# block 1

--- config.mk ---
export PLATFORM = sky130hd
export DESIGN_NAME = hack_alu
export DESIGN_NICKNAME = d
export VERILOG_FILES = /design/src/rtl/hack_alu.sv
export SDC_FILE = /design/constraint.sdc
export NUM_CORES = 1
export LEC_CHECK = 0
export CAP_MARGIN = 20
export CORE_MARGIN = 1.5
export CORE_UTILIZATION = 35
export DETAILED_ROUTE_END_ITERATION = 8
export GPL_TIMING_DRIVEN = 0
export PLACE_DENSITY = 0.67
export SLEW_MARGIN = 20
export SYNTH_ARGS = -nofsm -noshare
export SYNTH_HDL_FRONTEND = slang
export SYNTH_SLANG_ARGS = --single-unit
--- constraint.sdc ---
create_clock -name clk -period 0.9 [get_ports clk]
set_clock_uncertainty 0.2 [all_clocks]
set_input_delay 0.18 -clock clk [delete_from_list [all_inputs] [get_ports clk]]
set_output_delay 0.18 -clock clk [all_outputs]
set_load 0.02 [all_outputs]
--- src/rtl/hack_alu.sv ---
// rtl/hack_alu.sv - Hack ALU with one registered output stage; optional cy/ov outputs under HACK_ALU_FLAGS_EN
module hack_alu #(
  parameter int WIDTH = 16
) (
  input  logic             clk,
  input  logic             rst,
  input  logic             in_valid,
  input  logic [WIDTH-1:0] x,
  input  logic [WIDTH-1:0] y,
  input  logic             zx,
  input  logic             nx,
  input  logic             zy,
  input  logic             ny,
  input  logic             f,
  input  logic             no,
  output logic [WIDTH-1:0] out,
  output logic             zr,
  output logic             ng,
  output logic             out_valid
`ifdef HACK_ALU_FLAGS_EN
  ,
  output logic             cy,
  output logic             ov
`endif
);

  logic [WIDTH-1:0] x1, x2, y1, y2;
  logic [WIDTH-1:0] sum;
  logic [WIDTH-1:0] r;
  logic [WIDTH-1:0] o;

  // Operand conditioning: zero first, then invert.
  always_comb begin
    x1 = zx ? '0 : x;
    x2 = nx ? ~x1 : x1;
    y1 = zy ? '0 : y;
    y2 = ny ? ~y1 : y1;
  end

`ifdef HACK_ALU_FLAGS_EN
  logic [WIDTH:0] sum_ext;
  logic           cy_d;
  logic           ov_d;

  always_comb begin
    sum_ext = {1'b0, x2} + {1'b0, y2};
    sum     = sum_ext[WIDTH-1:0];
    cy_d    = f & sum_ext[WIDTH];
    // Signed overflow: like-signed operands producing an opposite-signed sum.
    ov_d    = f & (x2[WIDTH-1] == y2[WIDTH-1]) & (sum[WIDTH-1] != x2[WIDTH-1]);
  end
`else
  always_comb begin
    sum = x2 + y2;
  end
`endif

  always_comb begin
    r = f ? sum : (x2 & y2);
    o = no ? ~r : r;
  end

  // Outputs only load under in_valid, so unknown controls on idle cycles are harmless.
  always_ff @(posedge clk or posedge rst) begin
    if (rst) begin
      out       <= '0;
      zr        <= 1'b1;
      ng        <= 1'b0;
      out_valid <= 1'b0;
    end else begin
      out_valid <= in_valid;
      if (in_valid) begin
        out <= o;
        zr  <= (o == '0);
        ng  <= o[WIDTH-1];
      end
    end
  end

`ifdef HACK_ALU_FLAGS_EN
  always_ff @(posedge clk or posedge rst) begin
    if (rst) begin
      cy <= 1'b0;
      ov <= 1'b0;
    end else if (in_valid) begin
      cy <= cy_d;
      ov <= ov_d;
    end
  end
`endif

endmodule

# block 2

--- src/rtl/keyboard_tone_gen.sv ---
// Debounced multi-key square-wave tone generator.
// Lowest-index key wins; octave shifts the divider; volume sets the PWM duty.
module keyboard_tone_gen #(
    parameter int CLK_HZ      = 25_000_000,
    parameter int DEBOUNCE_MS = 1,
    parameter int NUM_KEYS    = 8,
    parameter int DIV_W       = 24,
    parameter logic [NUM_KEYS*DIV_W-1:0] DIV_TABLE = {
        24'd11943, 24'd12654, 24'd14204, 24'd15944,
        24'd17906, 24'd18977, 24'd21302, 24'd23860}
) (
    input  logic                clk,
    input  logic                rst_n,
    input  logic [NUM_KEYS-1:0] btn_raw,
    input  logic [1:0]          octave,
    input  logic [3:0]          volume,
    output logic                tone_out,
    output logic                pwm_out,
    output logic [NUM_KEYS-1:0] btn_stable,
    output logic [DIV_W-1:0]    note_div_out,
    output logic                gate,
    output logic [31:0]         note_counter
);

    localparam int DEB_CYC = (CLK_HZ / 1000) * DEBOUNCE_MS;
    localparam int DEB_EFF = (DEB_CYC < 1) ? 1 : DEB_CYC;
    localparam int CNT_W   = $clog2(DEB_EFF + 1);
    localparam logic [CNT_W-1:0] DEB_LAST = CNT_W'(DEB_EFF - 1);

    logic [NUM_KEYS-1:0] r_sync1;
    logic [NUM_KEYS-1:0] r_sync2;
    logic [NUM_KEYS-1:0] r_stable;
    logic [CNT_W-1:0]    r_deb_cnt [NUM_KEYS];
    logic [DIV_W-1:0]    r_note_div;
    logic [DIV_W-1:0]    r_hp_cnt;
    logic                r_tone;
    logic [3:0]          r_p;
    logic [31:0]         r_note_cnt;

    logic [NUM_KEYS-1:0] w_stab_nxt;
    logic [4:0]          w_active;
    logic                w_found;
    logic                w_gate;
    logic [DIV_W-1:0]    w_base;
    logic [DIV_W-1:0]    w_shift;
    logic [DIV_W-1:0]    w_div;

    // A key flips only on its DEB_EFF-th consecutive disagreeing cycle
    always_comb begin
        w_stab_nxt = r_stable;
        for (int k = 0; k < NUM_KEYS; k++) begin
            if (r_sync2[k] != r_stable[k] && r_deb_cnt[k] == DEB_LAST)
                w_stab_nxt[k] = ~r_stable[k];
        end
    end

    always_ff @(posedge clk or negedge rst_n) begin
        if (!rst_n) begin
            r_sync1  <= '0;
            r_sync2  <= '0;
            r_stable <= '0;
            for (int k = 0; k < NUM_KEYS; k++) r_deb_cnt[k] <= '0;
        end else begin
            r_sync1  <= btn_raw;
            r_sync2  <= r_sync1;
            r_stable <= w_stab_nxt;
            for (int k = 0; k < NUM_KEYS; k++) begin
                if (r_sync2[k] == r_stable[k] || r_deb_cnt[k] == DEB_LAST)
                    r_deb_cnt[k] <= '0;
                else
                    r_deb_cnt[k] <= r_deb_cnt[k] + 1'b1;
            end
        end
    end

    always_comb begin
        w_active = '0;
        w_found  = 1'b0;
        for (int k = 0; k < NUM_KEYS; k++) begin
            if (r_stable[k] && !w_found) begin
                w_active = 5'(k);
                w_found  = 1'b1;
            end
        end
    end

    assign w_gate  = |r_stable;
    assign w_base  = DIV_TABLE[32'(w_active)*DIV_W +: DIV_W];
    assign w_shift = w_base >> octave;

    always_comb begin
        w_div = '0;
        if (w_gate)
            w_div = (w_shift == '0) ? DIV_W'(1) : w_shift;
    end

    // Any new divider restarts the tone on a fresh, full high phase
    always_ff @(posedge clk or negedge rst_n) begin
        if (!rst_n) begin
            r_note_div <= '0;
            r_hp_cnt   <= '0;
            r_tone     <= 1'b0;
        end else begin
            r_note_div <= w_div;
            if (w_div == '0) begin
                r_tone   <= 1'b0;
                r_hp_cnt <= '0;
            end else if (w_div != r_note_div) begin
                r_tone   <= 1'b1;
                r_hp_cnt <= '0;
            end else if (r_hp_cnt == r_note_div - 1'b1) begin
                r_tone   <= ~r_tone;
                r_hp_cnt <= '0;
            end else begin
                r_hp_cnt <= r_hp_cnt + 1'b1;
            end
        end
    end

    always_ff @(posedge clk or negedge rst_n) begin
        if (!rst_n) begin
            r_p        <= '0;
            r_note_cnt <= '0;
        end else begin
            r_p <= r_p + 1'b1;
            if (r_stable == '0 && w_stab_nxt != '0)
                r_note_cnt <= r_note_cnt + 1'b1;
        end
    end

    assign tone_out     = r_tone & w_gate;
    assign pwm_out      = tone_out & (r_p < volume);
    assign btn_stable   = r_stable;
    assign note_div_out = r_note_div;
    assign gate         = w_gate;
    assign note_counter = r_note_cnt;

endmodule

--- config.mk ---
export PLATFORM = sky130hd
export DESIGN_NAME = keyboard_tone_gen
export DESIGN_NICKNAME = d
export VERILOG_FILES = /design/src/rtl/keyboard_tone_gen.sv
export SDC_FILE = /design/constraint.sdc
export NUM_CORES = 1
export LEC_CHECK = 0
export CAP_MARGIN = 20
export CORE_UTILIZATION = 45
export DETAILED_ROUTE_END_ITERATION = 10
export PLACE_DENSITY = 0.71
export SYNTH_ARGS = -nofsm -noshare
export SYNTH_HDL_FRONTEND = slang
export SYNTH_SLANG_ARGS = --single-unit
--- constraint.sdc ---
create_clock -name clk -period 8.1 [get_ports clk]
set_input_delay 2.025 -clock clk [delete_from_list [all_inputs] [get_ports clk]]
set_output_delay 2.025 -clock clk [all_outputs]
set_load 0.005 [all_outputs]
==> block_2/floorplan.png <==
Drawn at 2 px/um. Pins as bars on the die edge.
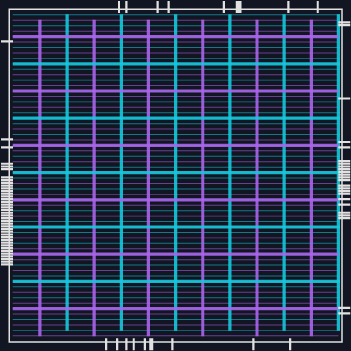
| net | colour |
|---|---|
| VSS | purple |
| VDD | cyan |
met5 straps: 11
met1 rails: 60

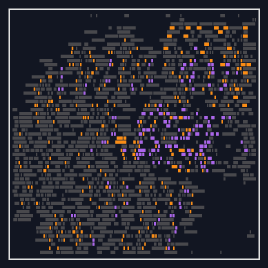
(block_2/gates.png)
Drawn at 1.5 px/um.
| family | colour | cells | most used |
|---|---|---|---|
| aoi and oai cells | purple | 144 | a21oi_1 |
| nor cells | orange | 231 | nor2_1 |

==> run notes, block 2 <==
From the run reports.

- STA classifies the critical path endpoint as a primary output.
- Derived from the worst setup path, the maximum achievable clock frequency is 0.170 GHz.
- The detailed router finished its first iteration with 774 violations.
- Once the floorplan was initialized, standard cells occupied 46.1% of the core.
- The script computed the net switching share of total power as 22.8%.
- The total number of vias is 9,444.
- The buffer count excluding the clock tree in the final layout is 81.
- The final worst hold slack is 0.350 ns.
- Hold repair after CTS inserted 0 buffers.
- Buffers added to address setup during post-CTS repair amount to 0.
- The checks that failed: DRC.
- The layout contains a multi-input combinational cell count of 946.
- The final weighted congestion recorded by global placement is 0.875.
- During I/O placement, the number of pins put on the boundary was 83.
- The number of cells on the critical path is 8.
- The register-to-register setup slack is 3.22 ns.
- After detailed routing, the number of remaining DRC violations is 12.
- Per the post-synthesis stats, the area per cell is 9.48 sq um.
- The yosys stat chip area is 0.0120 sq mm.
- Per the layout report, the design carries 2,392 filler cells.
- After global routing the overflow that remains totals 0.
- The sum of met2 wire segment lengths after detailed routing reads 12,500 um.
- Looking at the clock tree report, the root buffer type is clkbuf_16.
- The combinational share of cell area is 43.8%.
- The number of inverters outside the clock class in the layout reads 50.
- After detailed routing, the average wire length per cell comes to 16.4 um.
- The wire length of the first global-routing pass is 46,600 um.
- The run finished, with violations left.
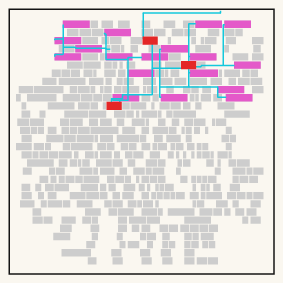
(block_1/clock_wires.png)
Drawn at 3 px/um.
[clock wires] cyan | length: 258 um
[flip-flops] magenta | count: 18
[clock-net drivers] red | count: 3
routed clock nets: 4
insertion delay at the late pin of the worst-skew pair: 0.26 ns
clock share of power: 9.1%
power in the clock group: 0.601 mW

==> run notes, block 1 <==
From the run reports.

- The run finished, with violations left.
- The checks that failed: setup timing.
- The highest signal layer in the routed design is met4.
- The yosys stat chip area is 0.00251 sq mm.
- The wire length of the first global-routing pass is 12,000 um.
- The maximum level of the CTS H-tree is 1.
- The number of max-slew violations in the final report is 0.
- The final critical-path setup slack reads -2.33 ns.
- For reference, the critical path is captured by zr$_DFFE_PP1P_.
- The share of final layout cell area taken by non-clock buffers is 27.3%.
- The ratio of cells with drive above 1 in the final layout is 40.6%.
- The number of failing setup endpoints in the final timing report is 36.
- Per the post-CTS timing run, clock transition at the registers of the reported paths is 0.07 ns.
- The total combinational power is 4.82 mW.
- The total number of vias reads 2,615.
- The sort of element at the start of the critical path reads a primary input.
- Ranked by power, first place goes to combinational cells.
- The endpoint required time on the critical path reads 0.88 ns.
- The routed length on met3 reads 240 um.
- The count of final hold-check violations reads 0.
- The class of the tightest hold or removal check is in -> async.
- The count of standard-cell rows is 30.
- The buffer cell driving the clock tree root is clkbuf_8.
- Across the run, the number of max-cap violations was 0.
- The count of flip-flops with a built-in enable after synthesis reads 0.
- The first element of the critical path reads zy.
- The beginning of the worst register-to-register path reads out[1]$_DFFE_PP0P_.
- The kind of critical path reads in -> reg.
- The data arrival at the endpoint of the critical path is 3.21 ns.
- The TritonCTS clock tree reads built.
- The total congestion overflow after global routing reads 0.
- The total routing usage reported by global routing is 19.3%.
- The combinational power share is 72.7%.
- The part of the cycle the worst path needs reads 359%.
- The met2 demand-to-capacity share in global routing is 35.7%.
- The die covers 0.00770 sq mm.
- After detailed routing, the number of vias per cell comes to 5.18.
- The number of port buffers reads 57.
- The global-route met1 utilization is 23.7%.
- The antenna diode count is 0.
- The tree built by TritonCTS fans out to 18 sinks.
- The number of buffer and inverter instances along the worst setup path reads 2.
- Per STA, the worst path accumulates the most delay in the family AND-OR/OR-AND gates.
- The storage element area is 453 sq um.
- The first-pass iteration count of the detailed router reads 4.
- The worst setup slack after placement reads -3.31 ns.
- The synthesis report lists the most area-consuming cells as dfrtp_1, xnor2_1, nand2b_1.
- Once placement completed, the tool counted placed cells totaling 455.

# block 3

==> block_3/gates.png <==
Drawn at 1.5 px/um.
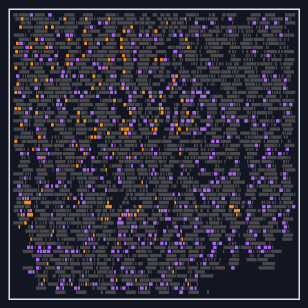

`src/rtl/mcpu_decrypt_table.sv`:
```
// Runtime-programmable opcode/data decryption: per-fetch bit permutation plus XOR mask
// chosen from an 8-entry key table streamed in over the ROM-download port.
// Build option: define DECRYPT_OUT_REG_EN to register data_out/out_valid (latency 1);
// otherwise the decrypt path is combinational (latency 0).
module mcpu_decrypt_table #(
    parameter int DW     = 8,
    parameter int AW     = 16,
    parameter int SEL_HI = 13,
    parameter int SEL_LO = 2
) (
    input  logic          clk_sys,
    input  logic          reset_n,
    input  logic [7:0]    mode,
    input  logic          in_valid,
    input  logic [DW-1:0] data_in,
    input  logic [AW-1:0] addr,
    input  logic          m1,
    output logic          out_valid,
    output logic [DW-1:0] data_out,
    input  logic          key_start,
    input  logic          key_we,
    input  logic [7:0]    key_data,
    output logic          key_busy
);

    localparam int PW = $clog2(DW);
    localparam int MB = DW / 8;
    localparam int EB = DW + MB;
    localparam int BW = $clog2(EB);
    localparam logic [BW-1:0] LAST_BYTE = BW'(EB - 1);

    typedef logic [DW-1:0][PW-1:0] perm_t;

    typedef enum logic [1:0] {
        ST_IDLE   = 2'd0,
        ST_LOAD   = 2'd1,
        ST_COMMIT = 2'd2
    } key_state_t;

    key_state_t            state_r;
    logic [2:0]            entry_r;
    logic [BW-1:0]         byte_r;
    logic                  key_busy_r;
    logic [7:0][DW-1:0][PW-1:0] act_perm_r;
    logic [7:0][DW-1:0][PW-1:0] shd_perm_r;
    logic [7:0][DW-1:0]    act_mask_r;
    logic [7:0][DW-1:0]    shd_mask_r;

    logic [2:0]            idx_s;
    logic [DW-1:0]         dec_s;
    logic                  unused_addr_s;

    function automatic perm_t identity_perm();
        perm_t p;
        for (int i = 0; i < DW; i++) begin
            p[i] = PW'(i);
        end
        return p;
    endfunction

    function automatic logic [DW-1:0] decrypt(input logic [DW-1:0] d, input perm_t p,
                                              input logic [DW-1:0] m);
        logic [DW-1:0] r;
        r = {DW{1'b0}};
        for (int i = 0; i < DW; i++) begin
            r[i] = d[p[i]] ^ m[i];
        end
        return r;
    endfunction

    assign idx_s         = {m1, addr[SEL_HI], addr[SEL_LO]};
    assign unused_addr_s = ^addr;
    assign key_busy      = key_busy_r;

    // Key stream FSM: fills the shadow table entry by entry, then copies it to the active table
    always_ff @(posedge clk_sys) begin
        if (!reset_n) begin
            state_r    <= ST_IDLE;
            entry_r    <= 3'd0;
            byte_r     <= {BW{1'b0}};
            key_busy_r <= 1'b0;
            act_mask_r <= {(8*DW){1'b0}};
            shd_mask_r <= {(8*DW){1'b0}};
            for (int e = 0; e < 8; e++) begin
                act_perm_r[e] <= identity_perm();
                shd_perm_r[e] <= identity_perm();
            end
        end else begin
            case (state_r)
                ST_IDLE: begin
                    if (key_start) begin
                        state_r    <= ST_LOAD;
                        entry_r    <= 3'd0;
                        byte_r     <= {BW{1'b0}};
                        key_busy_r <= 1'b1;
                    end
                end
                ST_LOAD: begin
                    // A restart rewinds the pointer but keeps bytes already in the shadow table
                    if (key_start) begin
                        entry_r <= 3'd0;
                        byte_r  <= {BW{1'b0}};
                    end else if (key_we) begin
                        for (int i = 0; i < DW; i++) begin
                            if (byte_r == BW'(i)) begin
                                shd_perm_r[entry_r][i] <= key_data[PW-1:0];
                            end
                        end
                        for (int k = 0; k < MB; k++) begin
                            if (byte_r == BW'(DW + k)) begin
                                shd_mask_r[entry_r][8*k +: 8] <= key_data;
                            end
                        end
                        if (entry_r == 3'd7 && byte_r == LAST_BYTE) begin
                            state_r <= ST_COMMIT;
                            entry_r <= 3'd0;
                            byte_r  <= {BW{1'b0}};
                        end else if (byte_r == LAST_BYTE) begin
                            entry_r <= entry_r + 3'd1;
                            byte_r  <= {BW{1'b0}};
                        end else begin
                            byte_r  <= byte_r + BW'(1);
                        end
                    end
                end
                ST_COMMIT: begin
                    act_perm_r <= shd_perm_r;
                    act_mask_r <= shd_mask_r;
                    state_r    <= ST_IDLE;
                    key_busy_r <= 1'b0;
                end
                default: begin
                    state_r    <= ST_IDLE;
                    key_busy_r <= 1'b0;
                end
            endcase
        end
    end

    // Decrypt datapath; mode 0 passes data straight through
    always_comb begin
        dec_s = data_in;
        if (mode != 8'd0) begin
            dec_s = decrypt(data_in, act_perm_r[idx_s], act_mask_r[idx_s]);
        end else begin
            dec_s = data_in;
        end
    end

`ifdef DECRYPT_OUT_REG_EN
    logic          out_valid_r;
    logic [DW-1:0] data_out_r;

    // Output register: data_out holds its value between fetch strobes
    always_ff @(posedge clk_sys) begin
        if (!reset_n) begin
            out_valid_r <= 1'b0;
            data_out_r  <= {DW{1'b0}};
        end else begin
            out_valid_r <= in_valid;
            if (in_valid) begin
                data_out_r <= dec_s;
            end
        end
    end

    assign out_valid = out_valid_r;
    assign data_out  = data_out_r;
`else
    assign out_valid = in_valid;
    assign data_out  = dec_s;
`endif

endmodule
```
`config.mk`:
```
export PLATFORM = sky130hd
export DESIGN_NAME = mcpu_decrypt_table
export DESIGN_NICKNAME = d
export VERILOG_FILES = /design/src/rtl/mcpu_decrypt_table.sv
export SDC_FILE = /design/constraint.sdc
export NUM_CORES = 1
export LEC_CHECK = 0
export CORE_MARGIN = 1.5
export CORE_UTILIZATION = 63
export DETAILED_ROUTE_END_ITERATION = 10
export PLACE_DENSITY_LB_ADDON = 0.1
export SYNTH_ARGS = -nofsm -noshare
export SYNTH_HDL_FRONTEND = slang
export SYNTH_SLANG_ARGS = --single-unit
export TNS_END_PERCENT = 10
```
`constraint.sdc`:
```
create_clock -name clk_sys -period 7.45 [get_ports clk_sys]
set_input_delay 1.49 -clock clk_sys [delete_from_list [all_inputs] [get_ports clk_sys]]
set_output_delay 1.49 -clock clk_sys [all_outputs]
set_load 0.02 [all_outputs]
```
# block 4

**config.mk**
```make
export PLATFORM = sky130hd
export DESIGN_NAME = accum_drain
export DESIGN_NICKNAME = d
export VERILOG_FILES = /design/src/rtl/config_pkg.sv /design/src/rtl/accum_drain.sv
export SDC_FILE = /design/constraint.sdc
export NUM_CORES = 1
export LEC_CHECK = 0
export CAP_MARGIN = 20
export CORE_MARGIN = 8
export CORE_UTILIZATION = 30
export CTS_BUF_LIST = sky130_fd_sc_hd__clkbuf_16
export CTS_CLUSTER_SIZE = 14
export DETAILED_ROUTE_END_ITERATION = 7
export SLEW_MARGIN = 20
export SYNTH_ARGS = -nofsm -noshare
export SYNTH_HDL_FRONTEND = slang
export SYNTH_SLANG_ARGS = --single-unit
```
**constraint.sdc**
```tcl
create_clock -name clk -period 6.35 [get_ports clk]
set_input_delay 0.9525 -clock clk [delete_from_list [all_inputs] [get_ports clk]]
set_output_delay 0.9525 -clock clk [all_outputs]
set_load 0.005 [all_outputs]
```
**src/rtl/config_pkg.sv**
```systemverilog
// Shared configuration for the systolic accumulator datapath.
// Column count and per-column result width.
package config_pkg;
    localparam int sys_cols   = 4;
    localparam int P_BITWIDTH = 32;
endpackage

```
**src/rtl/accum_drain.sv**
```systemverilog
// Accumulator drain: per-column FIFOs re-align skewed column results into
// whole rows, with a pass-level controller that signals when a pass is drained.
module accum_drain
    import config_pkg::*;
#(
    parameter int FIFO_DEPTH = 4
) (
    input  logic                                clk,
    input  logic                                rst,
    input  logic [sys_cols-1:0]                 read_out,
    input  logic [sys_cols-1:0][P_BITWIDTH-1:0] o_data,
    input  logic                                acc_done,
    output logic                                row_valid,
    input  logic                                row_ready,
    output logic [sys_cols-1:0][P_BITWIDTH-1:0] row_data,
    output logic [15:0]                         row_idx,
    output logic                                busy,
    output logic                                drain_done,
    output logic                                overflow
);

    localparam int AW = $clog2(FIFO_DEPTH);
    localparam int CW = $clog2(sys_cols + 1);

    typedef logic [AW:0] ptr_t;
    typedef enum logic [1:0] {IDLE, SKEW, FLUSH, DONE} state_t;

    logic [P_BITWIDTH-1:0] mem [sys_cols][FIFO_DEPTH];
    ptr_t                  wr_ptr [sys_cols];
    ptr_t                  rd_ptr [sys_cols];

    logic [sys_cols-1:0] empty;
    logic [sys_cols-1:0] full;
    logic [sys_cols-1:0] push;
    logic [sys_cols-1:0] drop;
    logic                pop;
    logic                flush;
    logic                all_empty;
    logic                any_empty;

    state_t              state;
    logic [CW-1:0]       skew_cnt;

    // Pointers carry one wrap bit so full and empty differ only in the MSB.
    always_comb begin
        for (int c = 0; c < sys_cols; c++) begin
            empty[c]    = wr_ptr[c] == rd_ptr[c];
            full[c]     = (wr_ptr[c][AW] != rd_ptr[c][AW]) &&
                          (wr_ptr[c][AW-1:0] == rd_ptr[c][AW-1:0]);
            row_data[c] = mem[c][rd_ptr[c][AW-1:0]];
        end
    end

    assign all_empty = &empty;
    assign any_empty = |empty;
    assign row_valid = ~any_empty;
    assign pop       = row_valid & row_ready;
    assign push      = read_out & (~full | {sys_cols{pop}});
    assign drop      = read_out & full & ~{sys_cols{pop}};

    // Columns out of step with nothing left to arrive: discard the remains.
    assign flush = (state == FLUSH) && any_empty && !all_empty &&
                   (read_out == '0);

    always_ff @(posedge clk) begin
        for (int c = 0; c < sys_cols; c++) begin
            if (push[c]) begin
                mem[c][wr_ptr[c][AW-1:0]] <= o_data[c];
            end
        end
    end

    always_ff @(posedge clk or negedge rst) begin
        if (!rst) begin
            for (int c = 0; c < sys_cols; c++) begin
                wr_ptr[c] <= '0;
                rd_ptr[c] <= '0;
            end
        end else begin
            for (int c = 0; c < sys_cols; c++) begin
                if (push[c]) begin
                    wr_ptr[c] <= wr_ptr[c] + ptr_t'(1);
                end
                if (flush) begin
                    rd_ptr[c] <= wr_ptr[c];
                end else if (pop) begin
                    rd_ptr[c] <= rd_ptr[c] + ptr_t'(1);
                end
            end
        end
    end

    always_ff @(posedge clk or negedge rst) begin
        if (!rst) begin
            state      <= IDLE;
            skew_cnt   <= '0;
            busy       <= 1'b0;
            drain_done <= 1'b0;
            row_idx    <= '0;
            overflow   <= 1'b0;
        end else begin
            drain_done <= 1'b0;
            if (|drop || flush) begin
                overflow <= 1'b1;
            end
            if (pop) begin
                row_idx <= row_idx + 16'd1;
            end
            unique case (state)
                IDLE: begin
                    if (acc_done || |read_out) begin
                        busy <= 1'b1;
                    end
                    if (acc_done) begin
                        state    <= SKEW;
                        skew_cnt <= CW'(sys_cols);
                    end
                end
                SKEW: begin
                    if (skew_cnt == '0) begin
                        state <= FLUSH;
                    end else begin
                        skew_cnt <= skew_cnt - CW'(1);
                    end
                end
                FLUSH: begin
                    if (all_empty || flush) begin
                        state      <= DONE;
                        drain_done <= 1'b1;
                    end
                end
                DONE: begin
                    state   <= IDLE;
                    row_idx <= '0;
                    busy    <= |read_out;
                end
            endcase
        end
    end

endmodule

```
# block 5

===== config.mk =====
export PLATFORM = sky130hd
export DESIGN_NAME = blue_seq_ctrl
export DESIGN_NICKNAME = d
export VERILOG_FILES = /design/src/rtl/blue_seq_ctrl.sv
export SDC_FILE = /design/constraint.sdc
export NUM_CORES = 1
export LEC_CHECK = 0
export CAP_MARGIN = 15
export CORE_MARGIN = 2
export CORE_UTILIZATION = 45
export DETAILED_ROUTE_END_ITERATION = 10
export PLACE_DENSITY = 0.83
export SKIP_CTS_REPAIR_TIMING = 1
export SYNTH_ARGS = -nofsm -noshare
export SYNTH_HDL_FRONTEND = slang
export SYNTH_SLANG_ARGS = --single-unit

===== constraint.sdc =====
create_clock -name clk -period 3.85 [get_ports clk]
set_input_delay 0.385 -clock clk [delete_from_list [all_inputs] [get_ports clk]]
set_output_delay 0.385 -clock clk [all_outputs]
set_load 0.005 [all_outputs]

===== src/rtl/blue_seq_ctrl.sv =====
// Blue instruction sequencer: fetches over a req/ack port, holds the A/B/ZNC
// architectural registers, and sequences FETCH/DECODE/EXEC/WB.
module blue_seq_ctrl #(
  parameter int              PC_W   = 8,
  parameter logic [PC_W-1:0] RST_PC = '0
) (
  input  logic            clk,
  input  logic            rst,
  input  logic            start,
  output logic            imem_req,
  output logic [PC_W-1:0] imem_addr,
  input  logic            imem_ack,
  input  logic [15:0]     imem_data,
  output logic [2:0]      alu_sel,
  output logic [15:0]     a_q,
  output logic [15:0]     b_q,
  output logic [2:0]      znc_q,
  input  logic [15:0]     deco_a,
  input  logic [15:0]     deco_b,
  input  logic [2:0]      deco_znc,
  output logic [PC_W-1:0] pc,
  output logic            busy,
  output logic            halted
);

  typedef enum logic [2:0] {
    S_IDLE, S_FETCH, S_DECODE, S_EXEC, S_WB, S_HALT
  } state_t;

  typedef enum logic [1:0] {
    C_ALU  = 2'b00,
    C_LDB  = 2'b01,
    C_BR   = 2'b10,
    C_HALT = 2'b11
  } iclass_t;

  localparam logic [PC_W-1:0] PC_ONE = PC_W'(1);

  state_t          r_state;
  state_t          w_next_state;
  logic [15:0]     r_ir;
  logic [15:0]     r_a;
  logic [15:0]     r_b;
  logic [2:0]      r_znc;
  logic [2:0]      r_alu_sel;
  logic [PC_W-1:0] r_pc;

  iclass_t         w_class;
  logic [2:0]      w_mask;
  logic [PC_W-1:0] w_target;
  logic [PC_W-1:0] w_pc_inc;
  logic            w_taken;
  logic            w_restart;
  logic            w_ir_load;
  logic            w_sel_load;
  logic            w_wb;
  logic            w_unused_ir;

  assign w_class     = iclass_t'(r_ir[15:14]);
  assign w_mask      = r_ir[10:8];
  assign w_target    = r_ir[PC_W-1:0];
  assign w_pc_inc    = r_pc + PC_ONE;
  // Flags tested here are the ones held before this WB's own update.
  assign w_taken     = (w_mask == 3'b000) || ((r_znc & w_mask) != 3'b000);
  assign w_unused_ir = ^r_ir[13:12];

  // NOTE: state registers use non-blocking assignments so every flop samples
  // the pre-edge values, independent of statement order.
  always_ff @(posedge clk or posedge rst) begin
    if (rst) r_state <= S_IDLE;
    else     r_state <= w_next_state;
  end

  // NOTE: every signal gets a default before the case, so no path leaves one
  // unassigned and no latch is inferred.
  always_comb begin
    w_next_state = r_state;
    w_restart    = 1'b0;
    w_ir_load    = 1'b0;
    w_sel_load   = 1'b0;
    w_wb         = 1'b0;
    case (r_state)
      S_IDLE, S_HALT: begin
        if (start) begin
          w_next_state = S_FETCH;
          w_restart    = 1'b1;
        end
      end
      S_FETCH: begin
        if (imem_ack) begin
          w_next_state = S_DECODE;
          w_ir_load    = 1'b1;
        end
      end
      S_DECODE: w_next_state = (w_class == C_HALT) ? S_HALT : S_EXEC;
      S_EXEC: begin
        w_next_state = S_WB;
        w_sel_load   = (w_class == C_ALU);
      end
      S_WB: begin
        w_next_state = S_FETCH;
        w_wb         = 1'b1;
      end
      default: w_next_state = S_IDLE;
    endcase
  end

  always_ff @(posedge clk or posedge rst) begin
    if (rst) begin
      r_pc      <= RST_PC;
      r_ir      <= '0;
      r_a       <= '0;
      r_b       <= '0;
      r_znc     <= '0;
      r_alu_sel <= '0;
    end else begin
      if (w_restart)  r_pc      <= RST_PC;
      if (w_ir_load)  r_ir      <= imem_data;
      if (w_sel_load) r_alu_sel <= r_ir[2:0];
      if (w_wb) begin
        case (w_class)
          C_ALU: begin
            r_a   <= deco_a;
            r_b   <= deco_b;
            r_znc <= deco_znc;
            r_pc  <= w_pc_inc;
          end
          C_LDB: begin
            r_b  <= {4'b0000, r_ir[11:0]};
            r_pc <= w_pc_inc;
          end
          C_BR:    r_pc <= w_taken ? w_target : w_pc_inc;
          default: r_pc <= w_pc_inc;
        endcase
      end
    end
  end

  assign imem_req  = (r_state == S_FETCH);
  assign imem_addr = r_pc;
  assign alu_sel   = r_alu_sel;
  assign a_q       = r_a;
  assign b_q       = r_b;
  assign znc_q     = r_znc;
  assign pc        = r_pc;
  assign busy      = (r_state != S_IDLE) && (r_state != S_HALT);
  assign halted    = (r_state == S_HALT);

endmodule


==> block_4/clock_nets.png <==
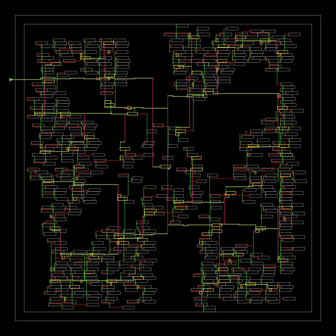
power in the clock group: 3.33 mW
TritonCTS Buffers: 59

==> run notes, block 4 <==
From the run reports.

- The static power due to leakage is 8.99 nW.
- The flow ran to the end, and the final reports show no timing, DRC or antenna violations.
- The share of final layout cell area taken by non-clock buffers is 10.6%.
- The synthesis run identifies the leading combinational cell family as multiplexers.
- The cell-mix breakdown from Yosys lists the adder-cell area share as 1.64%.
- After global routing, the most crowded layer is met2.
- For reference, the placement row count at floorplan is 98.
- Per the STA report, the cell with the highest stage delay on the worst path is dfrtp_2.
- The number of DRC violations after detailed routing is 0.
- Per the synthesis report, the simple-gate share of the synthesized area is 2.86%.
- The Yosys step of the flow raised 0 warnings.
- The tool flagged a number of max-cap violations equal to 0.
- In this run the critical path is formed by xnor2_1 -> nand3_2 -> nand4_4 -> inv_4 -> clkdlybuf4s50_1.
- The flow measured a signed area growth from synthesis to layout of 27.2%.
- By count the netlist is led by edfxtp_1, mux4_2, dfrtp_1.
- The total combinational power reads 4.32 mW.
- The total die size is 0.0801 sq mm.
- The post-CTS hold buffer count recorded in the log is 0.
- The layout report gives the register share of total cell area as 61.0%.
- The global routing report lists combined usage of all routing layers as 11.5%.
- The library cells used most frequently in the layout, excluding fill and tap cells, are edfxtp_1, clkdlybuf4s50_1, mux4_2.
- The capturing element type of the critical path is a primary output.
- The worst clock skew reads 0.0240 ns.
- Per the CTS log, the root buffer master is clkbuf_16.
- The total number of vias reads 10.3k.
- The final wirelength is 47,000 um.
- Detailed routing placed a total of 23,500 um of wire on met2.
- The multi-input gate area in the final layout reads 0.00457 sq mm.
- The combinational share of cell area reads 16.8%.
- The global route stage reports its total congestion overflow as 0.
- The largest share of the power goes to registers.
- The data required time reported for the critical path is 5.40 ns.
- The die span in x is 283 um.
- The sort of element at the start of the critical path reads a flop.
- The number of max-slew violations in the final report reads 0.
- The register-to-register setup slack reads 3.13 ns.
- The worst-case IR drop observed on VDD is 0.228 mV.
- The power drawn by the sequential cells reads 5.25 mW.
- The final sum of negative setup slack reads 0 ns.
- The number of port buffers reads 283.
- The number of inserted filler cells in the final layout reads 6,358.
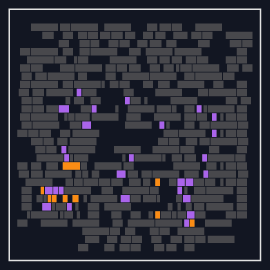
(block_5/gates.png)
Drawn at 3 px/um.
| family | colour | cells | most used |
|---|---|---|---|
| aoi and oai cells | purple | 27 | o21ai_0 |
| nor cells | orange | 9 | nor3_1 |
fraction of standard cell area in multi-input logic: 26.5%
most instantiated logic cell after routing: clkdlybuf4s50_1
number of cells in the finished layout apart from fillers: 404

==> run notes, block 5 <==
From the run reports.

- The run finished with clean final reports.
- The number of port buffers is 109.
- Non-clock buffering takes up 26.9% of total cell area after layout.
- For this design the top-level I/O count stands at 112.
- The yosys stat chip area reads 0.00283 sq mm.
- The most frequent cell after synthesis reads dfrtp_1.
- The number of antenna violations at the first check in global routing was 0.
- The peak clock frequency supported by timing reads 0.395 GHz.
- The worst clock skew is 0.00662 ns.
- The count of standard-cell rows is 28.
- There are 63 flip-flops and latches.
- The final wirelength is 6390 um.
- The total number of vias reads 2,110.
- The maximum level of the CTS H-tree is 3.
- In the synthesized netlist, the cells that appear most often are dfrtp_1, mux2_2, nand2_1.
- The clock net in this run drives a total of 63 sinks.
- The global routing report lists met3 layer usage as 4.37%.
- Among the non-sequential cells, multiplexers take the most area.
- The synthesized-area fraction occupied by and/or/nand/nor cells is 7.39%.
- Measured against the total synthesized area, the mux share comes to 19.3%.
- The largest cell class by area is flip-flops and latches.
- The total congestion overflow after global routing reads 0.
- The warning count from the yosys run is 0.
- STA lists the startpoint of the worst hold path as b_q[6]$_DFFE_PP0P_.
- Counting flops with an async set or reset pin after synthesis yields a share of 100%.
- The mean number of vias per cell is 5.22.
- The number of distinct library cell variants in the gate-level netlist after synthesis reads 38.
- Across all setup checks in the final design, the least slack found is 1.32 ns.
- The overall power is 3.12 mW.
- The final critical delay including setup and external delays reads 2.53 ns.
- The count of antenna-violating nets left after detailed routing is 0.
- The summed instance area of the synthesized netlist is 0.00283 sq mm.
- The buffer count excluding the clock tree in the final layout reads 110.
- The worst reg2reg path depth is 3.
- Compared with the post-synthesis result, the final layout area differs by 44.2%.
- The global-route met1 utilization is 25.1%.
- The internal power is 2.17 mW.
- The number of max-slew violations in the final report reads 0.
- The endpoint required time on the critical path reads 4.06 ns.
- The count of routing violations after the opening detailed-route iteration reads 93.
- The clock tree buffer depth reads 2.
- The total routing usage reported by global routing reads 19.0%.
- The routed length on met3 reads 341 um.
- The chip height reads 83.3 um.
- The number of DRC violations after detailed routing reads 0.
- The register-to-register setup slack is 1.32 ns.
- The final report gives the core utilization as 68.1%.
- The cell type with the largest total area reads dfrtp_1.
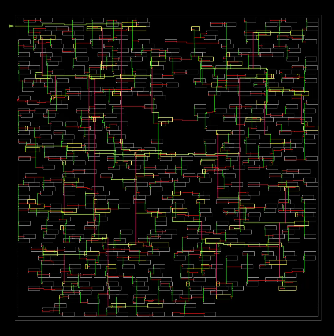
(block_3/clock_nets.png)
post-route clock skew: 0.0255 ns
insertion delay at the late pin of the worst-skew pair: 0.60 ns

## Picture notes: block_3/gates.png
| family | colour | cells | most used |
|---|---|---|---|
| aoi and oai cells | purple | 416 | a21boi_0 |
| nor cells | orange | 145 | nor2b_1 |

==> run notes, block 3 <==
From the run reports.

- The data arrival at the endpoint of the critical path reads 4.79 ns.
- After clock tree synthesis, the repair step resized 0 gates.
- The launch point of the critical path was reported as addr[13].
- The met2 demand-to-capacity share in global routing reads 50.5%.
- The total number of vias is 17.9k.
- The largest registers in the layout are act_perm_r: 192 flops, shd_perm_r: 192 flops.
- The routed length on met3 is 2610 um.
- The total number of warnings across the stage logs is 51.
- The internal portion of the total power is 4.51 mW.
- The tree is rooted in a clkbuf_16.
- The ratio of cells with drive above 1 in the final layout reads 8.03%.
- The estimated wirelength of the detail-placed design reads 31,700 um.
- The critical path goes through buf_2 -> buf_4 -> nor2b_1 -> buf_4 -> a22oi_1 -> nand2_1 -> mux2_1 -> a2bb2oi_1 -> a211oi_1 -> nand3b_1 -> clkdlybuf4s50_1.
- The clock network contribution to total cell area reads 7.24%.
- When the netlist entered floorplanning its net count stood at 2,680.
- The flow ran to the end, and the final reports show no timing, DRC or antenna violations.
- The overall power is 5.75 mW.
- Summing the sequential cell areas from Yosys gives 46.3% of the chip area.
- The power per unit of standard cell area reads 233 mW/mm^2.
- Buffers inserted to repair hold after CTS numbered 0.
- The cell that appears most often on the critical path is buf_4.
- The global-route met1 utilization reads 39.7%.
- Measured against its own limit, the worst slew margin works out to 15.6%.
- In the synthesized netlist, the cells that appear most often are nand2_1, dfxtp_1, nand3_1.
- The count of flip-flops with a built-in enable after synthesis is 0.
- The final sum of negative setup slack is 0 ns.
- The total die size is 0.0370 sq mm.
- The antenna diode count is 0.
- The final weighted congestion of routability-driven global placement is 0.808.
- The synthesized-area fraction occupied by ao, oa, aoi and oai cells is 12.8%.
- The clock buffer count from CTS reads 52.
- The most congested layer reported by global routing reads met2.
- The yosys cell count reads 2,628.
- The total routing usage reported by global routing is 30.0%.
- The highest signal layer in the routed design reads met4.
- Once the floorplan was initialized, standard cells occupied 63.8% of the core.
- The floorplan step set the die width to 192 um.

==> screenshots <==
Floorplan with the power grid.
image #1
Drawn at 1.5 px/um. Pins as bars on the die edge.
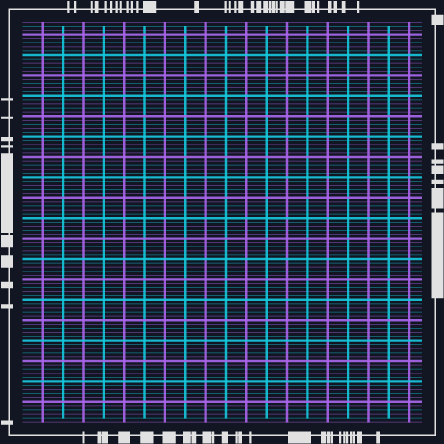
image #2
Drawn at 4 px/um. Pins as bars on the die edge.
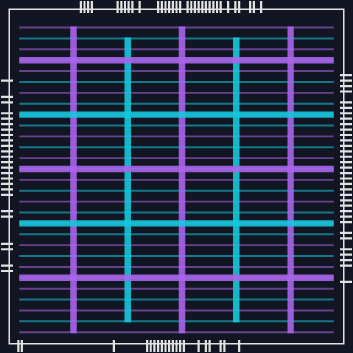
image #3
Drawn at 2 px/um. Pins as bars on the die edge.
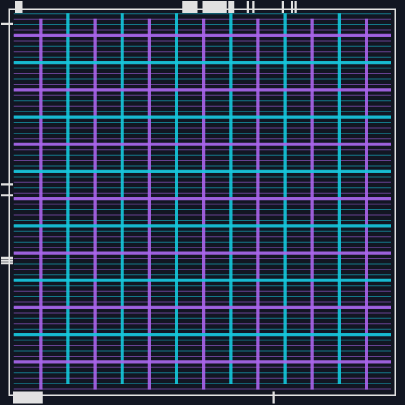
- image #3 = block 3
- image #2 = block 5
- image #1 = block 4
Of these, smallest die: image #2

Key to image #3:
| net | colour |
|---|---|
| VSS | purple |
| VDD | cyan |
met1 rails: 70
met5 straps: 13
rows: 69
met4 straps: 13
signal pins: 56


# block 6

===== config.mk =====
export PLATFORM = sky130hd
export DESIGN_NAME = divider64
export DESIGN_NICKNAME = d
export VERILOG_FILES = /design/src/rtl/cpu_pkg.sv /design/src/rtl/subtractor64.sv /design/src/rtl/divider64.sv
export SDC_FILE = /design/constraint.sdc
export NUM_CORES = 1
export LEC_CHECK = 0
export CAP_MARGIN = 20
export CORE_ASPECT_RATIO = 0.75
export CORE_MARGIN = 3
export CORE_UTILIZATION = 56
export CTS_CLUSTER_DIAMETER = 40
export DETAILED_ROUTE_END_ITERATION = 16
export GPL_ROUTABILITY_DRIVEN = 1
export PLACE_DENSITY = 0.94
export SYNTH_ARGS = -nofsm -noshare
export SYNTH_HDL_FRONTEND = slang
export SYNTH_HIERARCHICAL = 1
export SYNTH_SLANG_ARGS = --single-unit

===== constraint.sdc =====
create_clock -name clk -period 5.3 [get_ports clk]
set_clock_uncertainty 0.2 [all_clocks]
set_input_delay 1.59 -clock clk [delete_from_list [all_inputs] [get_ports clk]]
set_output_delay 1.59 -clock clk [all_outputs]
set_load 0.03 [all_outputs]

===== src/rtl/cpu_pkg.sv =====
// cpu_pkg -- shared CPU-slice definitions.
// Provides the datapath width, the divider iteration count and the divider
// FSM state type used by divider64.
`timescale 1ns/1ps
package cpu_pkg;
  localparam int WIDTH     = 64;
  localparam int DIV_ITERS = 64;
  localparam int DIV_CNT_W = $clog2(DIV_ITERS);

  typedef enum logic [1:0] {
    DIV_IDLE = 2'd0,
    DIV_RUN  = 2'd1,
    DIV_DONE = 2'd2
  } div_state_e;
endpackage


===== src/rtl/subtractor64.sv =====
// subtractor64 -- 64-bit subtractor, diff = a - b.
// Ports:
//   a, b      : operands
//   diff      : a - b mod 2^64
//   cout      : 1 when no borrow (a >= b unsigned)
//   overflow  : two's-complement overflow of the subtraction
`timescale 1ns/1ps
module subtractor64 (
  input  logic [63:0] a,
  input  logic [63:0] b,
  output logic [63:0] diff,
  output logic        cout,
  output logic        overflow
);
  assign {cout, diff} = {1'b0, a} + {1'b0, ~b} + 65'd1;
  assign overflow     = (a[63] ^ b[63]) & (a[63] ^ diff[63]);
endmodule


===== src/rtl/divider64.sv =====
// divider64 -- iterative restoring divider, one quotient bit per cycle.
// Ports:
//   clk, rst_n          : clock, async active-low reset
//   start               : request, sampled only in IDLE
//   signed_op           : two's-complement divide (signed build only)
//   dividend, divisor   : operands, captured on accepted start
//   busy                : high in RUN and DONE
//   done                : one-cycle pulse, results valid
//   quotient, remainder : results, held until the next operation completes
//   div_by_zero         : divisor was zero for the last operation
// Build option: define DIVIDER64_SIGNED_DIV_EN to add signed division.
// Timing: accept edge E0, iterations on E1..E64, results land on E64 (entry
// to DONE), done pulses after E65 while the FSM is back in IDLE.
`timescale 1ns/1ps
module divider64 #(
  parameter int WIDTH = cpu_pkg::WIDTH
) (
  input  logic             clk,
  input  logic             rst_n,
  input  logic             start,
  input  logic             signed_op,
  input  logic [WIDTH-1:0] dividend,
  input  logic [WIDTH-1:0] divisor,
  output logic             busy,
  output logic             done,
  output logic [WIDTH-1:0] quotient,
  output logic [WIDTH-1:0] remainder,
  output logic             div_by_zero
);
  import cpu_pkg::*;

  div_state_e           state, state_nxt;
  logic [DIV_CNT_W-1:0] cnt;
  logic [WIDTH-1:0]     rem_q;   // partial remainder
  logic [WIDTH-1:0]     dq_q;    // dividend bits shift out, quotient bits shift in
  logic [WIDTH-1:0]     dsr_q;

  logic [WIDTH-1:0] shifted, sub_diff, rem_nxt, quo_nxt, q_fin, r_fin;
  logic [WIDTH-1:0] dvd_mag, dsr_mag;
  logic             sub_cout, sub_ovf_unused, take, cnt_last, accept, dsr_zero;

  assign accept   = (state == DIV_IDLE) & start;
  assign dsr_zero = (divisor == '0);
  assign cnt_last = (cnt == DIV_CNT_W'(DIV_ITERS-1));
  assign busy     = (state != DIV_IDLE);

  assign shifted = {rem_q[WIDTH-2:0], dq_q[WIDTH-1]};

  subtractor64 u_sub (
    .a       (shifted),
    .b       (dsr_q),
    .diff    (sub_diff),
    .cout    (sub_cout),
    .overflow(sub_ovf_unused)
  );

  // A set MSB in rem_q means the shifted value is really 65 bits wide and
  // exceeds any divisor, so the subtract must be kept even though the
  // 64-bit subtractor reports a borrow.
  assign take    = sub_cout | rem_q[WIDTH-1];
  assign rem_nxt = take ? sub_diff : shifted;
  assign quo_nxt = {dq_q[WIDTH-2:0], take};

`ifdef DIVIDER64_SIGNED_DIV_EN
  logic dvd_neg, dsr_neg, neg_q, neg_r;
  assign dvd_neg = signed_op & dividend[WIDTH-1];
  assign dsr_neg = signed_op & divisor[WIDTH-1];
  assign dvd_mag = dvd_neg ? -dividend : dividend;
  assign dsr_mag = dsr_neg ? -divisor  : divisor;
  // Most-negative / -1 needs no special case: magnitudes give 2^63 / 1 and
  // negating 2^63 wraps back to itself.
  assign q_fin   = neg_q ? -quo_nxt : quo_nxt;
  assign r_fin   = neg_r ? -rem_nxt : rem_nxt;

  always_ff @(posedge clk or negedge rst_n) begin
    if (!rst_n) begin
      neg_q <= 1'b0;
      neg_r <= 1'b0;
    end else if (accept) begin
      neg_q <= dvd_neg ^ dsr_neg;
      neg_r <= dvd_neg;
    end
  end
`else
  logic unused_signed_op;
  assign unused_signed_op = signed_op;
  assign dvd_mag = dividend;
  assign dsr_mag = divisor;
  assign q_fin   = quo_nxt;
  assign r_fin   = rem_nxt;
`endif

  always_comb begin
    state_nxt = state;
    unique case (state)
      DIV_IDLE: if (start) state_nxt = dsr_zero ? DIV_DONE : DIV_RUN;
      DIV_RUN:  if (cnt_last) state_nxt = DIV_DONE;
      DIV_DONE: state_nxt = DIV_IDLE;
      default:  state_nxt = DIV_IDLE;
    endcase
  end

  always_ff @(posedge clk or negedge rst_n) begin
    if (!rst_n) begin
      state       <= DIV_IDLE;
      done        <= 1'b0;
      cnt         <= '0;
      rem_q       <= '0;
      dq_q        <= '0;
      dsr_q       <= '0;
      quotient    <= '0;
      remainder   <= '0;
      div_by_zero <= 1'b0;
    end else begin
      state <= state_nxt;
      done  <= (state == DIV_DONE);
      if (accept) begin
        cnt   <= '0;
        rem_q <= '0;
        dq_q  <= dvd_mag;
        dsr_q <= dsr_mag;
        // Zero divisor skips RUN entirely; results land on this edge.
        if (dsr_zero) begin
          quotient    <= '1;
          remainder   <= dividend;
          div_by_zero <= 1'b1;
        end
      end else if (state == DIV_RUN) begin
        cnt   <= cnt + 1'b1;
        rem_q <= rem_nxt;
        dq_q  <= quo_nxt;
        if (cnt_last) begin
          quotient    <= q_fin;
          remainder   <= r_fin;
          div_by_zero <= 1'b0;
        end
      end
    end
  end
endmodule

# block 7

<file path="config.mk">
export PLATFORM = sky130hd
export DESIGN_NAME = result_drain_reader
export DESIGN_NICKNAME = d
export VERILOG_FILES = /design/src/rtl/result_drain_reader_pkg.sv /design/src/rtl/result_drain_reader_row_serializer.sv /design/src/rtl/result_drain_reader.sv
export SDC_FILE = /design/constraint.sdc
export NUM_CORES = 2
export LEC_CHECK = 0
export ABC_AREA = 1
export ABC_CLOCK_PERIOD_IN_PS = 36200
export CAP_MARGIN = 20
export CORE_AREA = 4 4 347 349
export CTS_CLUSTER_DIAMETER = 60
export DETAILED_ROUTE_END_ITERATION = 16
export DIE_AREA = 0 0 351 353
export GPL_ROUTABILITY_DRIVEN = 1
export GPL_TIMING_DRIVEN = 1
export MAX_ROUTING_LAYER = met4
export SYNTH_ARGS = -nofsm -noshare
export SYNTH_HDL_FRONTEND = slang
export SYNTH_HIERARCHICAL = 1
export SYNTH_SLANG_ARGS = --single-unit
</file>
<file path="constraint.sdc">
create_clock -name clk -period 36.2 [get_ports clk]
set_input_delay 10.86 -clock clk [delete_from_list [all_inputs] [get_ports clk]]
set_output_delay 10.86 -clock clk [all_outputs]
set_load 0.01 [all_outputs]
</file>
<file path="src/rtl/result_drain_reader_pkg.sv">
// Shared definitions for the results-SRAM drain reader.
// Holds the FSM state encoding, the default geometry of the results SRAM,
// and helpers that derive the beat geometry (beats per row, beat width,
// beat index width) from the row geometry.
package result_drain_reader_pkg;

    typedef enum logic [2:0] {
        ST_IDLE   = 3'd0,
        ST_RD_REQ = 3'd1,
        ST_RD_LAT = 3'd2,
        ST_SEND   = 3'd3,
        ST_FIN    = 3'd4
    } state_t;

    localparam int DEF_ADDRESSSIZE    = 10;
    localparam int DEF_MATRIX_SIZE    = 32;
    localparam int DEF_PARTIAL_SUM_BW = 24;
    localparam int DEF_LANES          = 4;

    function automatic int calc_bpr(input int matrix_size, input int lanes);
        return matrix_size / lanes;
    endfunction

    function automatic int calc_beat_w(input int lanes, input int partial_sum_bw);
        return lanes * partial_sum_bw;
    endfunction

    // A single-beat row still needs a 1-bit index register.
    function automatic int calc_idx_w(input int bpr);
        return (bpr > 1) ? $clog2(bpr) : 1;
    endfunction

    localparam int DEF_BPR    = calc_bpr(DEF_MATRIX_SIZE, DEF_LANES);
    localparam int DEF_BEAT_W = calc_beat_w(DEF_LANES, DEF_PARTIAL_SUM_BW);

endpackage

</file>
<file path="src/rtl/result_drain_reader_row_serializer.sv">
// Row serializer for the drain reader.
// Captures one SRAM row into row_buf and presents it as BPR beats of BEAT_W
// bits on a valid/ready stream, lowest lanes first.
// Ports:
//   clk, rst      clock, asynchronous active-high reset
//   load          capture sram_rdata into row_buf and restart at beat 0
//   sram_rdata    full SRAM row
//   active        stream is presenting beats of row_buf
//   m_ready       sink ready
//   m_valid       beat valid
//   m_data        current beat payload
//   m_row_last    current beat is the last beat of the row
//   row_done      last beat of the row transfers this cycle
module result_drain_reader_row_serializer
    import result_drain_reader_pkg::*;
#(
    parameter int BPR      = DEF_BPR,
    parameter int BEAT_W   = DEF_BEAT_W,
    parameter int WORDSIZE = BPR * BEAT_W
) (
    input  logic                clk,
    input  logic                rst,
    input  logic                load,
    input  logic [WORDSIZE-1:0] sram_rdata,
    input  logic                active,
    input  logic                m_ready,
    output logic                m_valid,
    output logic [BEAT_W-1:0]   m_data,
    output logic                m_row_last,
    output logic                row_done
);

    localparam int IDX_W = calc_idx_w(BPR);
    localparam logic [IDX_W-1:0] LAST_IDX = IDX_W'(BPR - 1);

    // Row viewed as an array of beats; element 0 holds the lowest lanes.
    logic [BPR-1:0][BEAT_W-1:0] row_buf;
    logic [IDX_W-1:0]           beat_idx;
    logic                       fire;
    logic                       at_last;

    assign at_last    = (beat_idx == LAST_IDX);
    assign fire       = active && m_ready;
    assign m_valid    = active;
    assign m_data     = row_buf[beat_idx];
    assign m_row_last = active && at_last;
    assign row_done   = fire && at_last;

    // Payload and index only move on load or on a handshake, so a stalled
    // beat stays stable until the sink takes it.
    always_ff @(posedge clk or posedge rst) begin
        if (rst) begin
            row_buf  <= '0;
            beat_idx <= '0;
        end else if (load) begin
            row_buf  <= sram_rdata;
            beat_idx <= '0;
        end else if (fire) begin
            beat_idx <= at_last ? '0 : beat_idx + 1'b1;
        end
    end

endmodule

</file>
<file path="src/rtl/result_drain_reader.sv">
// Results-SRAM drain reader.
// Reads num_rows consecutive rows starting at base_addr from the results SRAM
// (address wraps modulo 2^ADDRESSSIZE), yielding the read port whenever the
// writer owns it, and streams each row out as MATRIX_SIZE/LANES beats.
// Ports:
//   clk, rst                 clock, asynchronous active-high reset
//   start                    launch pulse, accepted only when idle
//   base_addr, num_rows      drain range, sampled on an accepted start
//   busy, done               drain in progress / one-cycle completion pulse
//   sram_rd_en, sram_addr    read request toward the results SRAM
//   sram_rdata               row data, valid the cycle after sram_rd_en
//   sram_wr_busy             writer owns the SRAM; no read may issue
//   m_valid, m_ready, m_data beat stream
//   m_row_last, m_last       last beat of row / last beat of the drain
module result_drain_reader
    import result_drain_reader_pkg::*;
#(
    parameter int ADDRESSSIZE    = DEF_ADDRESSSIZE,
    parameter int MATRIX_SIZE    = DEF_MATRIX_SIZE,
    parameter int PARTIAL_SUM_BW = DEF_PARTIAL_SUM_BW,
    parameter int LANES          = DEF_LANES,
    parameter int WORDSIZE       = PARTIAL_SUM_BW * MATRIX_SIZE
) (
    input  logic                            clk,
    input  logic                            rst,
    input  logic                            start,
    input  logic [ADDRESSSIZE-1:0]          base_addr,
    input  logic [ADDRESSSIZE-1:0]          num_rows,
    output logic                            busy,
    output logic                            done,
    output logic                            sram_rd_en,
    output logic [ADDRESSSIZE-1:0]          sram_addr,
    input  logic [WORDSIZE-1:0]             sram_rdata,
    input  logic                            sram_wr_busy,
    output logic                            m_valid,
    input  logic                            m_ready,
    output logic [LANES*PARTIAL_SUM_BW-1:0] m_data,
    output logic                            m_row_last,
    output logic                            m_last
);

    localparam int BPR    = calc_bpr(MATRIX_SIZE, LANES);
    localparam int BEAT_W = calc_beat_w(LANES, PARTIAL_SUM_BW);
    localparam logic [ADDRESSSIZE-1:0] ONE_ROW = ADDRESSSIZE'(1);

    state_t                 state_q;
    state_t                 state_d;
    logic [ADDRESSSIZE-1:0] row_addr;
    logic [ADDRESSSIZE-1:0] rows_left;
    logic                   row_done;
    logic                   last_row;

    assign last_row  = (rows_left == ONE_ROW);
    assign busy      = (state_q != ST_IDLE);
    assign done      = (state_q == ST_FIN);
    assign sram_addr = row_addr;
    assign m_last    = m_row_last && last_row;

    always_ff @(posedge clk or posedge rst) begin
        if (rst) begin
            state_q <= ST_IDLE;
        end else begin
            state_q <= state_d;
        end
    end

    always_comb begin
        state_d    = state_q;
        sram_rd_en = 1'b0;
        case (state_q)
            ST_IDLE: begin
                if (start) begin
                    state_d = (num_rows == '0) ? ST_FIN : ST_RD_REQ;
                end
            end
            ST_RD_REQ: begin
                // The writer has priority; wait as long as it holds the port.
                if (!sram_wr_busy) begin
                    sram_rd_en = 1'b1;
                    state_d    = ST_RD_LAT;
                end
            end
            ST_RD_LAT: begin
                state_d = ST_SEND;
            end
            ST_SEND: begin
                if (row_done) begin
                    state_d = last_row ? ST_FIN : ST_RD_REQ;
                end
            end
            ST_FIN: begin
                state_d = ST_IDLE;
            end
            default: begin
                state_d = ST_IDLE;
            end
        endcase
    end

    // Range registers are only written on an accepted start, so a start
    // arriving mid-drain cannot disturb the transfer in progress.
    always_ff @(posedge clk or posedge rst) begin
        if (rst) begin
            row_addr  <= '0;
            rows_left <= '0;
        end else if (state_q == ST_IDLE && start) begin
            row_addr  <= base_addr;
            rows_left <= num_rows;
        end else if (state_q == ST_SEND && row_done) begin
            rows_left <= rows_left - 1'b1;
            row_addr  <= row_addr + 1'b1;
        end
    end

    result_drain_reader_row_serializer #(
        .BPR      (BPR),
        .BEAT_W   (BEAT_W),
        .WORDSIZE (WORDSIZE)
    ) u_row_serializer (
        .clk        (clk),
        .rst        (rst),
        .load       (state_q == ST_RD_LAT),
        .sram_rdata (sram_rdata),
        .active     (state_q == ST_SEND),
        .m_ready    (m_ready),
        .m_valid    (m_valid),
        .m_data     (m_data),
        .m_row_last (m_row_last),
        .row_done   (row_done)
    );

endmodule

</file>
# block 8

File: config.mk
export PLATFORM = sky130hd
export DESIGN_NAME = fifo_uart_tx
export DESIGN_NICKNAME = d
export VERILOG_FILES = /design/src/rtl/fifo_uart_tx.sv
export SDC_FILE = /design/constraint.sdc
export NUM_CORES = 1
export LEC_CHECK = 0
export ABC_AREA = 1
export CORE_MARGIN = 1.5
export CORE_UTILIZATION = 32
export CTS_CLUSTER_SIZE = 25
export DETAILED_ROUTE_END_ITERATION = 10
export MAX_ROUTING_LAYER = met4
export PLACE_DENSITY_LB_ADDON = 0.05
export SLEW_MARGIN = 40
export SYNTH_ARGS = -nofsm -noshare
export SYNTH_HDL_FRONTEND = slang
export SYNTH_SLANG_ARGS = --single-unit
File: constraint.sdc
create_clock -name clk -period 3.8 [get_ports clk]
set_input_delay 0.38 -clock clk [delete_from_list [all_inputs] [get_ports clk]]
set_output_delay 0.38 -clock clk [all_outputs]
set_load 0.05 [all_outputs]
File: src/rtl/fifo_uart_tx.sv
// UART transmitter draining a sync FIFO: pops one byte per frame and serialises it as
// start, LSB-first data, optional parity and stop bit(s) on a registered tx line.
module fifo_uart_tx #(
  parameter int unsigned WIDTH        = 8,
  parameter int unsigned CLKS_PER_BIT = 16,
  parameter int unsigned PARITY_EN    = 0,
  parameter int unsigned PARITY_ODD   = 0,
  parameter int unsigned STOP_BITS    = 1
) (
  input  logic             clk,
  input  logic             rst,
  input  logic             tx_en,
  input  logic             fifo_empty,
  input  logic [WIDTH-1:0] fifo_dout,
  output logic             fifo_re,
  output logic             tx,
  output logic             busy,
  output logic             frame_done
);

  localparam int unsigned BaudW = (CLKS_PER_BIT > 1) ? $clog2(CLKS_PER_BIT) : 1;
  localparam int unsigned BitW  = $clog2(WIDTH) + 1;

  localparam logic [2:0] StIdle   = 3'd0;
  localparam logic [2:0] StFetch  = 3'd1;
  localparam logic [2:0] StLoad   = 3'd2;
  localparam logic [2:0] StStart  = 3'd3;
  localparam logic [2:0] StData   = 3'd4;
  localparam logic [2:0] StParity = 3'd5;
  localparam logic [2:0] StStop   = 3'd6;

  logic [2:0]       state_q, state_d;
  logic [BaudW-1:0] baud_q, baud_d;
  logic [BitW-1:0]  bit_q, bit_d;
  logic [WIDTH-1:0] shift_q, shift_d;
  logic             par_q, par_d;
  logic             tx_q, tx_d;
  logic             baud_last;
  logic             timed_state;

  assign baud_last   = (baud_q == BaudW'(CLKS_PER_BIT - 1));
  assign timed_state = (state_q == StStart) || (state_q == StData) ||
                       (state_q == StParity) || (state_q == StStop);

  always_comb begin
    state_d = state_q;
    baud_d  = '0;
    bit_d   = bit_q;
    shift_d = shift_q;
    par_d   = par_q;
    case (state_q)
      StIdle:  if (tx_en && !fifo_empty) state_d = StFetch;
      StFetch: state_d = StLoad;
      StLoad: begin
        shift_d = fifo_dout;
        par_d   = (^fifo_dout) ^ (PARITY_ODD != 0);
        state_d = StStart;
      end
      StStart: if (baud_last) state_d = StData;
      StData: begin
        if (baud_last) begin
          shift_d = shift_q >> 1;
          if (bit_q == BitW'(WIDTH - 1)) state_d = (PARITY_EN != 0) ? StParity : StStop;
          else                           bit_d   = bit_q + 1'b1;
        end
      end
      StParity: if (baud_last) state_d = StStop;
      StStop: begin
        if (baud_last) begin
          if (bit_q == BitW'(STOP_BITS - 1)) state_d = StIdle;
          else                               bit_d   = bit_q + 1'b1;
        end
      end
      default: state_d = StIdle;
    endcase

    // Both counters restart on every state change so each bit period begins at zero.
    if (state_d != state_q) begin
      baud_d = '0;
      bit_d  = '0;
    end else if (timed_state) begin
      baud_d = baud_last ? '0 : baud_q + 1'b1;
    end

    // tx is registered, so it is derived from the state being entered.
    case (state_d)
      StStart:  tx_d = 1'b0;
      StData:   tx_d = shift_d[0];
      StParity: tx_d = par_d;
      default:  tx_d = 1'b1;
    endcase
  end

  always_ff @(posedge clk or posedge rst) begin
    if (rst) begin
      state_q <= StIdle;
      baud_q  <= '0;
      bit_q   <= '0;
      shift_q <= '0;
      par_q   <= 1'b0;
      tx_q    <= 1'b1;
    end else begin
      state_q <= state_d;
      baud_q  <= baud_d;
      bit_q   <= bit_d;
      shift_q <= shift_d;
      par_q   <= par_d;
      tx_q    <= tx_d;
    end
  end

  assign fifo_re    = (state_q == StFetch);
  assign busy       = (state_q != StIdle);
  assign frame_done = (state_q == StStop) && baud_last && (bit_q == BitW'(STOP_BITS - 1));
  assign tx         = tx_q;

endmodule

==> block_6/floorplan.png <==
Drawn at 1.5 px/um. Pins as bars on the die edge.
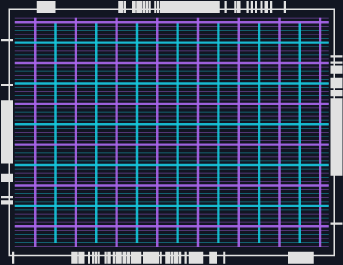
| net | colour |
|---|---|
| VDD | cyan |
| VSS | purple |
rows: 56
met1 rails: 57
signal pins: 263

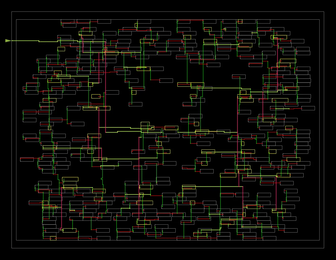
(block_6/clock_nets.png)
clock buffer count in the final layout: 51
power in the clock group: 3.07 mW
insertion delay at the late pin of the worst-skew pair: 0.55 ns

==> run notes, block 6 <==
From the run reports.

- The number of antenna violations at the first check in global routing is 4.
- The area of all placed cells without fillers is 0.0229 sq mm.
- The timing report gives the clock slew at the launch and capture registers of the worst setup and hold paths as 0.06 ns.
- The number of port buffers reads 261.
- The max-cap check violation count is 0.
- Pin placement for this block handled 263 I/O pins.
- The maximum cell stage delay along the critical path is 0.50 ns.
- The number of buffers added to fix hold violations after cts is 0.
- In the layout the commonest cells are nand2_1, dfrtp_1, clkdlybuf4s50_1.
- The mean number of vias per cell reads 6.32.
- The highest-count logic cell in the final layout reads nand2_1.
- The global-route met1 utilization is 44.6%.
- The endpoint required time on the critical path is 5.51 ns.
- Per the timing report, the most critical flop-to-flop path finishes at remainder[61]$_DFFE_PN0P_.
- The design has 330 sequential cells.
- The setup fix buffers added after clock tree synthesis is 0.
- The worst register-to-register path has a setup slack of 0.50 ns.
- The wire length of the first global-routing pass reads 91,400 um.
- In this run the worst setup path terminates at remainder[61]$_DFFE_PN0P_.
- The global routing report lists met2 layer usage as 50.2%.
- The tap cell count reads 435.
- The total routed wire length on the met1 layer reads 23,900 um.
- The flow ran to the end, and the final reports show no timing, DRC or antenna violations.
- The worst reg2reg path depth reads 17.
- The average wire length per cell after detail routing is 21.6 um.
- The average instance area after synthesis reads 9.37 sq um.
- The worst setup slack after placement reads 0.678 ns.
- Setup repair after global routing left no endpoint under its margin.
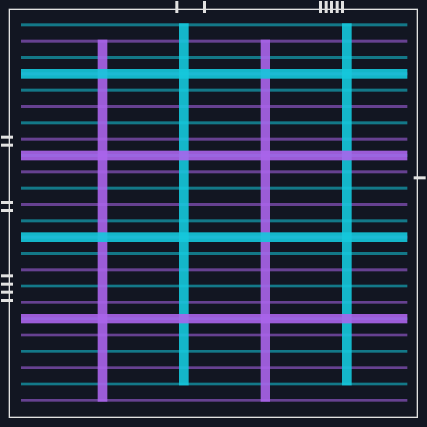
(block_8/floorplan.png)
Drawn at 6 px/um. Pins as bars on the die edge.
| net | colour |
|---|---|
| VSS | purple |
| VDD | cyan |
signal pins: 16
met1 rails: 24
met5 straps: 4
rows: 23
met4 straps: 4
area inside the core boundary: 0.00403 sq mm
Die X-Extent: 67.8 um
floorplan die height: 67.8 um
worst vdd rail ir drop: 0.0857 mV

==> run notes, block 8 <==
From the run reports.

- The number of buffers added to fix hold violations after cts is 0.
- The flow ran to the end, and the final reports show no timing, DRC or antenna violations.
- The number of inserted filler cells in the final layout reads 412.
- The area after detailed placement reads 0.00155 sq mm.
- The met2 demand-to-capacity share in global routing is 24.5%.
- The combinational gate count is 131.
- The register name with the most flops reads shift_q.
- The class of the tightest hold or removal check reads in -> async.
- Based on the critical path, the design can be clocked at up to 0.411 GHz.
- The count of standard-cell rows is 23.
- The max-cap check violation count reads 0.
- The power drawn by the sequential cells is 0.233 mW.
- The buffer count excluding the clock tree in the final layout is 15.
- The sequential cell count reads 21.
- The number of antenna violations at the first check in global routing is 0.
- The first global-routing pass estimated 4940 um of wire.
- The die covers 0.00459 sq mm.
- The number of clock sinks seen by CTS is 21.
- The critical path capture point reads frame_done.
- Summing internal, switching and leakage power gives 0.418 mW.
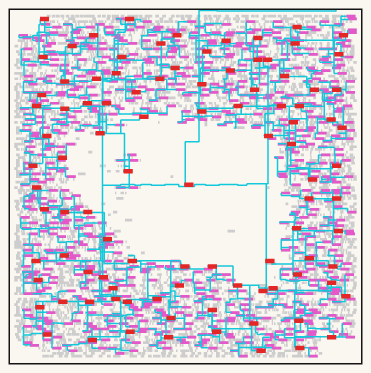
(block_7/clock_wires.png)
Drawn at 1 px/um.
[clock-net drivers] red | count: 98
[flip-flops] magenta | count: 794
[clock wires] cyan | length: 11,700 um
flops lie: widely spread
routed clock nets: 99

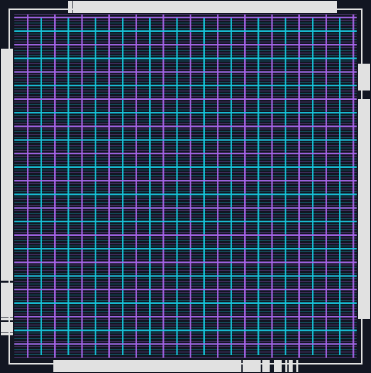
(block_7/floorplan.png)
Drawn at 1 px/um. Pins as bars on the die edge.
| net | colour |
|---|---|
| VSS | purple |
| VDD | cyan |
rows: 126
met5 straps: 25

==> run notes, block 7 <==
From the run reports.

- In this run the mean area of a mapped cell was 7.45 sq um.
- Routability-driven placement finished with a final weighted congestion of 0.915.
- The number of buffers added to fix hold violations after cts is 0.
- The cell type with the largest total area is dfrtp_1.
- The data arrival at the endpoint of the critical path is 12.13 ns.
- For the worst reg-to-reg path, the startpoint reported by OpenROAD is state_q[0]$_DFFE_PP0P_.
- The global-route met1 utilization reads 28.0%.
- The number of max-slew violations in the final report reads 0.
- Per the run report, area growth between synthesis and finish was 32.7%.
- The number of port buffers reads 904.
- The max-cap check violation count is 0.
- Across every metal layer, demand over resource in global routing totals 22.4%.
- The synthesized instance count reads 5,269.
- The average wire length per cell after detail routing is 18.1 um.
- In this run the critical register-to-register path is captured at u_row_serializer/row_buf[453]$_DFFE_PP0P_.
- The number of storage elements in the synthesis netlist is 794.
- The register-to-register setup slack reads 31.53 ns.
- The synthesized net count reads 6,067.
- The first element of the critical path reads sram_wr_busy.
- The ratio of cells with drive above 1 in the final layout is 3.68%.
- The kind of cell adding the most delay to the critical path is buffers and inverters.
- The capturing element type of the critical path is a primary output.
- Once the clock tree was built, the setup fixing pass inserted 0 buffers.
- The flow ran to the end, and the final reports show no timing, DRC or antenna violations.
- Post-synthesis, Yosys gives the total cell area as 0.0392 sq mm.
- The synthesized-area fraction occupied by ao, oa, aoi and oai cells is 10.2%.
- The warning tally printed by Yosys for this design is 6.
- The power report lists cell-internal power as 2.69 mW.
- The registers of the reported paths see a clock transition of 0.06 ns.
- The total number of vias reads 35.5k.
- The register name with the most flops is u_row_serializer/row_buf.
- There are 794 flip-flops and latches.
- The sum of met2 wire segment lengths after detailed routing is 66,000 um.
- The total number of warnings across the stage logs is 75.
- The final worst hold slack is 0.499 ns.
- The area share of the largest cell type after synthesis is 50.6%.
- The part of the cycle the worst path needs reads 63.5%.
- The number of clock sinks seen by CTS is 794.
- The slowest stage cell on the critical path is clkdlybuf4s50_1.

# block 9

==> block_9/clock_nets.png <==
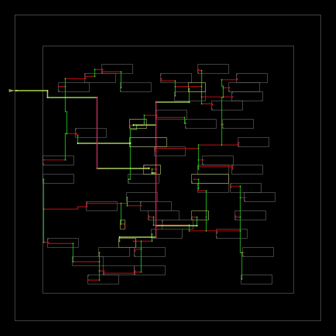

===== config.mk =====
export PLATFORM = sky130hd
export DESIGN_NAME = lz4_match_copier
export DESIGN_NICKNAME = d
export VERILOG_FILES = /design/src/rtl/lz4_match_copier.sv
export SDC_FILE = /design/constraint.sdc
export NUM_CORES = 1
export LEC_CHECK = 0
export ABC_AREA = 1
export CORE_MARGIN = 8
export CORE_UTILIZATION = 53
export DETAILED_ROUTE_END_ITERATION = 6
export PLACE_DENSITY = 0.89
export SKIP_LAST_GASP = 1
export SYNTH_ARGS = -nofsm -noshare
export SYNTH_HDL_FRONTEND = slang
export SYNTH_SLANG_ARGS = --single-unit

===== constraint.sdc =====
create_clock -name clk -period 7 [get_ports clk]
set_input_delay 2.1 -clock clk [delete_from_list [all_inputs] [get_ports clk]]
set_output_delay 2.1 -clock clk [all_outputs]
set_load 0.01 [all_outputs]

===== src/rtl/lz4_match_copier.sv =====
// LZ4 match/literal copier: replays back-referenced bytes out of a history RAM and
// appends every emitted byte (literal or copied) to that history.
module lz4_match_copier #(
  parameter int unsigned AW = 7,
  parameter int unsigned LW = 16
) (
  input  logic          clk,
  input  logic          rst_n,
  input  logic          cmd_valid,
  output logic          cmd_ready,
  input  logic [AW-1:0] cmd_offset,
  input  logic [LW-1:0] cmd_len,
  input  logic          lit_valid,
  output logic          lit_ready,
  input  logic [7:0]    lit_data,
  output logic          out_valid,
  input  logic          out_ready,
  output logic [7:0]    out_data,
  output logic          ram_we_a,
  output logic [AW-1:0] ram_addr_a,
  output logic [7:0]    ram_data_a,
  output logic [AW-1:0] ram_addr_b,
  input  logic [7:0]    ram_q_b,
  output logic          done,
  output logic          err_offset
);

  typedef enum logic [1:0] {StIdle, StRd, StCap, StOut} state_e;

  state_e        state_q, state_d;
  logic [AW-1:0] wptr_q, wptr_d;
  logic [AW-1:0] offset_q, offset_d;
  logic [LW-1:0] remain_q, remain_d;
  logic [7:0]    data_q, data_d;
  logic          valid_q, valid_d;
  logic          done_q, done_d;
  logic          err_q, err_d;
  logic          cmd_fire, lit_fire, out_fire;

  assign cmd_ready = (state_q == StIdle);
  assign lit_ready = (state_q == StIdle) && !cmd_valid;
  assign cmd_fire  = cmd_valid && cmd_ready;
  assign lit_fire  = lit_valid && lit_ready;
  assign out_fire  = (state_q == StOut) && out_ready;

  assign out_valid  = valid_q;
  assign out_data   = data_q;
  assign done       = done_q;
  assign err_offset = err_q;

  // Every emitted byte is written back at the write pointer on its handshake, so an
  // overlapping match reads its own freshly written bytes on the following RD.
  assign ram_we_a   = out_fire;
  assign ram_addr_a = wptr_q;
  assign ram_data_a = data_q;
  assign ram_addr_b = wptr_q - offset_q;

  always_comb begin
    state_d  = state_q;
    wptr_d   = wptr_q;
    offset_d = offset_q;
    remain_d = remain_q;
    data_d   = data_q;
    valid_d  = valid_q;
    done_d   = 1'b0;
    err_d    = err_q;

    unique case (state_q)
      StIdle: begin
        if (cmd_fire) begin
          if (cmd_len == '0) begin
            done_d = 1'b1;
          end else if (cmd_offset == '0) begin
            err_d  = 1'b1;
            done_d = 1'b1;
          end else begin
            offset_d = cmd_offset;
            remain_d = cmd_len;
            state_d  = StRd;
          end
        end else if (lit_fire) begin
          data_d   = lit_data;
          valid_d  = 1'b1;
          remain_d = LW'(1);
          state_d  = StOut;
        end
      end
      StRd: begin
        state_d = StCap;
      end
      StCap: begin
        data_d  = ram_q_b;
        valid_d = 1'b1;
        state_d = StOut;
      end
      StOut: begin
        if (out_ready) begin
          wptr_d   = wptr_q + 1'b1;
          remain_d = remain_q - 1'b1;
          valid_d  = 1'b0;
          if (remain_q == LW'(1)) begin
            done_d  = 1'b1;
            state_d = StIdle;
          end else begin
            state_d = StRd;
          end
        end
      end
      default: state_d = StIdle;
    endcase
  end

  always_ff @(posedge clk or negedge rst_n) begin
    if (!rst_n) begin
      state_q  <= StIdle;
      wptr_q   <= '0;
      offset_q <= '0;
      remain_q <= '0;
      data_q   <= '0;
      valid_q  <= 1'b0;
      done_q   <= 1'b0;
      err_q    <= 1'b0;
    end else begin
      state_q  <= state_d;
      wptr_q   <= wptr_d;
      offset_q <= offset_d;
      remain_q <= remain_d;
      data_q   <= data_d;
      valid_q  <= valid_d;
      done_q   <= done_d;
      err_q    <= err_d;
    end
  end

endmodule


# block 10

`src/rtl/av_matmul.sv`:
```
// Attention context: out[d] = sum_j p[j]*V[j][d], one V row per cycle over HEAD_DIM MAC lanes.
// Latency SEQ_LEN cycles from start to done; start is ignored while busy, with no queueing or stall.
module av_matmul #(
  parameter int HEAD_DIM = 4,
  parameter int SEQ_LEN  = 3,
  parameter int DW       = 4,
  parameter int PW       = 8,
  localparam int AW      = PW + DW + $clog2(SEQ_LEN)
) (
  input  logic                             clk,
  input  logic                             rst,
  input  logic                             start,
  input  logic [PW*SEQ_LEN-1:0]            p_vec,
  input  logic [DW*SEQ_LEN*HEAD_DIM-1:0]   v_mat,
  output logic                             busy,
  output logic                             done,
  output logic [AW*HEAD_DIM-1:0]           out_vec
);

  localparam int RW = $clog2(SEQ_LEN) + 1;
  localparam int MW = PW + DW;

  typedef enum logic {IDLE, ACC} state_t;

  state_t                state;
  logic [RW-1:0]         row_idx;
  logic signed [PW-1:0]  p_lat [SEQ_LEN];
  logic signed [AW-1:0]  acc   [HEAD_DIM];

  logic signed [PW-1:0]  p_sel;
  logic signed [DW-1:0]  v_sel [HEAD_DIM];
  logic signed [MW-1:0]  prod  [HEAD_DIM];
  logic signed [AW-1:0]  sum   [HEAD_DIM];
  logic                  last_row;

  assign last_row = (row_idx == RW'(SEQ_LEN - 1));

  // Packing: p element j at [j*PW +: PW]; V element (j,d) at [(j*HEAD_DIM+d)*DW +: DW].
  always_comb begin
    p_sel = '0;
    for (int j = 0; j < SEQ_LEN; j++) begin
      if (row_idx == RW'(j)) p_sel = p_lat[j];
    end
  end

  always_comb begin
    for (int d = 0; d < HEAD_DIM; d++) begin
      v_sel[d] = '0;
      for (int j = 0; j < SEQ_LEN; j++) begin
        if (row_idx == RW'(j)) v_sel[d] = v_mat[(j*HEAD_DIM+d)*DW +: DW];
      end
    end
  end

  // Operands are sign-extended to the full product width before multiplying.
  always_comb begin
    for (int d = 0; d < HEAD_DIM; d++) begin
      prod[d] = MW'(p_sel) * MW'(v_sel[d]);
      sum[d]  = acc[d] + AW'(prod[d]);
    end
  end

  always_ff @(posedge clk) begin
    if (rst) begin
      state   <= IDLE;
      row_idx <= '0;
      busy    <= 1'b0;
      done    <= 1'b0;
      out_vec <= '0;
      for (int d = 0; d < HEAD_DIM; d++) acc[d] <= '0;
      for (int j = 0; j < SEQ_LEN; j++) p_lat[j] <= '0;
    end else begin
      done <= 1'b0;
      case (state)
        IDLE: begin
          if (start) begin
            for (int j = 0; j < SEQ_LEN; j++) p_lat[j] <= p_vec[j*PW +: PW];
            for (int d = 0; d < HEAD_DIM; d++) acc[d] <= '0;
            row_idx <= '0;
            busy    <= 1'b1;
            state   <= ACC;
          end
        end
        ACC: begin
          for (int d = 0; d < HEAD_DIM; d++) acc[d] <= sum[d];
          if (last_row) begin
            for (int d = 0; d < HEAD_DIM; d++) out_vec[d*AW +: AW] <= sum[d];
            done    <= 1'b1;
            busy    <= 1'b0;
            row_idx <= '0;
            state   <= IDLE;
          end else begin
            row_idx <= row_idx + RW'(1);
          end
        end
        default: state <= IDLE;
      endcase
    end
  end

endmodule

```
`config.mk`:
```
export PLATFORM = sky130hd
export DESIGN_NAME = av_matmul
export DESIGN_NICKNAME = d
export VERILOG_FILES = /design/src/rtl/av_matmul.sv
export SDC_FILE = /design/constraint.sdc
export NUM_CORES = 1
export LEC_CHECK = 0
export ABC_AREA = 1
export CAP_MARGIN = 10
export CORE_ASPECT_RATIO = 1.2
export CORE_MARGIN = 3
export CORE_UTILIZATION = 50
export CTS_CLUSTER_DIAMETER = 60
export DETAILED_ROUTE_END_ITERATION = 6
export HOLD_SLACK_MARGIN = 0.15
export PLACE_DENSITY = 0.77
export REMOVE_ABC_BUFFERS = 1
export SYNTH_ARGS = -nofsm -noshare
export SYNTH_HDL_FRONTEND = slang
export SYNTH_SLANG_ARGS = --single-unit
```
`constraint.sdc`:
```
create_clock -name clk -period 11.2 [get_ports clk]
set_clock_uncertainty 0.2 [all_clocks]
set_input_delay 1.68 -clock clk [delete_from_list [all_inputs] [get_ports clk]]
set_output_delay 1.68 -clock clk [all_outputs]
set_load 0.03 [all_outputs]
```
==> block_9/floorplan.png <==
Drawn at 4 px/um. Pins as bars on the die edge.
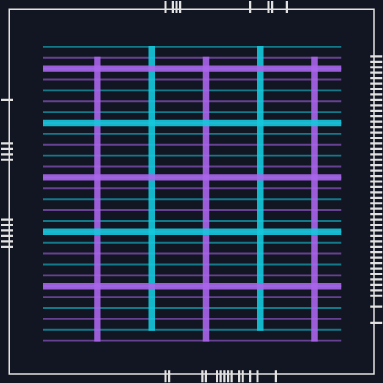
| net | colour |
|---|---|
| VSS | purple |
| VDD | cyan |
signal pins: 80
met5 straps: 5
rows: 27
met1 rails: 28
met4 straps: 5
Die X-Extent: 90.8 um
area inside the core boundary: 0.00547 sq mm
worst vdd rail ir drop: 0.351 mV

Notes on block_9/clock_nets.png above:
insertion delay at the late pin of the worst-skew pair: 0.30 ns
# clock sinks: 43
clock buffer count in the final layout: 6

==> run notes, block 9 <==
From the run reports.

- Once synthesis finished, the tally of register bits stood at 43.
- The worst hold path endpoint is out_valid$_DFFE_PN0P_.
- Looking at hold timing, the worst path starts from out_valid$_DFFE_PN0P_.
- Counting buffers and inverters, the worst setup path is 4 cells deep.
- The run finished with clean final reports.
- met3 track demand over resource after global routing is 5.07%.
- The layout net count is 557.
- The flow reports an fmax of 0.180 GHz.
- The capturing element type of the critical path reads a primary output.
- The summed instance area of the synthesized netlist is 0.00297 sq mm.
- The clock network fraction of design power reads 12.7%.
- The maximum level of the CTS H-tree reads 2.
- The number of antenna violations at the first check in global routing is 0.
- The worst clock skew is 0.00870 ns.
- The cell-mix breakdown from Yosys lists the adder-cell area share as 6.58%.
- Looking at the critical path, the single cell with the biggest stage delay is clkdlybuf4s50_1.
- Net switching is 44.8% of the power.
- The first element of the critical path is out_ready.
- The count of standard-cell rows reads 27.
- The total congestion overflow after global routing is 0.
- The ratio of cells with drive above 1 in the final layout reads 3.61%.
- The synthesized-area fraction occupied by and/or/nand/nor cells reads 34.5%.
- The area growth from synthesis to layout reads 30.0%.
- The leakage component of the power was reported as 1.96 nW.
- The largest contributor to cell area by class reads combinational gates.
- The antenna diode count reads 0.
- The worst max-slew margin expressed relative to the limit is 36.1%.
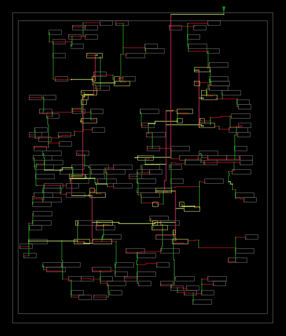
(block_10/clock_nets.png)
insertion delay at the late pin of the worst-skew pair: 0.44 ns
Flops: 142
power in the clock group: 0.561 mW

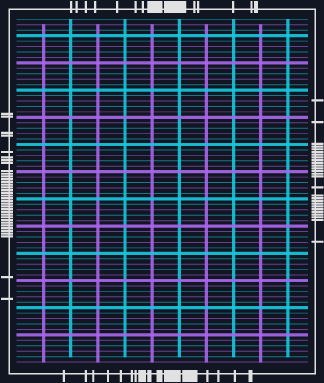
(block_10/floorplan.png)
Drawn at 2 px/um. Pins as bars on the die edge.
| net | colour |
|---|---|
| VDD | cyan |
| VSS | purple |
met5 straps: 12
rows: 63
met4 straps: 10

==> run notes, block 10 <==
From the run reports.

- The flow ran to the end, and the final reports show no timing, DRC or antenna violations.
- The count of final hold-check violations reads 0.
- After legalization and detailed placement, the total HPWL measured 25,600 um.
- The warning count from the yosys run is 0.
- Setup repair after global routing left no endpoint under its margin.
- The number of port buffers is 132.
- The yosys stat chip area reads 0.0128 sq mm.
- The capturing element type of the critical path reads a flop.
- The sum of met2 wire segment lengths after detailed routing is 16,900 um.
- Looking at the max-slew report, the worst-margin pin has a slew of 1.15 ns.
- The ratio of cells with drive above 1 in the final layout reads 4.88%.
- The layout report lists the non-clock buffer share of cell area as 9.30%.
- The post-layout instance count excluding filler cells is 2,047.
- The multi-input gate area in the final layout reads 0.00769 sq mm.
- The worst setup path is launched from a flop.
- The average instance area after synthesis is 8.07 sq um.
- By area, the combinational part of the netlist is dominated by adder cells.
- The worst reg2reg path depth is 18.
- The area fraction of the largest cell type after synthesis is 18.9%.
- The cell type with the largest total area reads fa_1.
- The internal power is 2.13 mW.
- Warnings raised by the tools during the run amount to 29.
- The clock-pin transition on the worst setup and hold timing paths is 0.07 ns.
- The xor-xnor portion of the synthesized cell area is 2.46%.
- The critical path endpoint has a required time of 11.18 ns.
- The synthesized instance count is 1,591.

==> layout pictures side by side <==
Clock wires, drivers and flops.
shot_01.png
Drawn at 3 px/um.
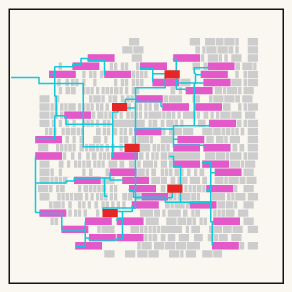
shot_02.png
Drawn at 1.5 px/um.
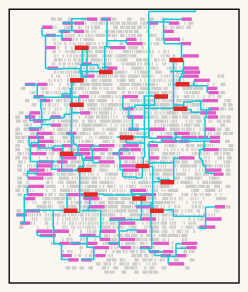
The one with the most sequential cells is shot_02.png.
The one with the largest die is shot_02.png.
| picture | from |
|---|---|
| shot_01.png | block 9 |
| shot_02.png | block 10 |


# block 11

==> block_11/floorplan.png <==
Drawn at 4 px/um. Pins as bars on the die edge.
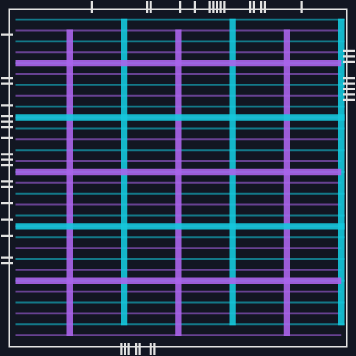

--- config.mk ---
export PLATFORM = sky130hd
export DESIGN_NAME = tdc_meas_seq_flat
export DESIGN_NICKNAME = d
export VERILOG_FILES = /design/src/rtl/tdc_pkg.sv /design/src/rtl/tdc_meas_seq_if.sv /design/src/rtl/tdc_sample_acc.sv /design/src/rtl/tdc_meas_seq.sv /design/src/flat_wrapper.sv
export SDC_FILE = /design/constraint.sdc
export NUM_CORES = 1
export LEC_CHECK = 0
export CORE_UTILIZATION = 55
export CTS_BUF_LIST = sky130_fd_sc_hd__clkbuf_4 sky130_fd_sc_hd__clkbuf_8
export DETAILED_ROUTE_END_ITERATION = 7
export DONT_BUFFER_PORTS = 1
export GPL_ROUTABILITY_DRIVEN = 0
export PLACE_DENSITY = 0.73
export SETUP_SLACK_MARGIN = 0.2
export SYNTH_ARGS = -nofsm -noshare
export SYNTH_HDL_FRONTEND = slang
export SYNTH_HIERARCHICAL = 1
export SYNTH_SLANG_ARGS = --single-unit
--- constraint.sdc ---
create_clock -name clk -period 2.1 [get_ports clk]
set_clock_uncertainty 0.1 [all_clocks]
set_input_delay 0.42 -clock clk [delete_from_list [all_inputs] [get_ports clk]]
set_output_delay 0.42 -clock clk [all_outputs]
set_load 0.005 [all_outputs]
--- src/rtl/tdc_pkg.sv ---
// Shared types and helpers for the TDC measurement path.
package tdc_pkg;

  typedef enum logic [2:0] {
    IDLE,
    LAUNCH,
    WAIT,
    SAMPLE,
    DONE
  } tdc_state_e;

  // Width of a popcount over an n-bit delay line (0..n inclusive).
  function automatic int unsigned hw_width(input int unsigned n);
    return $clog2(n) + 1;
  endfunction

endpackage

--- src/rtl/tdc_meas_seq_if.sv ---
// Result channel of the measurement sequencer: valid/ready plus burst statistics.
interface tdc_meas_seq_if #(
  parameter int unsigned HW_W  = tdc_pkg::hw_width(64),
  parameter int unsigned SUM_W = HW_W + 4
);
  logic             res_valid;
  logic             res_ready;
  logic [SUM_W-1:0] res_sum;
  logic [HW_W-1:0]  res_mean;
  logic [HW_W-1:0]  res_min;
  logic [HW_W-1:0]  res_max;

  modport master (
    output res_valid, res_sum, res_mean, res_min, res_max,
    input  res_ready
  );

  modport slave (
    input  res_valid, res_sum, res_mean, res_min, res_max,
    output res_ready
  );
endinterface

--- src/rtl/tdc_sample_acc.sv ---
// Running sum/min/max over captured Hamming weights. The *_o outputs are the
// post-update values, so a consumer can latch a burst's final sample on the same edge.
module tdc_sample_acc #(
  parameter int unsigned HW_W  = 7,
  parameter int unsigned SUM_W = 11
) (
  input  logic             clk,
  input  logic             rst,
  input  logic             clr_i,
  input  logic             acc_en_i,
  input  logic [HW_W-1:0]  hw_i,
  output logic [SUM_W-1:0] sum_o,
  output logic [HW_W-1:0]  min_o,
  output logic [HW_W-1:0]  max_o
);
  logic [SUM_W-1:0] sum_q, sum_d;
  logic [HW_W-1:0]  min_q, min_d;
  logic [HW_W-1:0]  max_q, max_d;

  always_comb begin
    sum_d = sum_q;
    min_d = min_q;
    max_d = max_q;
    if (clr_i) begin
      sum_d = '0;
      min_d = '1;
      max_d = '0;
    end else if (acc_en_i) begin
      sum_d = sum_q + SUM_W'(hw_i);
      if (hw_i < min_q) min_d = hw_i;
      if (hw_i > max_q) max_d = hw_i;
    end
  end

  always_ff @(posedge clk) begin
    if (rst) begin
      sum_q <= '0;
      min_q <= '0;
      max_q <= '0;
    end else begin
      sum_q <= sum_d;
      min_q <= min_d;
      max_q <= max_d;
    end
  end

  assign sum_o = sum_d;
  assign min_o = min_d;
  assign max_o = max_d;

endmodule

--- src/rtl/tdc_meas_seq.sv ---
// Burst measurement sequencer: launches 2^LOG2_SAMPLES edges, captures hw_in LAT
// cycles after each launch and presents sum/mean/min/max over a valid/ready channel.
module tdc_meas_seq
  import tdc_pkg::*;
#(
  parameter int unsigned N            = 64,
  parameter int unsigned LOG2_SAMPLES = 4,
  parameter int unsigned LAT          = 3
) (
  input  logic                   clk,
  input  logic                   rst,
  input  logic                   start,
  input  logic                   abort,
  input  logic [hw_width(N)-1:0] hw_in,
  output logic                   tdc_en,
  output logic                   pg_tog,
  output logic                   busy,
  tdc_meas_seq_if.master         res
);
  localparam int unsigned HW_W  = hw_width(N);
  localparam int unsigned SUM_W = HW_W + LOG2_SAMPLES;
  localparam int unsigned WCW   = $clog2(LAT + 1);

  localparam logic [LOG2_SAMPLES-1:0] SMP_LAST  = '1;
  localparam logic [WCW-1:0]          WAIT_LOAD = WCW'(LAT - 1);
  localparam logic [WCW-1:0]          WAIT_END  = WCW'(1);

  tdc_state_e state_q, state_d;

  logic [LOG2_SAMPLES-1:0] scnt_q, scnt_d;
  logic [WCW-1:0]          wcnt_q, wcnt_d;

  logic             acc_clr, acc_en, load_res;
  logic [SUM_W-1:0] acc_sum;
  logic [HW_W-1:0]  acc_min, acc_max;

  logic [SUM_W-1:0] res_sum_q;
  logic [HW_W-1:0]  res_mean_q, res_min_q, res_max_q;

  logic res_valid;

  // State register
  always_ff @(posedge clk) begin
    if (rst) state_q <= IDLE;
    else     state_q <= state_d;
  end

  // Next-state logic; abort has priority over every other request
  always_comb begin
    state_d = state_q;
    unique case (state_q)
      IDLE:   if (!abort && start) state_d = LAUNCH;
      LAUNCH: begin
        if (abort)        state_d = IDLE;
        else if (LAT > 1) state_d = WAIT;
        else              state_d = SAMPLE;
      end
      WAIT: begin
        if (abort)                   state_d = IDLE;
        else if (wcnt_q == WAIT_END) state_d = SAMPLE;
      end
      SAMPLE: begin
        if (abort)                   state_d = IDLE;
        else if (scnt_q == SMP_LAST) state_d = DONE;
        else                         state_d = LAUNCH;
      end
      DONE:   if (abort || res.res_ready) state_d = IDLE;
      default: state_d = IDLE;
    endcase
  end

  // Outputs decoded from state only
  always_comb begin
    tdc_en    = 1'b0;
    pg_tog    = 1'b0;
    busy      = 1'b1;
    res_valid = 1'b0;
    unique case (state_q)
      IDLE:   busy      = 1'b0;
      LAUNCH: begin
        tdc_en = 1'b1;
        pg_tog = 1'b1;
      end
      WAIT:   tdc_en    = 1'b1;
      SAMPLE: tdc_en    = 1'b1;
      DONE:   res_valid = 1'b1;
      default: busy     = 1'b0;
    endcase
  end

  // Sample and wait counters
  always_comb begin
    scnt_d = scnt_q;
    wcnt_d = wcnt_q;
    if (acc_clr) scnt_d = '0;
    if (state_q == SAMPLE && scnt_q != SMP_LAST) scnt_d = scnt_q + 1'b1;
    if (state_q == LAUNCH) wcnt_d = WAIT_LOAD;
    if (state_q == WAIT)   wcnt_d = wcnt_q - 1'b1;
  end

  always_ff @(posedge clk) begin
    if (rst) begin
      scnt_q <= '0;
      wcnt_q <= '0;
    end else begin
      scnt_q <= scnt_d;
      wcnt_q <= wcnt_d;
    end
  end

  assign acc_clr  = (state_q == IDLE) && start && !abort;
  assign acc_en   = (state_q == SAMPLE);
  assign load_res = (state_q == SAMPLE) && !abort && (scnt_q == SMP_LAST);

  tdc_sample_acc #(
    .HW_W  (HW_W),
    .SUM_W (SUM_W)
  ) u_acc (
    .clk      (clk),
    .rst      (rst),
    .clr_i    (acc_clr),
    .acc_en_i (acc_en),
    .hw_i     (hw_in),
    .sum_o    (acc_sum),
    .min_o    (acc_min),
    .max_o    (acc_max)
  );

  // Results latch the post-update accumulator on the edge that enters DONE
  always_ff @(posedge clk) begin
    if (rst) begin
      res_sum_q  <= '0;
      res_mean_q <= '0;
      res_min_q  <= '0;
      res_max_q  <= '0;
    end else if (load_res) begin
      res_sum_q  <= acc_sum;
      res_mean_q <= acc_sum[SUM_W-1:LOG2_SAMPLES];
      res_min_q  <= acc_min;
      res_max_q  <= acc_max;
    end
  end

  assign res.res_valid = res_valid;
  assign res.res_sum   = res_sum_q;
  assign res.res_mean  = res_mean_q;
  assign res.res_min   = res_min_q;
  assign res.res_max   = res_max_q;

endmodule
--- src/flat_wrapper.sv ---
// flat-port wrapper written by rule: the top's interface ports become plain ports
module tdc_meas_seq_flat import tdc_pkg::*;
#(
  parameter int unsigned N            = 64,
  parameter int unsigned LOG2_SAMPLES = 4,
  parameter int unsigned LAT          = 3
)
  (clk, rst, start, abort, hw_in, tdc_en, pg_tog, busy, res_res_valid, res_res_sum, res_res_mean, res_res_min, res_res_max, res_res_ready);
  tdc_meas_seq_if res_i ();
  input  logic clk;
  input  logic rst;
  input  logic start;
  input  logic abort;
  input  logic [hw_width(N)-1:0] hw_in;
  output logic tdc_en;
  output logic pg_tog;
  output logic busy;
  output wire logic [$bits(res_i.res_valid)-1:0] res_res_valid;
  output wire logic [$bits(res_i.res_sum)-1:0] res_res_sum;
  output wire logic [$bits(res_i.res_mean)-1:0] res_res_mean;
  output wire logic [$bits(res_i.res_min)-1:0] res_res_min;
  output wire logic [$bits(res_i.res_max)-1:0] res_res_max;
  input wire logic [$bits(res_i.res_ready)-1:0] res_res_ready;
  assign res_res_valid = res_i.res_valid;
  assign res_res_sum = res_i.res_sum;
  assign res_res_mean = res_i.res_mean;
  assign res_res_min = res_i.res_min;
  assign res_res_max = res_i.res_max;
  assign res_i.res_ready = res_res_ready;
  tdc_meas_seq #(.N(N), .LOG2_SAMPLES(LOG2_SAMPLES), .LAT(LAT)) u_core (.clk(clk), .rst(rst), .start(start), .abort(abort), .hw_in(hw_in), .tdc_en(tdc_en), .pg_tog(pg_tog), .busy(busy), .res(res_i));
endmodule
# block 12

File: src/rtl/pll_phase_ctrl.sv
// Dynamic phase-shift sequencer for an EHXPLLL: latches a request, pulses PHASESTEP, then waits for lock.
// Latency: done asserts 1 cycle after accept for steps=0; otherwise SETUP_CYC + steps*(PULSE_CYC+GAP_CYC) + lock wait + 1.
// Backpressure: req_ready is high only while idle; a request is taken on req_valid & req_ready.
//
// Optional feature: define PLL_PHASE_LOADREG_EN to add a PHASELOADREG pulse (LOAD state) after the last step.
//
// Ports:
//   clk, rst_n                      single rising-edge clock, asynchronous active-low reset
//   req_valid/req_ready             request handshake
//   req_sel, req_dir, req_steps     PLL output select, direction (1=lead), number of step pulses
//   pll_locked                      PLL lock, asynchronous (synchronized internally)
//   phasesel, phasedir              held from accept until the next accept
//   phasestep, phaseloadreg         idle-high, active-low pulses to the PLL
//   busy, done, err                 status: not idle, one-cycle completion, sticky lock timeout
module pll_phase_ctrl #(
    parameter int SETUP_CYC    = 2,
    parameter int PULSE_CYC    = 4,
    parameter int GAP_CYC      = 4,
    parameter int LOCK_STABLE  = 16,
    parameter int LOCK_TIMEOUT = 65535
) (
    input  logic       clk,
    input  logic       rst_n,
    input  logic       req_valid,
    output logic       req_ready,
    input  logic [1:0] req_sel,
    input  logic       req_dir,
    input  logic [7:0] req_steps,
    input  logic       pll_locked,
    output logic [1:0] phasesel,
    output logic       phasedir,
    output logic       phasestep,
    output logic       phaseloadreg,
    output logic       busy,
    output logic       done,
    output logic       err
);

    localparam int CYC_MAX_SP = (SETUP_CYC > PULSE_CYC) ? SETUP_CYC : PULSE_CYC;
    localparam int CYC_MAX    = (CYC_MAX_SP > GAP_CYC) ? CYC_MAX_SP : GAP_CYC;
    localparam int CW         = $clog2(CYC_MAX + 1);
    localparam int SW         = $clog2(LOCK_STABLE + 1);
    localparam int TW         = $clog2(LOCK_TIMEOUT + 1);

    localparam logic [CW-1:0] SETUP_LAST  = CW'(SETUP_CYC - 1);
    localparam logic [CW-1:0] PULSE_LAST  = CW'(PULSE_CYC - 1);
    localparam logic [CW-1:0] GAP_LAST    = CW'(GAP_CYC - 1);
    localparam logic [SW-1:0] STABLE_LAST = SW'(LOCK_STABLE - 1);
    localparam logic [TW-1:0] TMO_LAST    = TW'(LOCK_TIMEOUT - 1);

    typedef enum logic [2:0] {
        S_IDLE,
        S_SETUP,
        S_STEP,
        S_GAP,
        S_LOAD,
        S_LOCKWAIT,
        S_DONE
    } state_t;

    state_t        state_q;
    state_t        state_nxt;
    logic [CW-1:0] cyc_q;
    logic [7:0]    steps_q;
    logic [SW-1:0] stable_q;
    logic [TW-1:0] tmo_q;
    logic          load_gap_q;
    logic          load_gap_nxt;
    logic          tmo_exit;
    logic          lock_meta;
    logic          lock_s;
    logic          accept;
    logic          restart;

    // req_ready is a registered image of (state_q == S_IDLE), so it doubles as the idle test.
    assign accept  = req_valid & req_ready;
    // Phase counter restarts on every state change and on the low->high split inside LOAD.
    assign restart = (state_nxt != state_q) || (load_gap_nxt != load_gap_q);

    // Two-flop synchronizer for the asynchronous lock input.
    always_ff @(posedge clk or negedge rst_n) begin
        if (!rst_n) begin
            lock_meta <= 1'b0;
            lock_s    <= 1'b0;
        end else begin
            lock_meta <= pll_locked;
            lock_s    <= lock_meta;
        end
    end

    always_comb begin
        state_nxt    = state_q;
        load_gap_nxt = load_gap_q;
        tmo_exit     = 1'b0;
        case (state_q)
            S_IDLE: begin
                if (req_valid) begin
                    state_nxt    = (req_steps == 8'd0) ? S_DONE : S_SETUP;
                    load_gap_nxt = 1'b0;
                end
            end
            S_SETUP: begin
                if (cyc_q == SETUP_LAST) state_nxt = S_STEP;
            end
            S_STEP: begin
                if (cyc_q == PULSE_LAST) state_nxt = S_GAP;
            end
            S_GAP: begin
                if (cyc_q == GAP_LAST) begin
                    // steps_q still holds the pre-decrement count here.
                    if (steps_q == 8'd1) begin
`ifdef PLL_PHASE_LOADREG_EN
                        state_nxt    = S_LOAD;
                        load_gap_nxt = 1'b0;
`else
                        state_nxt    = S_LOCKWAIT;
`endif
                    end else begin
                        state_nxt = S_STEP;
                    end
                end
            end
            S_LOAD: begin
                // First half drives PHASELOADREG low, second half is the high gap.
                if (!load_gap_q) begin
                    if (cyc_q == PULSE_LAST) load_gap_nxt = 1'b1;
                end else if (cyc_q == GAP_LAST) begin
                    state_nxt = S_LOCKWAIT;
                end
            end
            S_LOCKWAIT: begin
                // Stable lock is checked first so it wins a tie with the timeout.
                if (lock_s && (stable_q == STABLE_LAST)) begin
                    state_nxt = S_DONE;
                end else if (tmo_q == TMO_LAST) begin
                    state_nxt = S_DONE;
                    tmo_exit  = 1'b1;
                end
            end
            S_DONE:  state_nxt = S_IDLE;
            default: state_nxt = S_IDLE;
        endcase
    end

    always_ff @(posedge clk or negedge rst_n) begin
        if (!rst_n) begin
            state_q    <= S_IDLE;
            load_gap_q <= 1'b0;
            cyc_q      <= '0;
            steps_q    <= 8'd0;
            stable_q   <= '0;
            tmo_q      <= '0;
        end else begin
            state_q    <= state_nxt;
            load_gap_q <= load_gap_nxt;

            if (restart) begin
                cyc_q <= '0;
            end else if ((state_q == S_SETUP) || (state_q == S_STEP) ||
                         (state_q == S_GAP) || (state_q == S_LOAD)) begin
                cyc_q <= cyc_q + 1'b1;
            end

            if (accept) begin
                steps_q <= req_steps;
            end else if ((state_q == S_GAP) && (state_nxt != S_GAP)) begin
                steps_q <= steps_q - 8'd1;
            end

            // Any low synchronized lock cycle restarts the stability run.
            if ((state_q == S_LOCKWAIT) && lock_s) begin
                stable_q <= stable_q + 1'b1;
            end else begin
                stable_q <= '0;
            end

            if (state_q == S_LOCKWAIT) begin
                tmo_q <= tmo_q + 1'b1;
            end else begin
                tmo_q <= '0;
            end
        end
    end

    // Outputs are registered from the next state so the PLL control pins never glitch;
    // the asynchronous reset still returns the pulse pins high immediately.
    always_ff @(posedge clk or negedge rst_n) begin
        if (!rst_n) begin
            phasesel     <= 2'd0;
            phasedir     <= 1'b1;
            phasestep    <= 1'b1;
            phaseloadreg <= 1'b1;
            busy         <= 1'b0;
            done         <= 1'b0;
            err          <= 1'b0;
            req_ready    <= 1'b1;
        end else begin
            if (accept) begin
                phasesel <= req_sel;
                phasedir <= req_dir;
            end
            phasestep <= (state_nxt != S_STEP);
`ifdef PLL_PHASE_LOADREG_EN
            phaseloadreg <= !((state_nxt == S_LOAD) && !load_gap_nxt);
`else
            phaseloadreg <= 1'b1;
`endif
            busy      <= (state_nxt != S_IDLE);
            done      <= (state_nxt == S_DONE);
            req_ready <= (state_nxt == S_IDLE);
            if (accept) begin
                err <= 1'b0;
            end else if (tmo_exit) begin
                err <= 1'b1;
            end
        end
    end

endmodule

File: config.mk
export PLATFORM = sky130hd
export DESIGN_NAME = pll_phase_ctrl
export DESIGN_NICKNAME = d
export VERILOG_FILES = /design/src/rtl/pll_phase_ctrl.sv
export SDC_FILE = /design/constraint.sdc
export NUM_CORES = 1
export LEC_CHECK = 0
export ABC_CLOCK_PERIOD_IN_PS = 5800
export CAP_MARGIN = 10
export CORE_MARGIN = 5
export CORE_UTILIZATION = 61
export CTS_CLUSTER_SIZE = 25
export DETAILED_ROUTE_END_ITERATION = 7
export GPL_TIMING_DRIVEN = 0
export MAX_ROUTING_LAYER = met4
export PLACE_DENSITY = 0.84
export SLEW_MARGIN = 5
export SYNTH_ARGS = -nofsm -noshare
export SYNTH_HDL_FRONTEND = slang
export SYNTH_SLANG_ARGS = --single-unit
File: constraint.sdc
create_clock -name clk -period 5.8 [get_ports clk]
set_input_delay 1.16 -clock clk [delete_from_list [all_inputs] [get_ports clk]]
set_output_delay 1.16 -clock clk [all_outputs]
set_load 0.05 [all_outputs]
# block 13

[src/rtl/load_unit.sv]
// Memory-side load responder: fixed-latency BRAM read, in-flight tag pipe, response FIFO with credit admission.
// Optional feature macro: LOAD_UNIT_MISALIGN_CHECK_EN (flags loads whose byte address is not word aligned).
module load_unit #(
    parameter int ROB_IX          = 2,
    parameter int MEM_LATENCY     = 2,
    parameter int RESP_FIFO_DEPTH = 4,
    parameter int MEM_ADDR_W      = 10
) (
    input  logic                  clk_in,
    input  logic                  rst_n_in,
    input  logic                  flush_in,
    input  logic                  req_valid_in,
    input  logic [31:0]           req_addr_in,
    input  logic [ROB_IX:0]       req_rob_ix_in,
    output logic                  req_ready_out,
    output logic                  mem_en_out,
    output logic [MEM_ADDR_W-1:0] mem_addr_out,
    input  logic [31:0]           mem_data_in,
    output logic                  resp_valid_out,
    output logic [31:0]           resp_data_out,
    output logic [ROB_IX:0]       resp_rob_ix_out,
    input  logic                  resp_ready_in
`ifdef LOAD_UNIT_MISALIGN_CHECK_EN
    ,
    output logic                  resp_misalign_out
`endif
);

    localparam int PTR_W = $clog2(RESP_FIFO_DEPTH);
    localparam int CNT_W = PTR_W + 1;

    logic                   alive_q, alive_d;
    logic [MEM_LATENCY-1:0] pipe_vld_q, pipe_vld_d;
    logic [ROB_IX:0]        pipe_tag_q [MEM_LATENCY];
    logic [ROB_IX:0]        pipe_tag_d [MEM_LATENCY];
    logic [31:0]            fifo_data_q [RESP_FIFO_DEPTH];
    logic [31:0]            fifo_data_d [RESP_FIFO_DEPTH];
    logic [ROB_IX:0]        fifo_tag_q [RESP_FIFO_DEPTH];
    logic [ROB_IX:0]        fifo_tag_d [RESP_FIFO_DEPTH];
    logic [PTR_W-1:0]       wptr_q, wptr_d, rptr_q, rptr_d;
    logic [CNT_W-1:0]       count_q, count_d;
    logic [CNT_W-1:0]       inflight, used;
    logic                   accept, push, pop;
    logic [31:0]            push_data;

`ifdef LOAD_UNIT_MISALIGN_CHECK_EN
    logic [MEM_LATENCY-1:0]     pipe_mis_q, pipe_mis_d;
    logic [RESP_FIFO_DEPTH-1:0] fifo_mis_q, fifo_mis_d;
    logic                       unused_addr_bits;
    assign unused_addr_bits  = ^req_addr_in[31:MEM_ADDR_W+2];
    assign resp_misalign_out = fifo_mis_q[rptr_q];
`else
    logic unused_addr_bits;
    assign unused_addr_bits = ^{req_addr_in[31:MEM_ADDR_W+2], req_addr_in[1:0]};
`endif

    // Every outstanding load (in the pipe or queued) holds one FIFO slot, so the FIFO cannot overflow.
    always_comb begin
        inflight = '0;
        for (int i = 0; i < MEM_LATENCY; i++) begin
            inflight = inflight + CNT_W'(pipe_vld_q[i]);
        end
        used           = inflight + count_q;
        req_ready_out  = alive_q && !flush_in && (used < CNT_W'(RESP_FIFO_DEPTH));
        accept         = req_valid_in && req_ready_out;
        mem_en_out     = accept;
        mem_addr_out   = req_addr_in[MEM_ADDR_W+1:2];
        resp_valid_out = (count_q != '0);
        resp_data_out  = fifo_data_q[rptr_q];
        resp_rob_ix_out = fifo_tag_q[rptr_q];
        push           = pipe_vld_q[MEM_LATENCY-1] && !flush_in;
        pop            = resp_valid_out && resp_ready_in && !flush_in;
`ifdef LOAD_UNIT_MISALIGN_CHECK_EN
        push_data      = pipe_mis_q[MEM_LATENCY-1] ? 32'h0 : mem_data_in;
`else
        push_data      = mem_data_in;
`endif
    end

    always_comb begin
        alive_d       = 1'b1;
        pipe_vld_d    = '0;
        pipe_tag_d    = pipe_tag_q;
        pipe_vld_d[0] = accept;
        pipe_tag_d[0] = req_rob_ix_in;
        for (int i = 1; i < MEM_LATENCY; i++) begin
            pipe_vld_d[i] = pipe_vld_q[i-1];
            pipe_tag_d[i] = pipe_tag_q[i-1];
        end
        fifo_data_d = fifo_data_q;
        fifo_tag_d  = fifo_tag_q;
        wptr_d      = wptr_q;
        rptr_d      = rptr_q;
        count_d     = count_q;
`ifdef LOAD_UNIT_MISALIGN_CHECK_EN
        pipe_mis_d    = '0;
        pipe_mis_d[0] = (req_addr_in[1:0] != 2'b00);
        for (int i = 1; i < MEM_LATENCY; i++) begin
            pipe_mis_d[i] = pipe_mis_q[i-1];
        end
        fifo_mis_d = fifo_mis_q;
        if (push) begin
            fifo_mis_d[wptr_q] = pipe_mis_q[MEM_LATENCY-1];
        end
`endif
        if (push) begin
            fifo_data_d[wptr_q] = push_data;
            fifo_tag_d[wptr_q]  = pipe_tag_q[MEM_LATENCY-1];
            wptr_d              = wptr_q + 1'b1;
        end
        if (pop) begin
            rptr_d = rptr_q + 1'b1;
        end
        if (push && !pop) begin
            count_d = count_q + 1'b1;
        end else if (pop && !push) begin
            count_d = count_q - 1'b1;
        end
        // A flush squashes everything outstanding; late BRAM data for those loads is simply never pushed.
        if (flush_in) begin
            pipe_vld_d = '0;
            wptr_d     = '0;
            rptr_d     = '0;
            count_d    = '0;
        end
    end

    always_ff @(posedge clk_in or negedge rst_n_in) begin
        if (!rst_n_in) begin
            alive_q    <= 1'b0;
            pipe_vld_q <= '0;
            wptr_q     <= '0;
            rptr_q     <= '0;
            count_q    <= '0;
            for (int i = 0; i < MEM_LATENCY; i++) begin
                pipe_tag_q[i] <= '0;
            end
            for (int i = 0; i < RESP_FIFO_DEPTH; i++) begin
                fifo_data_q[i] <= '0;
                fifo_tag_q[i]  <= '0;
            end
`ifdef LOAD_UNIT_MISALIGN_CHECK_EN
            pipe_mis_q <= '0;
            fifo_mis_q <= '0;
`endif
        end else begin
            alive_q     <= alive_d;
            pipe_vld_q  <= pipe_vld_d;
            pipe_tag_q  <= pipe_tag_d;
            fifo_data_q <= fifo_data_d;
            fifo_tag_q  <= fifo_tag_d;
            wptr_q      <= wptr_d;
            rptr_q      <= rptr_d;
            count_q     <= count_d;
`ifdef LOAD_UNIT_MISALIGN_CHECK_EN
            pipe_mis_q  <= pipe_mis_d;
            fifo_mis_q  <= fifo_mis_d;
`endif
        end
    end

    assert property (@(posedge clk_in) disable iff (!rst_n_in)
        !(push && (count_q == CNT_W'(RESP_FIFO_DEPTH))));

endmodule

[config.mk]
export PLATFORM = sky130hd
export DESIGN_NAME = load_unit
export DESIGN_NICKNAME = d
export VERILOG_FILES = /design/src/rtl/load_unit.sv
export SDC_FILE = /design/constraint.sdc
export NUM_CORES = 1
export LEC_CHECK = 0
export ABC_CLOCK_PERIOD_IN_PS = 2800
export CORE_UTILIZATION = 35
export CTS_CLUSTER_SIZE = 10
export DETAILED_ROUTE_END_ITERATION = 8
export SLEW_MARGIN = 20
export SYNTH_ARGS = -nofsm -noshare
export SYNTH_HDL_FRONTEND = slang
export SYNTH_SLANG_ARGS = --single-unit
[constraint.sdc]
create_clock -name clk_in -period 2.8 [get_ports clk_in]
set_clock_uncertainty 0.2 [all_clocks]
set_input_delay 0.84 -clock clk_in [delete_from_list [all_inputs] [get_ports clk_in]]
set_output_delay 0.84 -clock clk_in [all_outputs]
set_load 0.02 [all_outputs]

==> screenshots <==
Clock wires, drivers and flops.
Plate I
Drawn at 4 px/um.
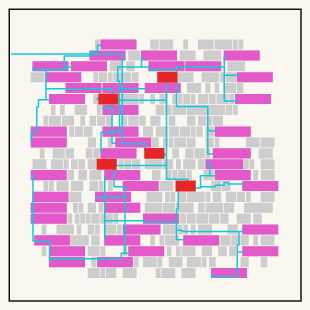
Plate II
Drawn at 3 px/um.
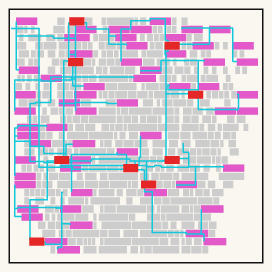
Plate III
Drawn at 2 px/um.
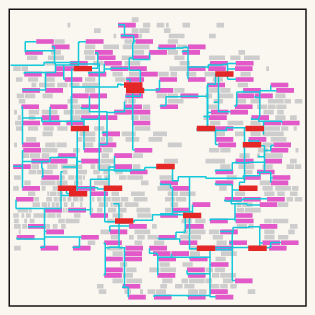
Plate I: block 12
Plate III: block 13
Plate II: block 11
- fewest sequential cells: Plate I
- most sequential cells: Plate III

==> block_12/gates.png <==
Drawn at 4 px/um.
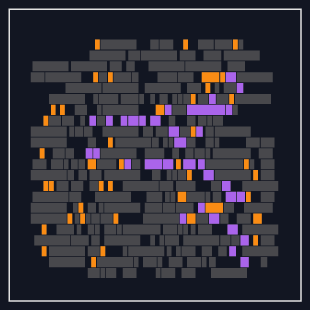
| family | colour | cells | most used |
|---|---|---|---|
| nor cells | orange | 41 | nor2_1 |
| aoi and oai cells | purple | 33 | a21oi_1 |
most instantiated logic cell after routing: dfrtp_1
number of cells in the finished layout apart from fillers: 323
fraction of standard cell area in multi-input logic: 41.5%

==> run notes, block 12 <==
From the run reports.

- Summed over all failing endpoints, the final setup total negative slack is 0 ns.
- The final critical-path setup slack reads 2.55 ns.
- Grouping non-sequential cells by family puts the most area in simple AND/OR/NAND/NOR gates.
- The clock network fraction of design power is 17.7%.
- The sort of element at the start of the critical path reads a primary input.
- The global-route met3 utilization reads 4.02%.
- The clock-pin transition on the worst setup and hold timing paths is 0.08 ns.
- Measured on the final layout, buffering overhead outside the clock network stands at 9.96%.
- The most frequent cell after synthesis reads dfrtp_1.
- The global-route met1 utilization reads 22.2%.
- The overall die size recorded for this design is 0.00526 sq mm.
- The endpoint required time on the critical path is 6.02 ns.
- Combinational logic is responsible for 39.8% of the overall power.
- The worst supply voltage drop on vdd is 0.176 mV.
- The run finished with clean final reports.
- The yosys cell count is 244.
- The largest net degree at the start of global routing reads 32.
- Across the whole layout, storage elements account for 0.00115 sq mm.
- The type recorded for the worst min-delay path is reg -> reg.
- The largest registers in the layout are tmo_q: 16 flops, steps_q: 8 flops, stable_q: 5 flops.
- The number of global-route vias before repair reads 1,792.
- The main power-consuming group reads registers.
- The number of buffer and inverter instances along the worst setup path is 1.
- The most congested layer reported by global routing reads met2.
- The final wirelength reads 4360 um.
- The final layout report lists a clock buffer count of 8.
- The report lists the cells along the critical path as clkdlybuf4s50_1 -> nor4_1 -> a21oi_1 -> a221oi_4 -> a31oi_2 -> or4_1 -> a31oi_1.
- In this run, power in flip-flops and latches comes to 0.444 mW.
- The beginning of the worst register-to-register path is cyc_q[0]$_DFFE_PN0P_.
- The count of final hold-check violations is 0.
- The net count after synthesis is 268.
- The cell sitting at the root of the clock tree is a clkbuf_8.
- The start point of the worst min-delay path reads lock_meta$_DFF_PN0_.
- The post-cts repair resize count is 0.
- Per the CTS log, the maximum H-tree level is 2.
- The detailed router reports a met3 wire length of 225 um.
- The synthesized-area fraction occupied by and/or/nand/nor cells reads 25.2%.
- Counting pins that exceed their max-slew limit in the final report gives 0.
- After floorplanning, the core was sized to cover 0.00372 sq mm.
- The number of storage elements in the synthesis netlist reads 46.
- The xor-xnor portion of the synthesized cell area is 6.60%.
- The worst hold path endpoint is lock_s$_DFF_PN0_.
- The chip height reads 72.6 um.
- Per the synthesis report, the number of distinct cell types is 48.
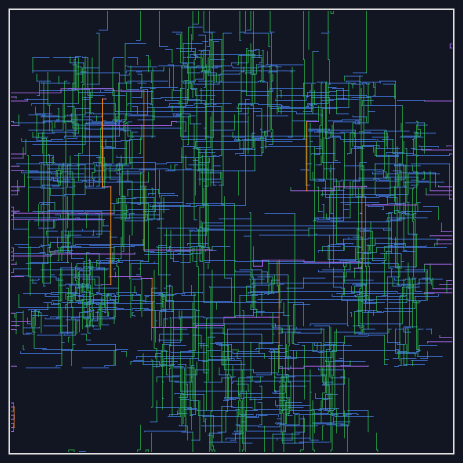
(block_13/layers.png)
Drawn at 3 px/um.
| layer | colour | wire length |
|---|---|---|
| M1 | blue | 7,060 um |
| M4 | orange | 224 um |
| M2 | green | 7,410 um |
| M3 | purple | 568 um |

==> run notes, block 13 <==
From the run reports.

- The synthesized-area fraction occupied by and/or/nand/nor cells reads 2.46%.
- Looking at the cell usage after synthesis, the top flip-flop cell is dfrtp_1.
- Summed over all cells, the static leakage comes to 4.69 nW.
- Counting instances in the post-synthesis netlist gives the leading cell types as dfrtp_1, mux2_4, mux4_2.
- The most congested layer reported by global routing reads met2.
- Per the detail_route report, routed wire per instance is 19.1 um.
- The summed instance area of the synthesized netlist reads 0.00742 sq mm.
- The sort of element at the start of the critical path is a flop.
- Dividing the synthesized area by the synthesized cell count gives 17.7 sq um.
- The count of flip-flops with a built-in enable after synthesis reads 0.
- The registers reported with the highest flop counts are fifo_data_q: 128 flops, fifo_tag_q: 12 flops.
- The number of inverters outside the clock class in the layout is 5.
- The cell type that accounts for the most area after synthesis is dfrtp_1.
- In the detailed route, the total length drawn on met3 is 568 um.
- The post-route report lists met1 wire length as 7060 um.
- The storage element area reads 0.00391 sq mm.
- In this run the critical path is formed by buf_6 -> buf_16 -> mux4_2 -> buf_6.
- The number of failing setup endpoints in the final timing report reads 23.
- The warning count from the yosys run is 0.
- The beginning of the worst register-to-register path is count_q[2]$_DFFE_PN0P_.
- The capturing element type of the critical path is a primary output.
- The timing report lists the critical path depth as 4 cells.
- The xor-xnor portion of the synthesized cell area is 0.590%.
- The checks that failed: setup timing.
- The yosys cell count is 419.
- The first detailed-routing pass took 4 iterations.
- Clock tree synthesis inserted a total of 17 buffers.
- The worst-path maximum fanout reads 5.
- The register-to-register setup slack reads 0.59 ns.
- The combinational power share reads 33.8%.
- The largest family of logic cells by area reads multiplexers.
- The run finished, with violations left.
- Looking at the clock tree report, the root buffer type is clkbuf_16.
- The top-level I/O count reads 120.
- The initial core utilization is 36.2%.
- After layout, the clock buffer instance count stands at 20.
- Setup repair after global routing could not meet its margin everywhere.
- The yosys stat chip area reads 0.00742 sq mm.
- In the post-route analysis, the smallest setup slack over all paths is -0.111 ns.
- The final critical delay including setup and external delays is 2.91 ns.
- The final wirelength reads 15,300 um.
- The power consumed by the clock network reads 2.30 mW.
- The post-layout instance count excluding filler cells reads 799.
- The class of the tightest hold or removal check is in -> async.
- The chip height reads 148 um.
- The core footprint is 0.0205 sq mm.
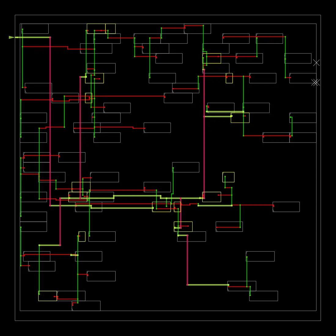
(block_11/clock_nets.png)
power in the clock group: 0.983 mW
clock buffer count in the final layout: 11

Notes on block_11/floorplan.png above:
| net | colour |
|---|---|
| VSS | purple |
| VDD | cyan |
rows: 29
met1 rails: 30
met4 straps: 6
met5 straps: 5
signal pins: 48

==> run notes, block 11 <==
From the run reports.

- The run finished, with violations left.
- The checks that failed: DRC, setup timing.
- The wire length of the first global-routing pass is 16,600 um.
- The number of DRC violations after detailed routing is 3.
- Summing the areas of all compound-gate instances in the mapped netlist gives 24.3% of the synthesized area.
- The setup fix buffers added after clock tree synthesis reads 13.
- The global-route met3 utilization is 7.91%.
- The worst hold path endpoint is u_core/u_acc/min_q[2]$_SDFF_PP0_.
- The most frequent cell after synthesis is dfxtp_1.
- The total combinational power is 0.419 mW.
- After layout the clock buffers and inverters come to 3.48% of cell area.
- The average wire length per cell after detail routing is 23.9 um.
- The layout net count is 522.
- Between the synthesized netlist and the finished layout, the area growth was recorded as 35.1%.
- The share of final layout cell area taken by non-clock buffers reads 12.3%.
- The largest family of logic cells by area is AND-OR/OR-AND gates.
- The number of clock sinks came to 59.
- Per the final timing report, the hold violations number 0.
- In this run, the synthesized area fraction spent on and/or/nand/nor cells is recorded as 20.9%.
- The final sum of negative setup slack is -0.500 ns.
- Counting flops with an async set or reset pin after synthesis yields a share of 0%.
- The TritonCTS clock tree is built.
- The fraction of the yosys area taken by sequential cells is 31.9%.
- The synthesized instance count reads 445.
- The count of antenna-violating nets left after detailed routing is 0.
- After detailed placement, the design holds a cell count of 517.
- The combinational share of cell area is 56.4%.
- Per the synthesis report, the single largest cell type by area occupies 31.9% of cell area.
- The number of port buffers reads 0.
- STA puts the critical path data required time at 2.28 ns.
- The number of max-slew violations in the final report reads 0.
- The highest signal layer in the routed design is met4.
- The first-pass iteration count of the detailed router reads 8.
- The area of all placed cells without fillers reads 0.00500 sq mm.
- The final critical-path setup slack is -0.113 ns.
- The estimated wirelength of the detail-placed design reads 6600 um.
- The buffer cell driving the clock tree root is clkbuf_8.
- The number of failing setup endpoints in the final timing report reads 10.
- The maximum level of the CTS H-tree is 3.


==> gallery <==
Signal wires by layer.
panel A
Drawn at 2 px/um.
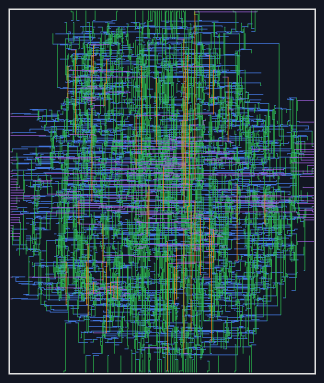
panel B
Drawn at 6 px/um.
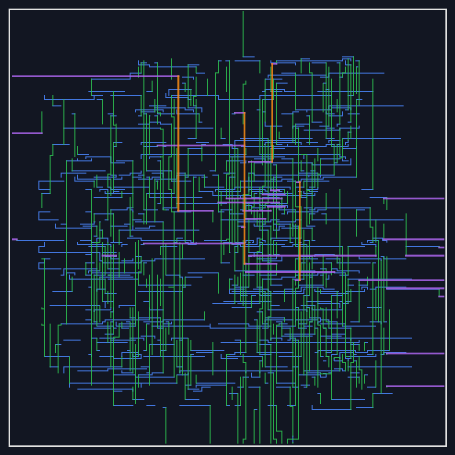
panel C
Drawn at 2 px/um.
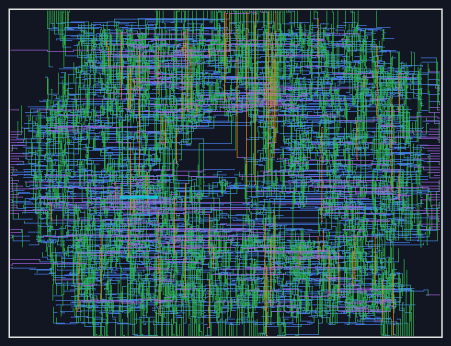
panel D
Drawn at 6 px/um.
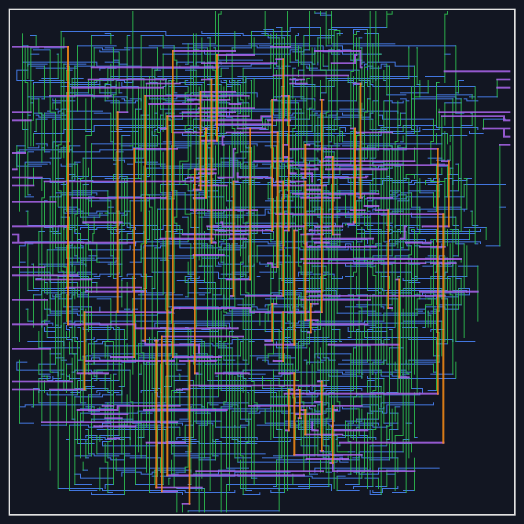
panel E
Drawn at 2 px/um.
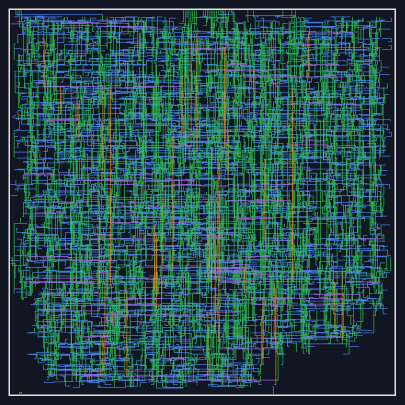
panel F
Drawn at 6 px/um.
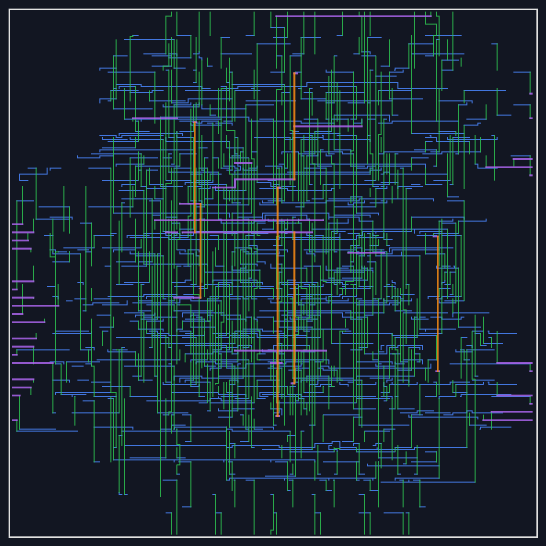
panel A: block 10
panel B: block 12
panel D: block 11
panel C: block 6
panel E: block 3
panel F: block 1


==> layout pictures side by side <==
Signal wires by layer.
(a)
Drawn at 3 px/um.
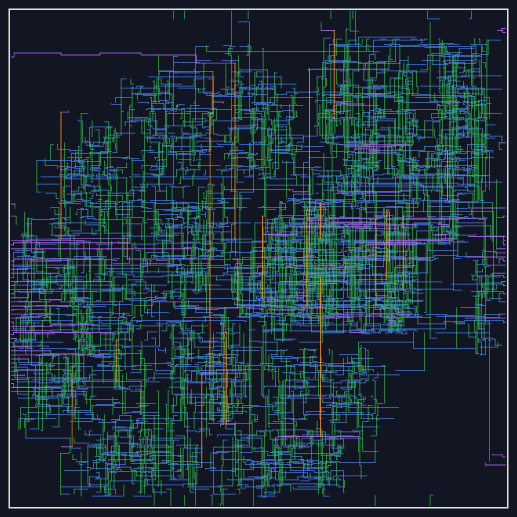
(b)
Drawn at 1.5 px/um.
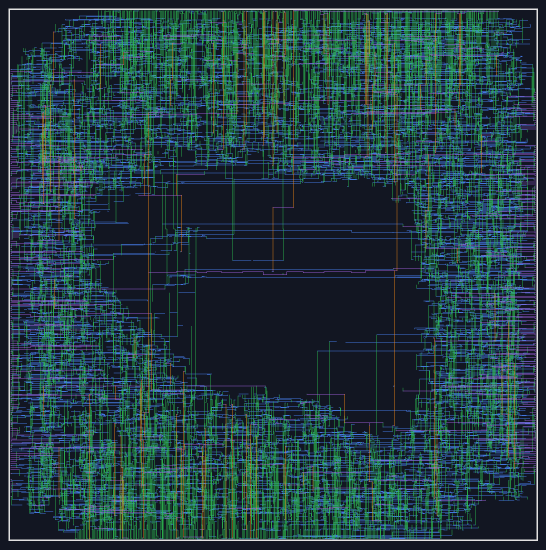
(c)
Drawn at 6 px/um.
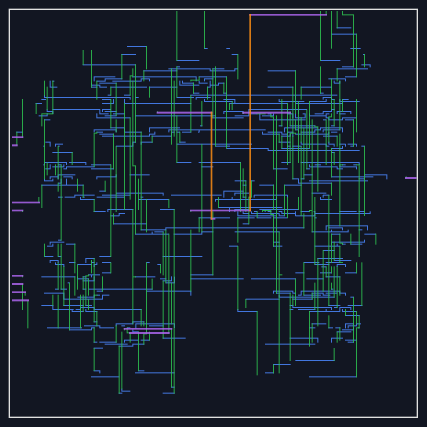
(d)
Drawn at 4 px/um.
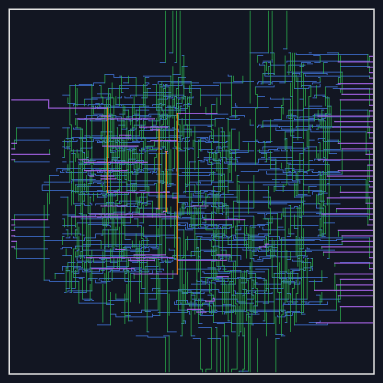
(e)
Drawn at 1.5 px/um.
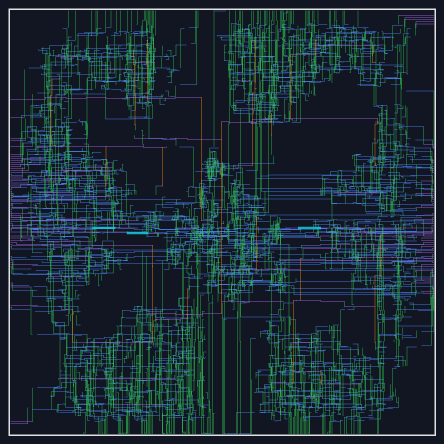
(f)
Drawn at 6 px/um.
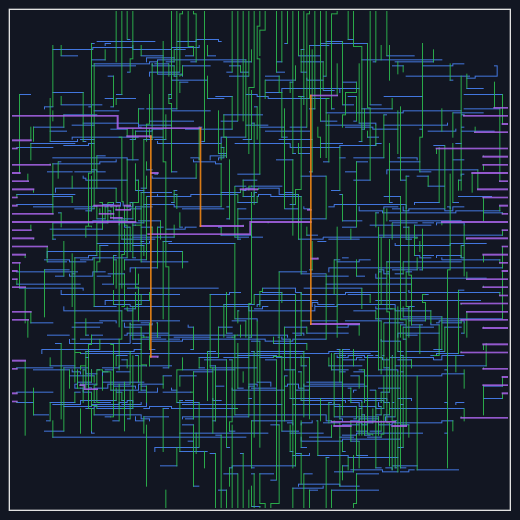
Of these, least wire: (c)
Of these, most wire: (b)
- block 9 = (d)
- block 8 = (c)
- block 5 = (f)
- block 7 = (b)
- block 2 = (a)
- block 4 = (e)

Power figures rest on the tool's default switching activity, not on a simulated workload.
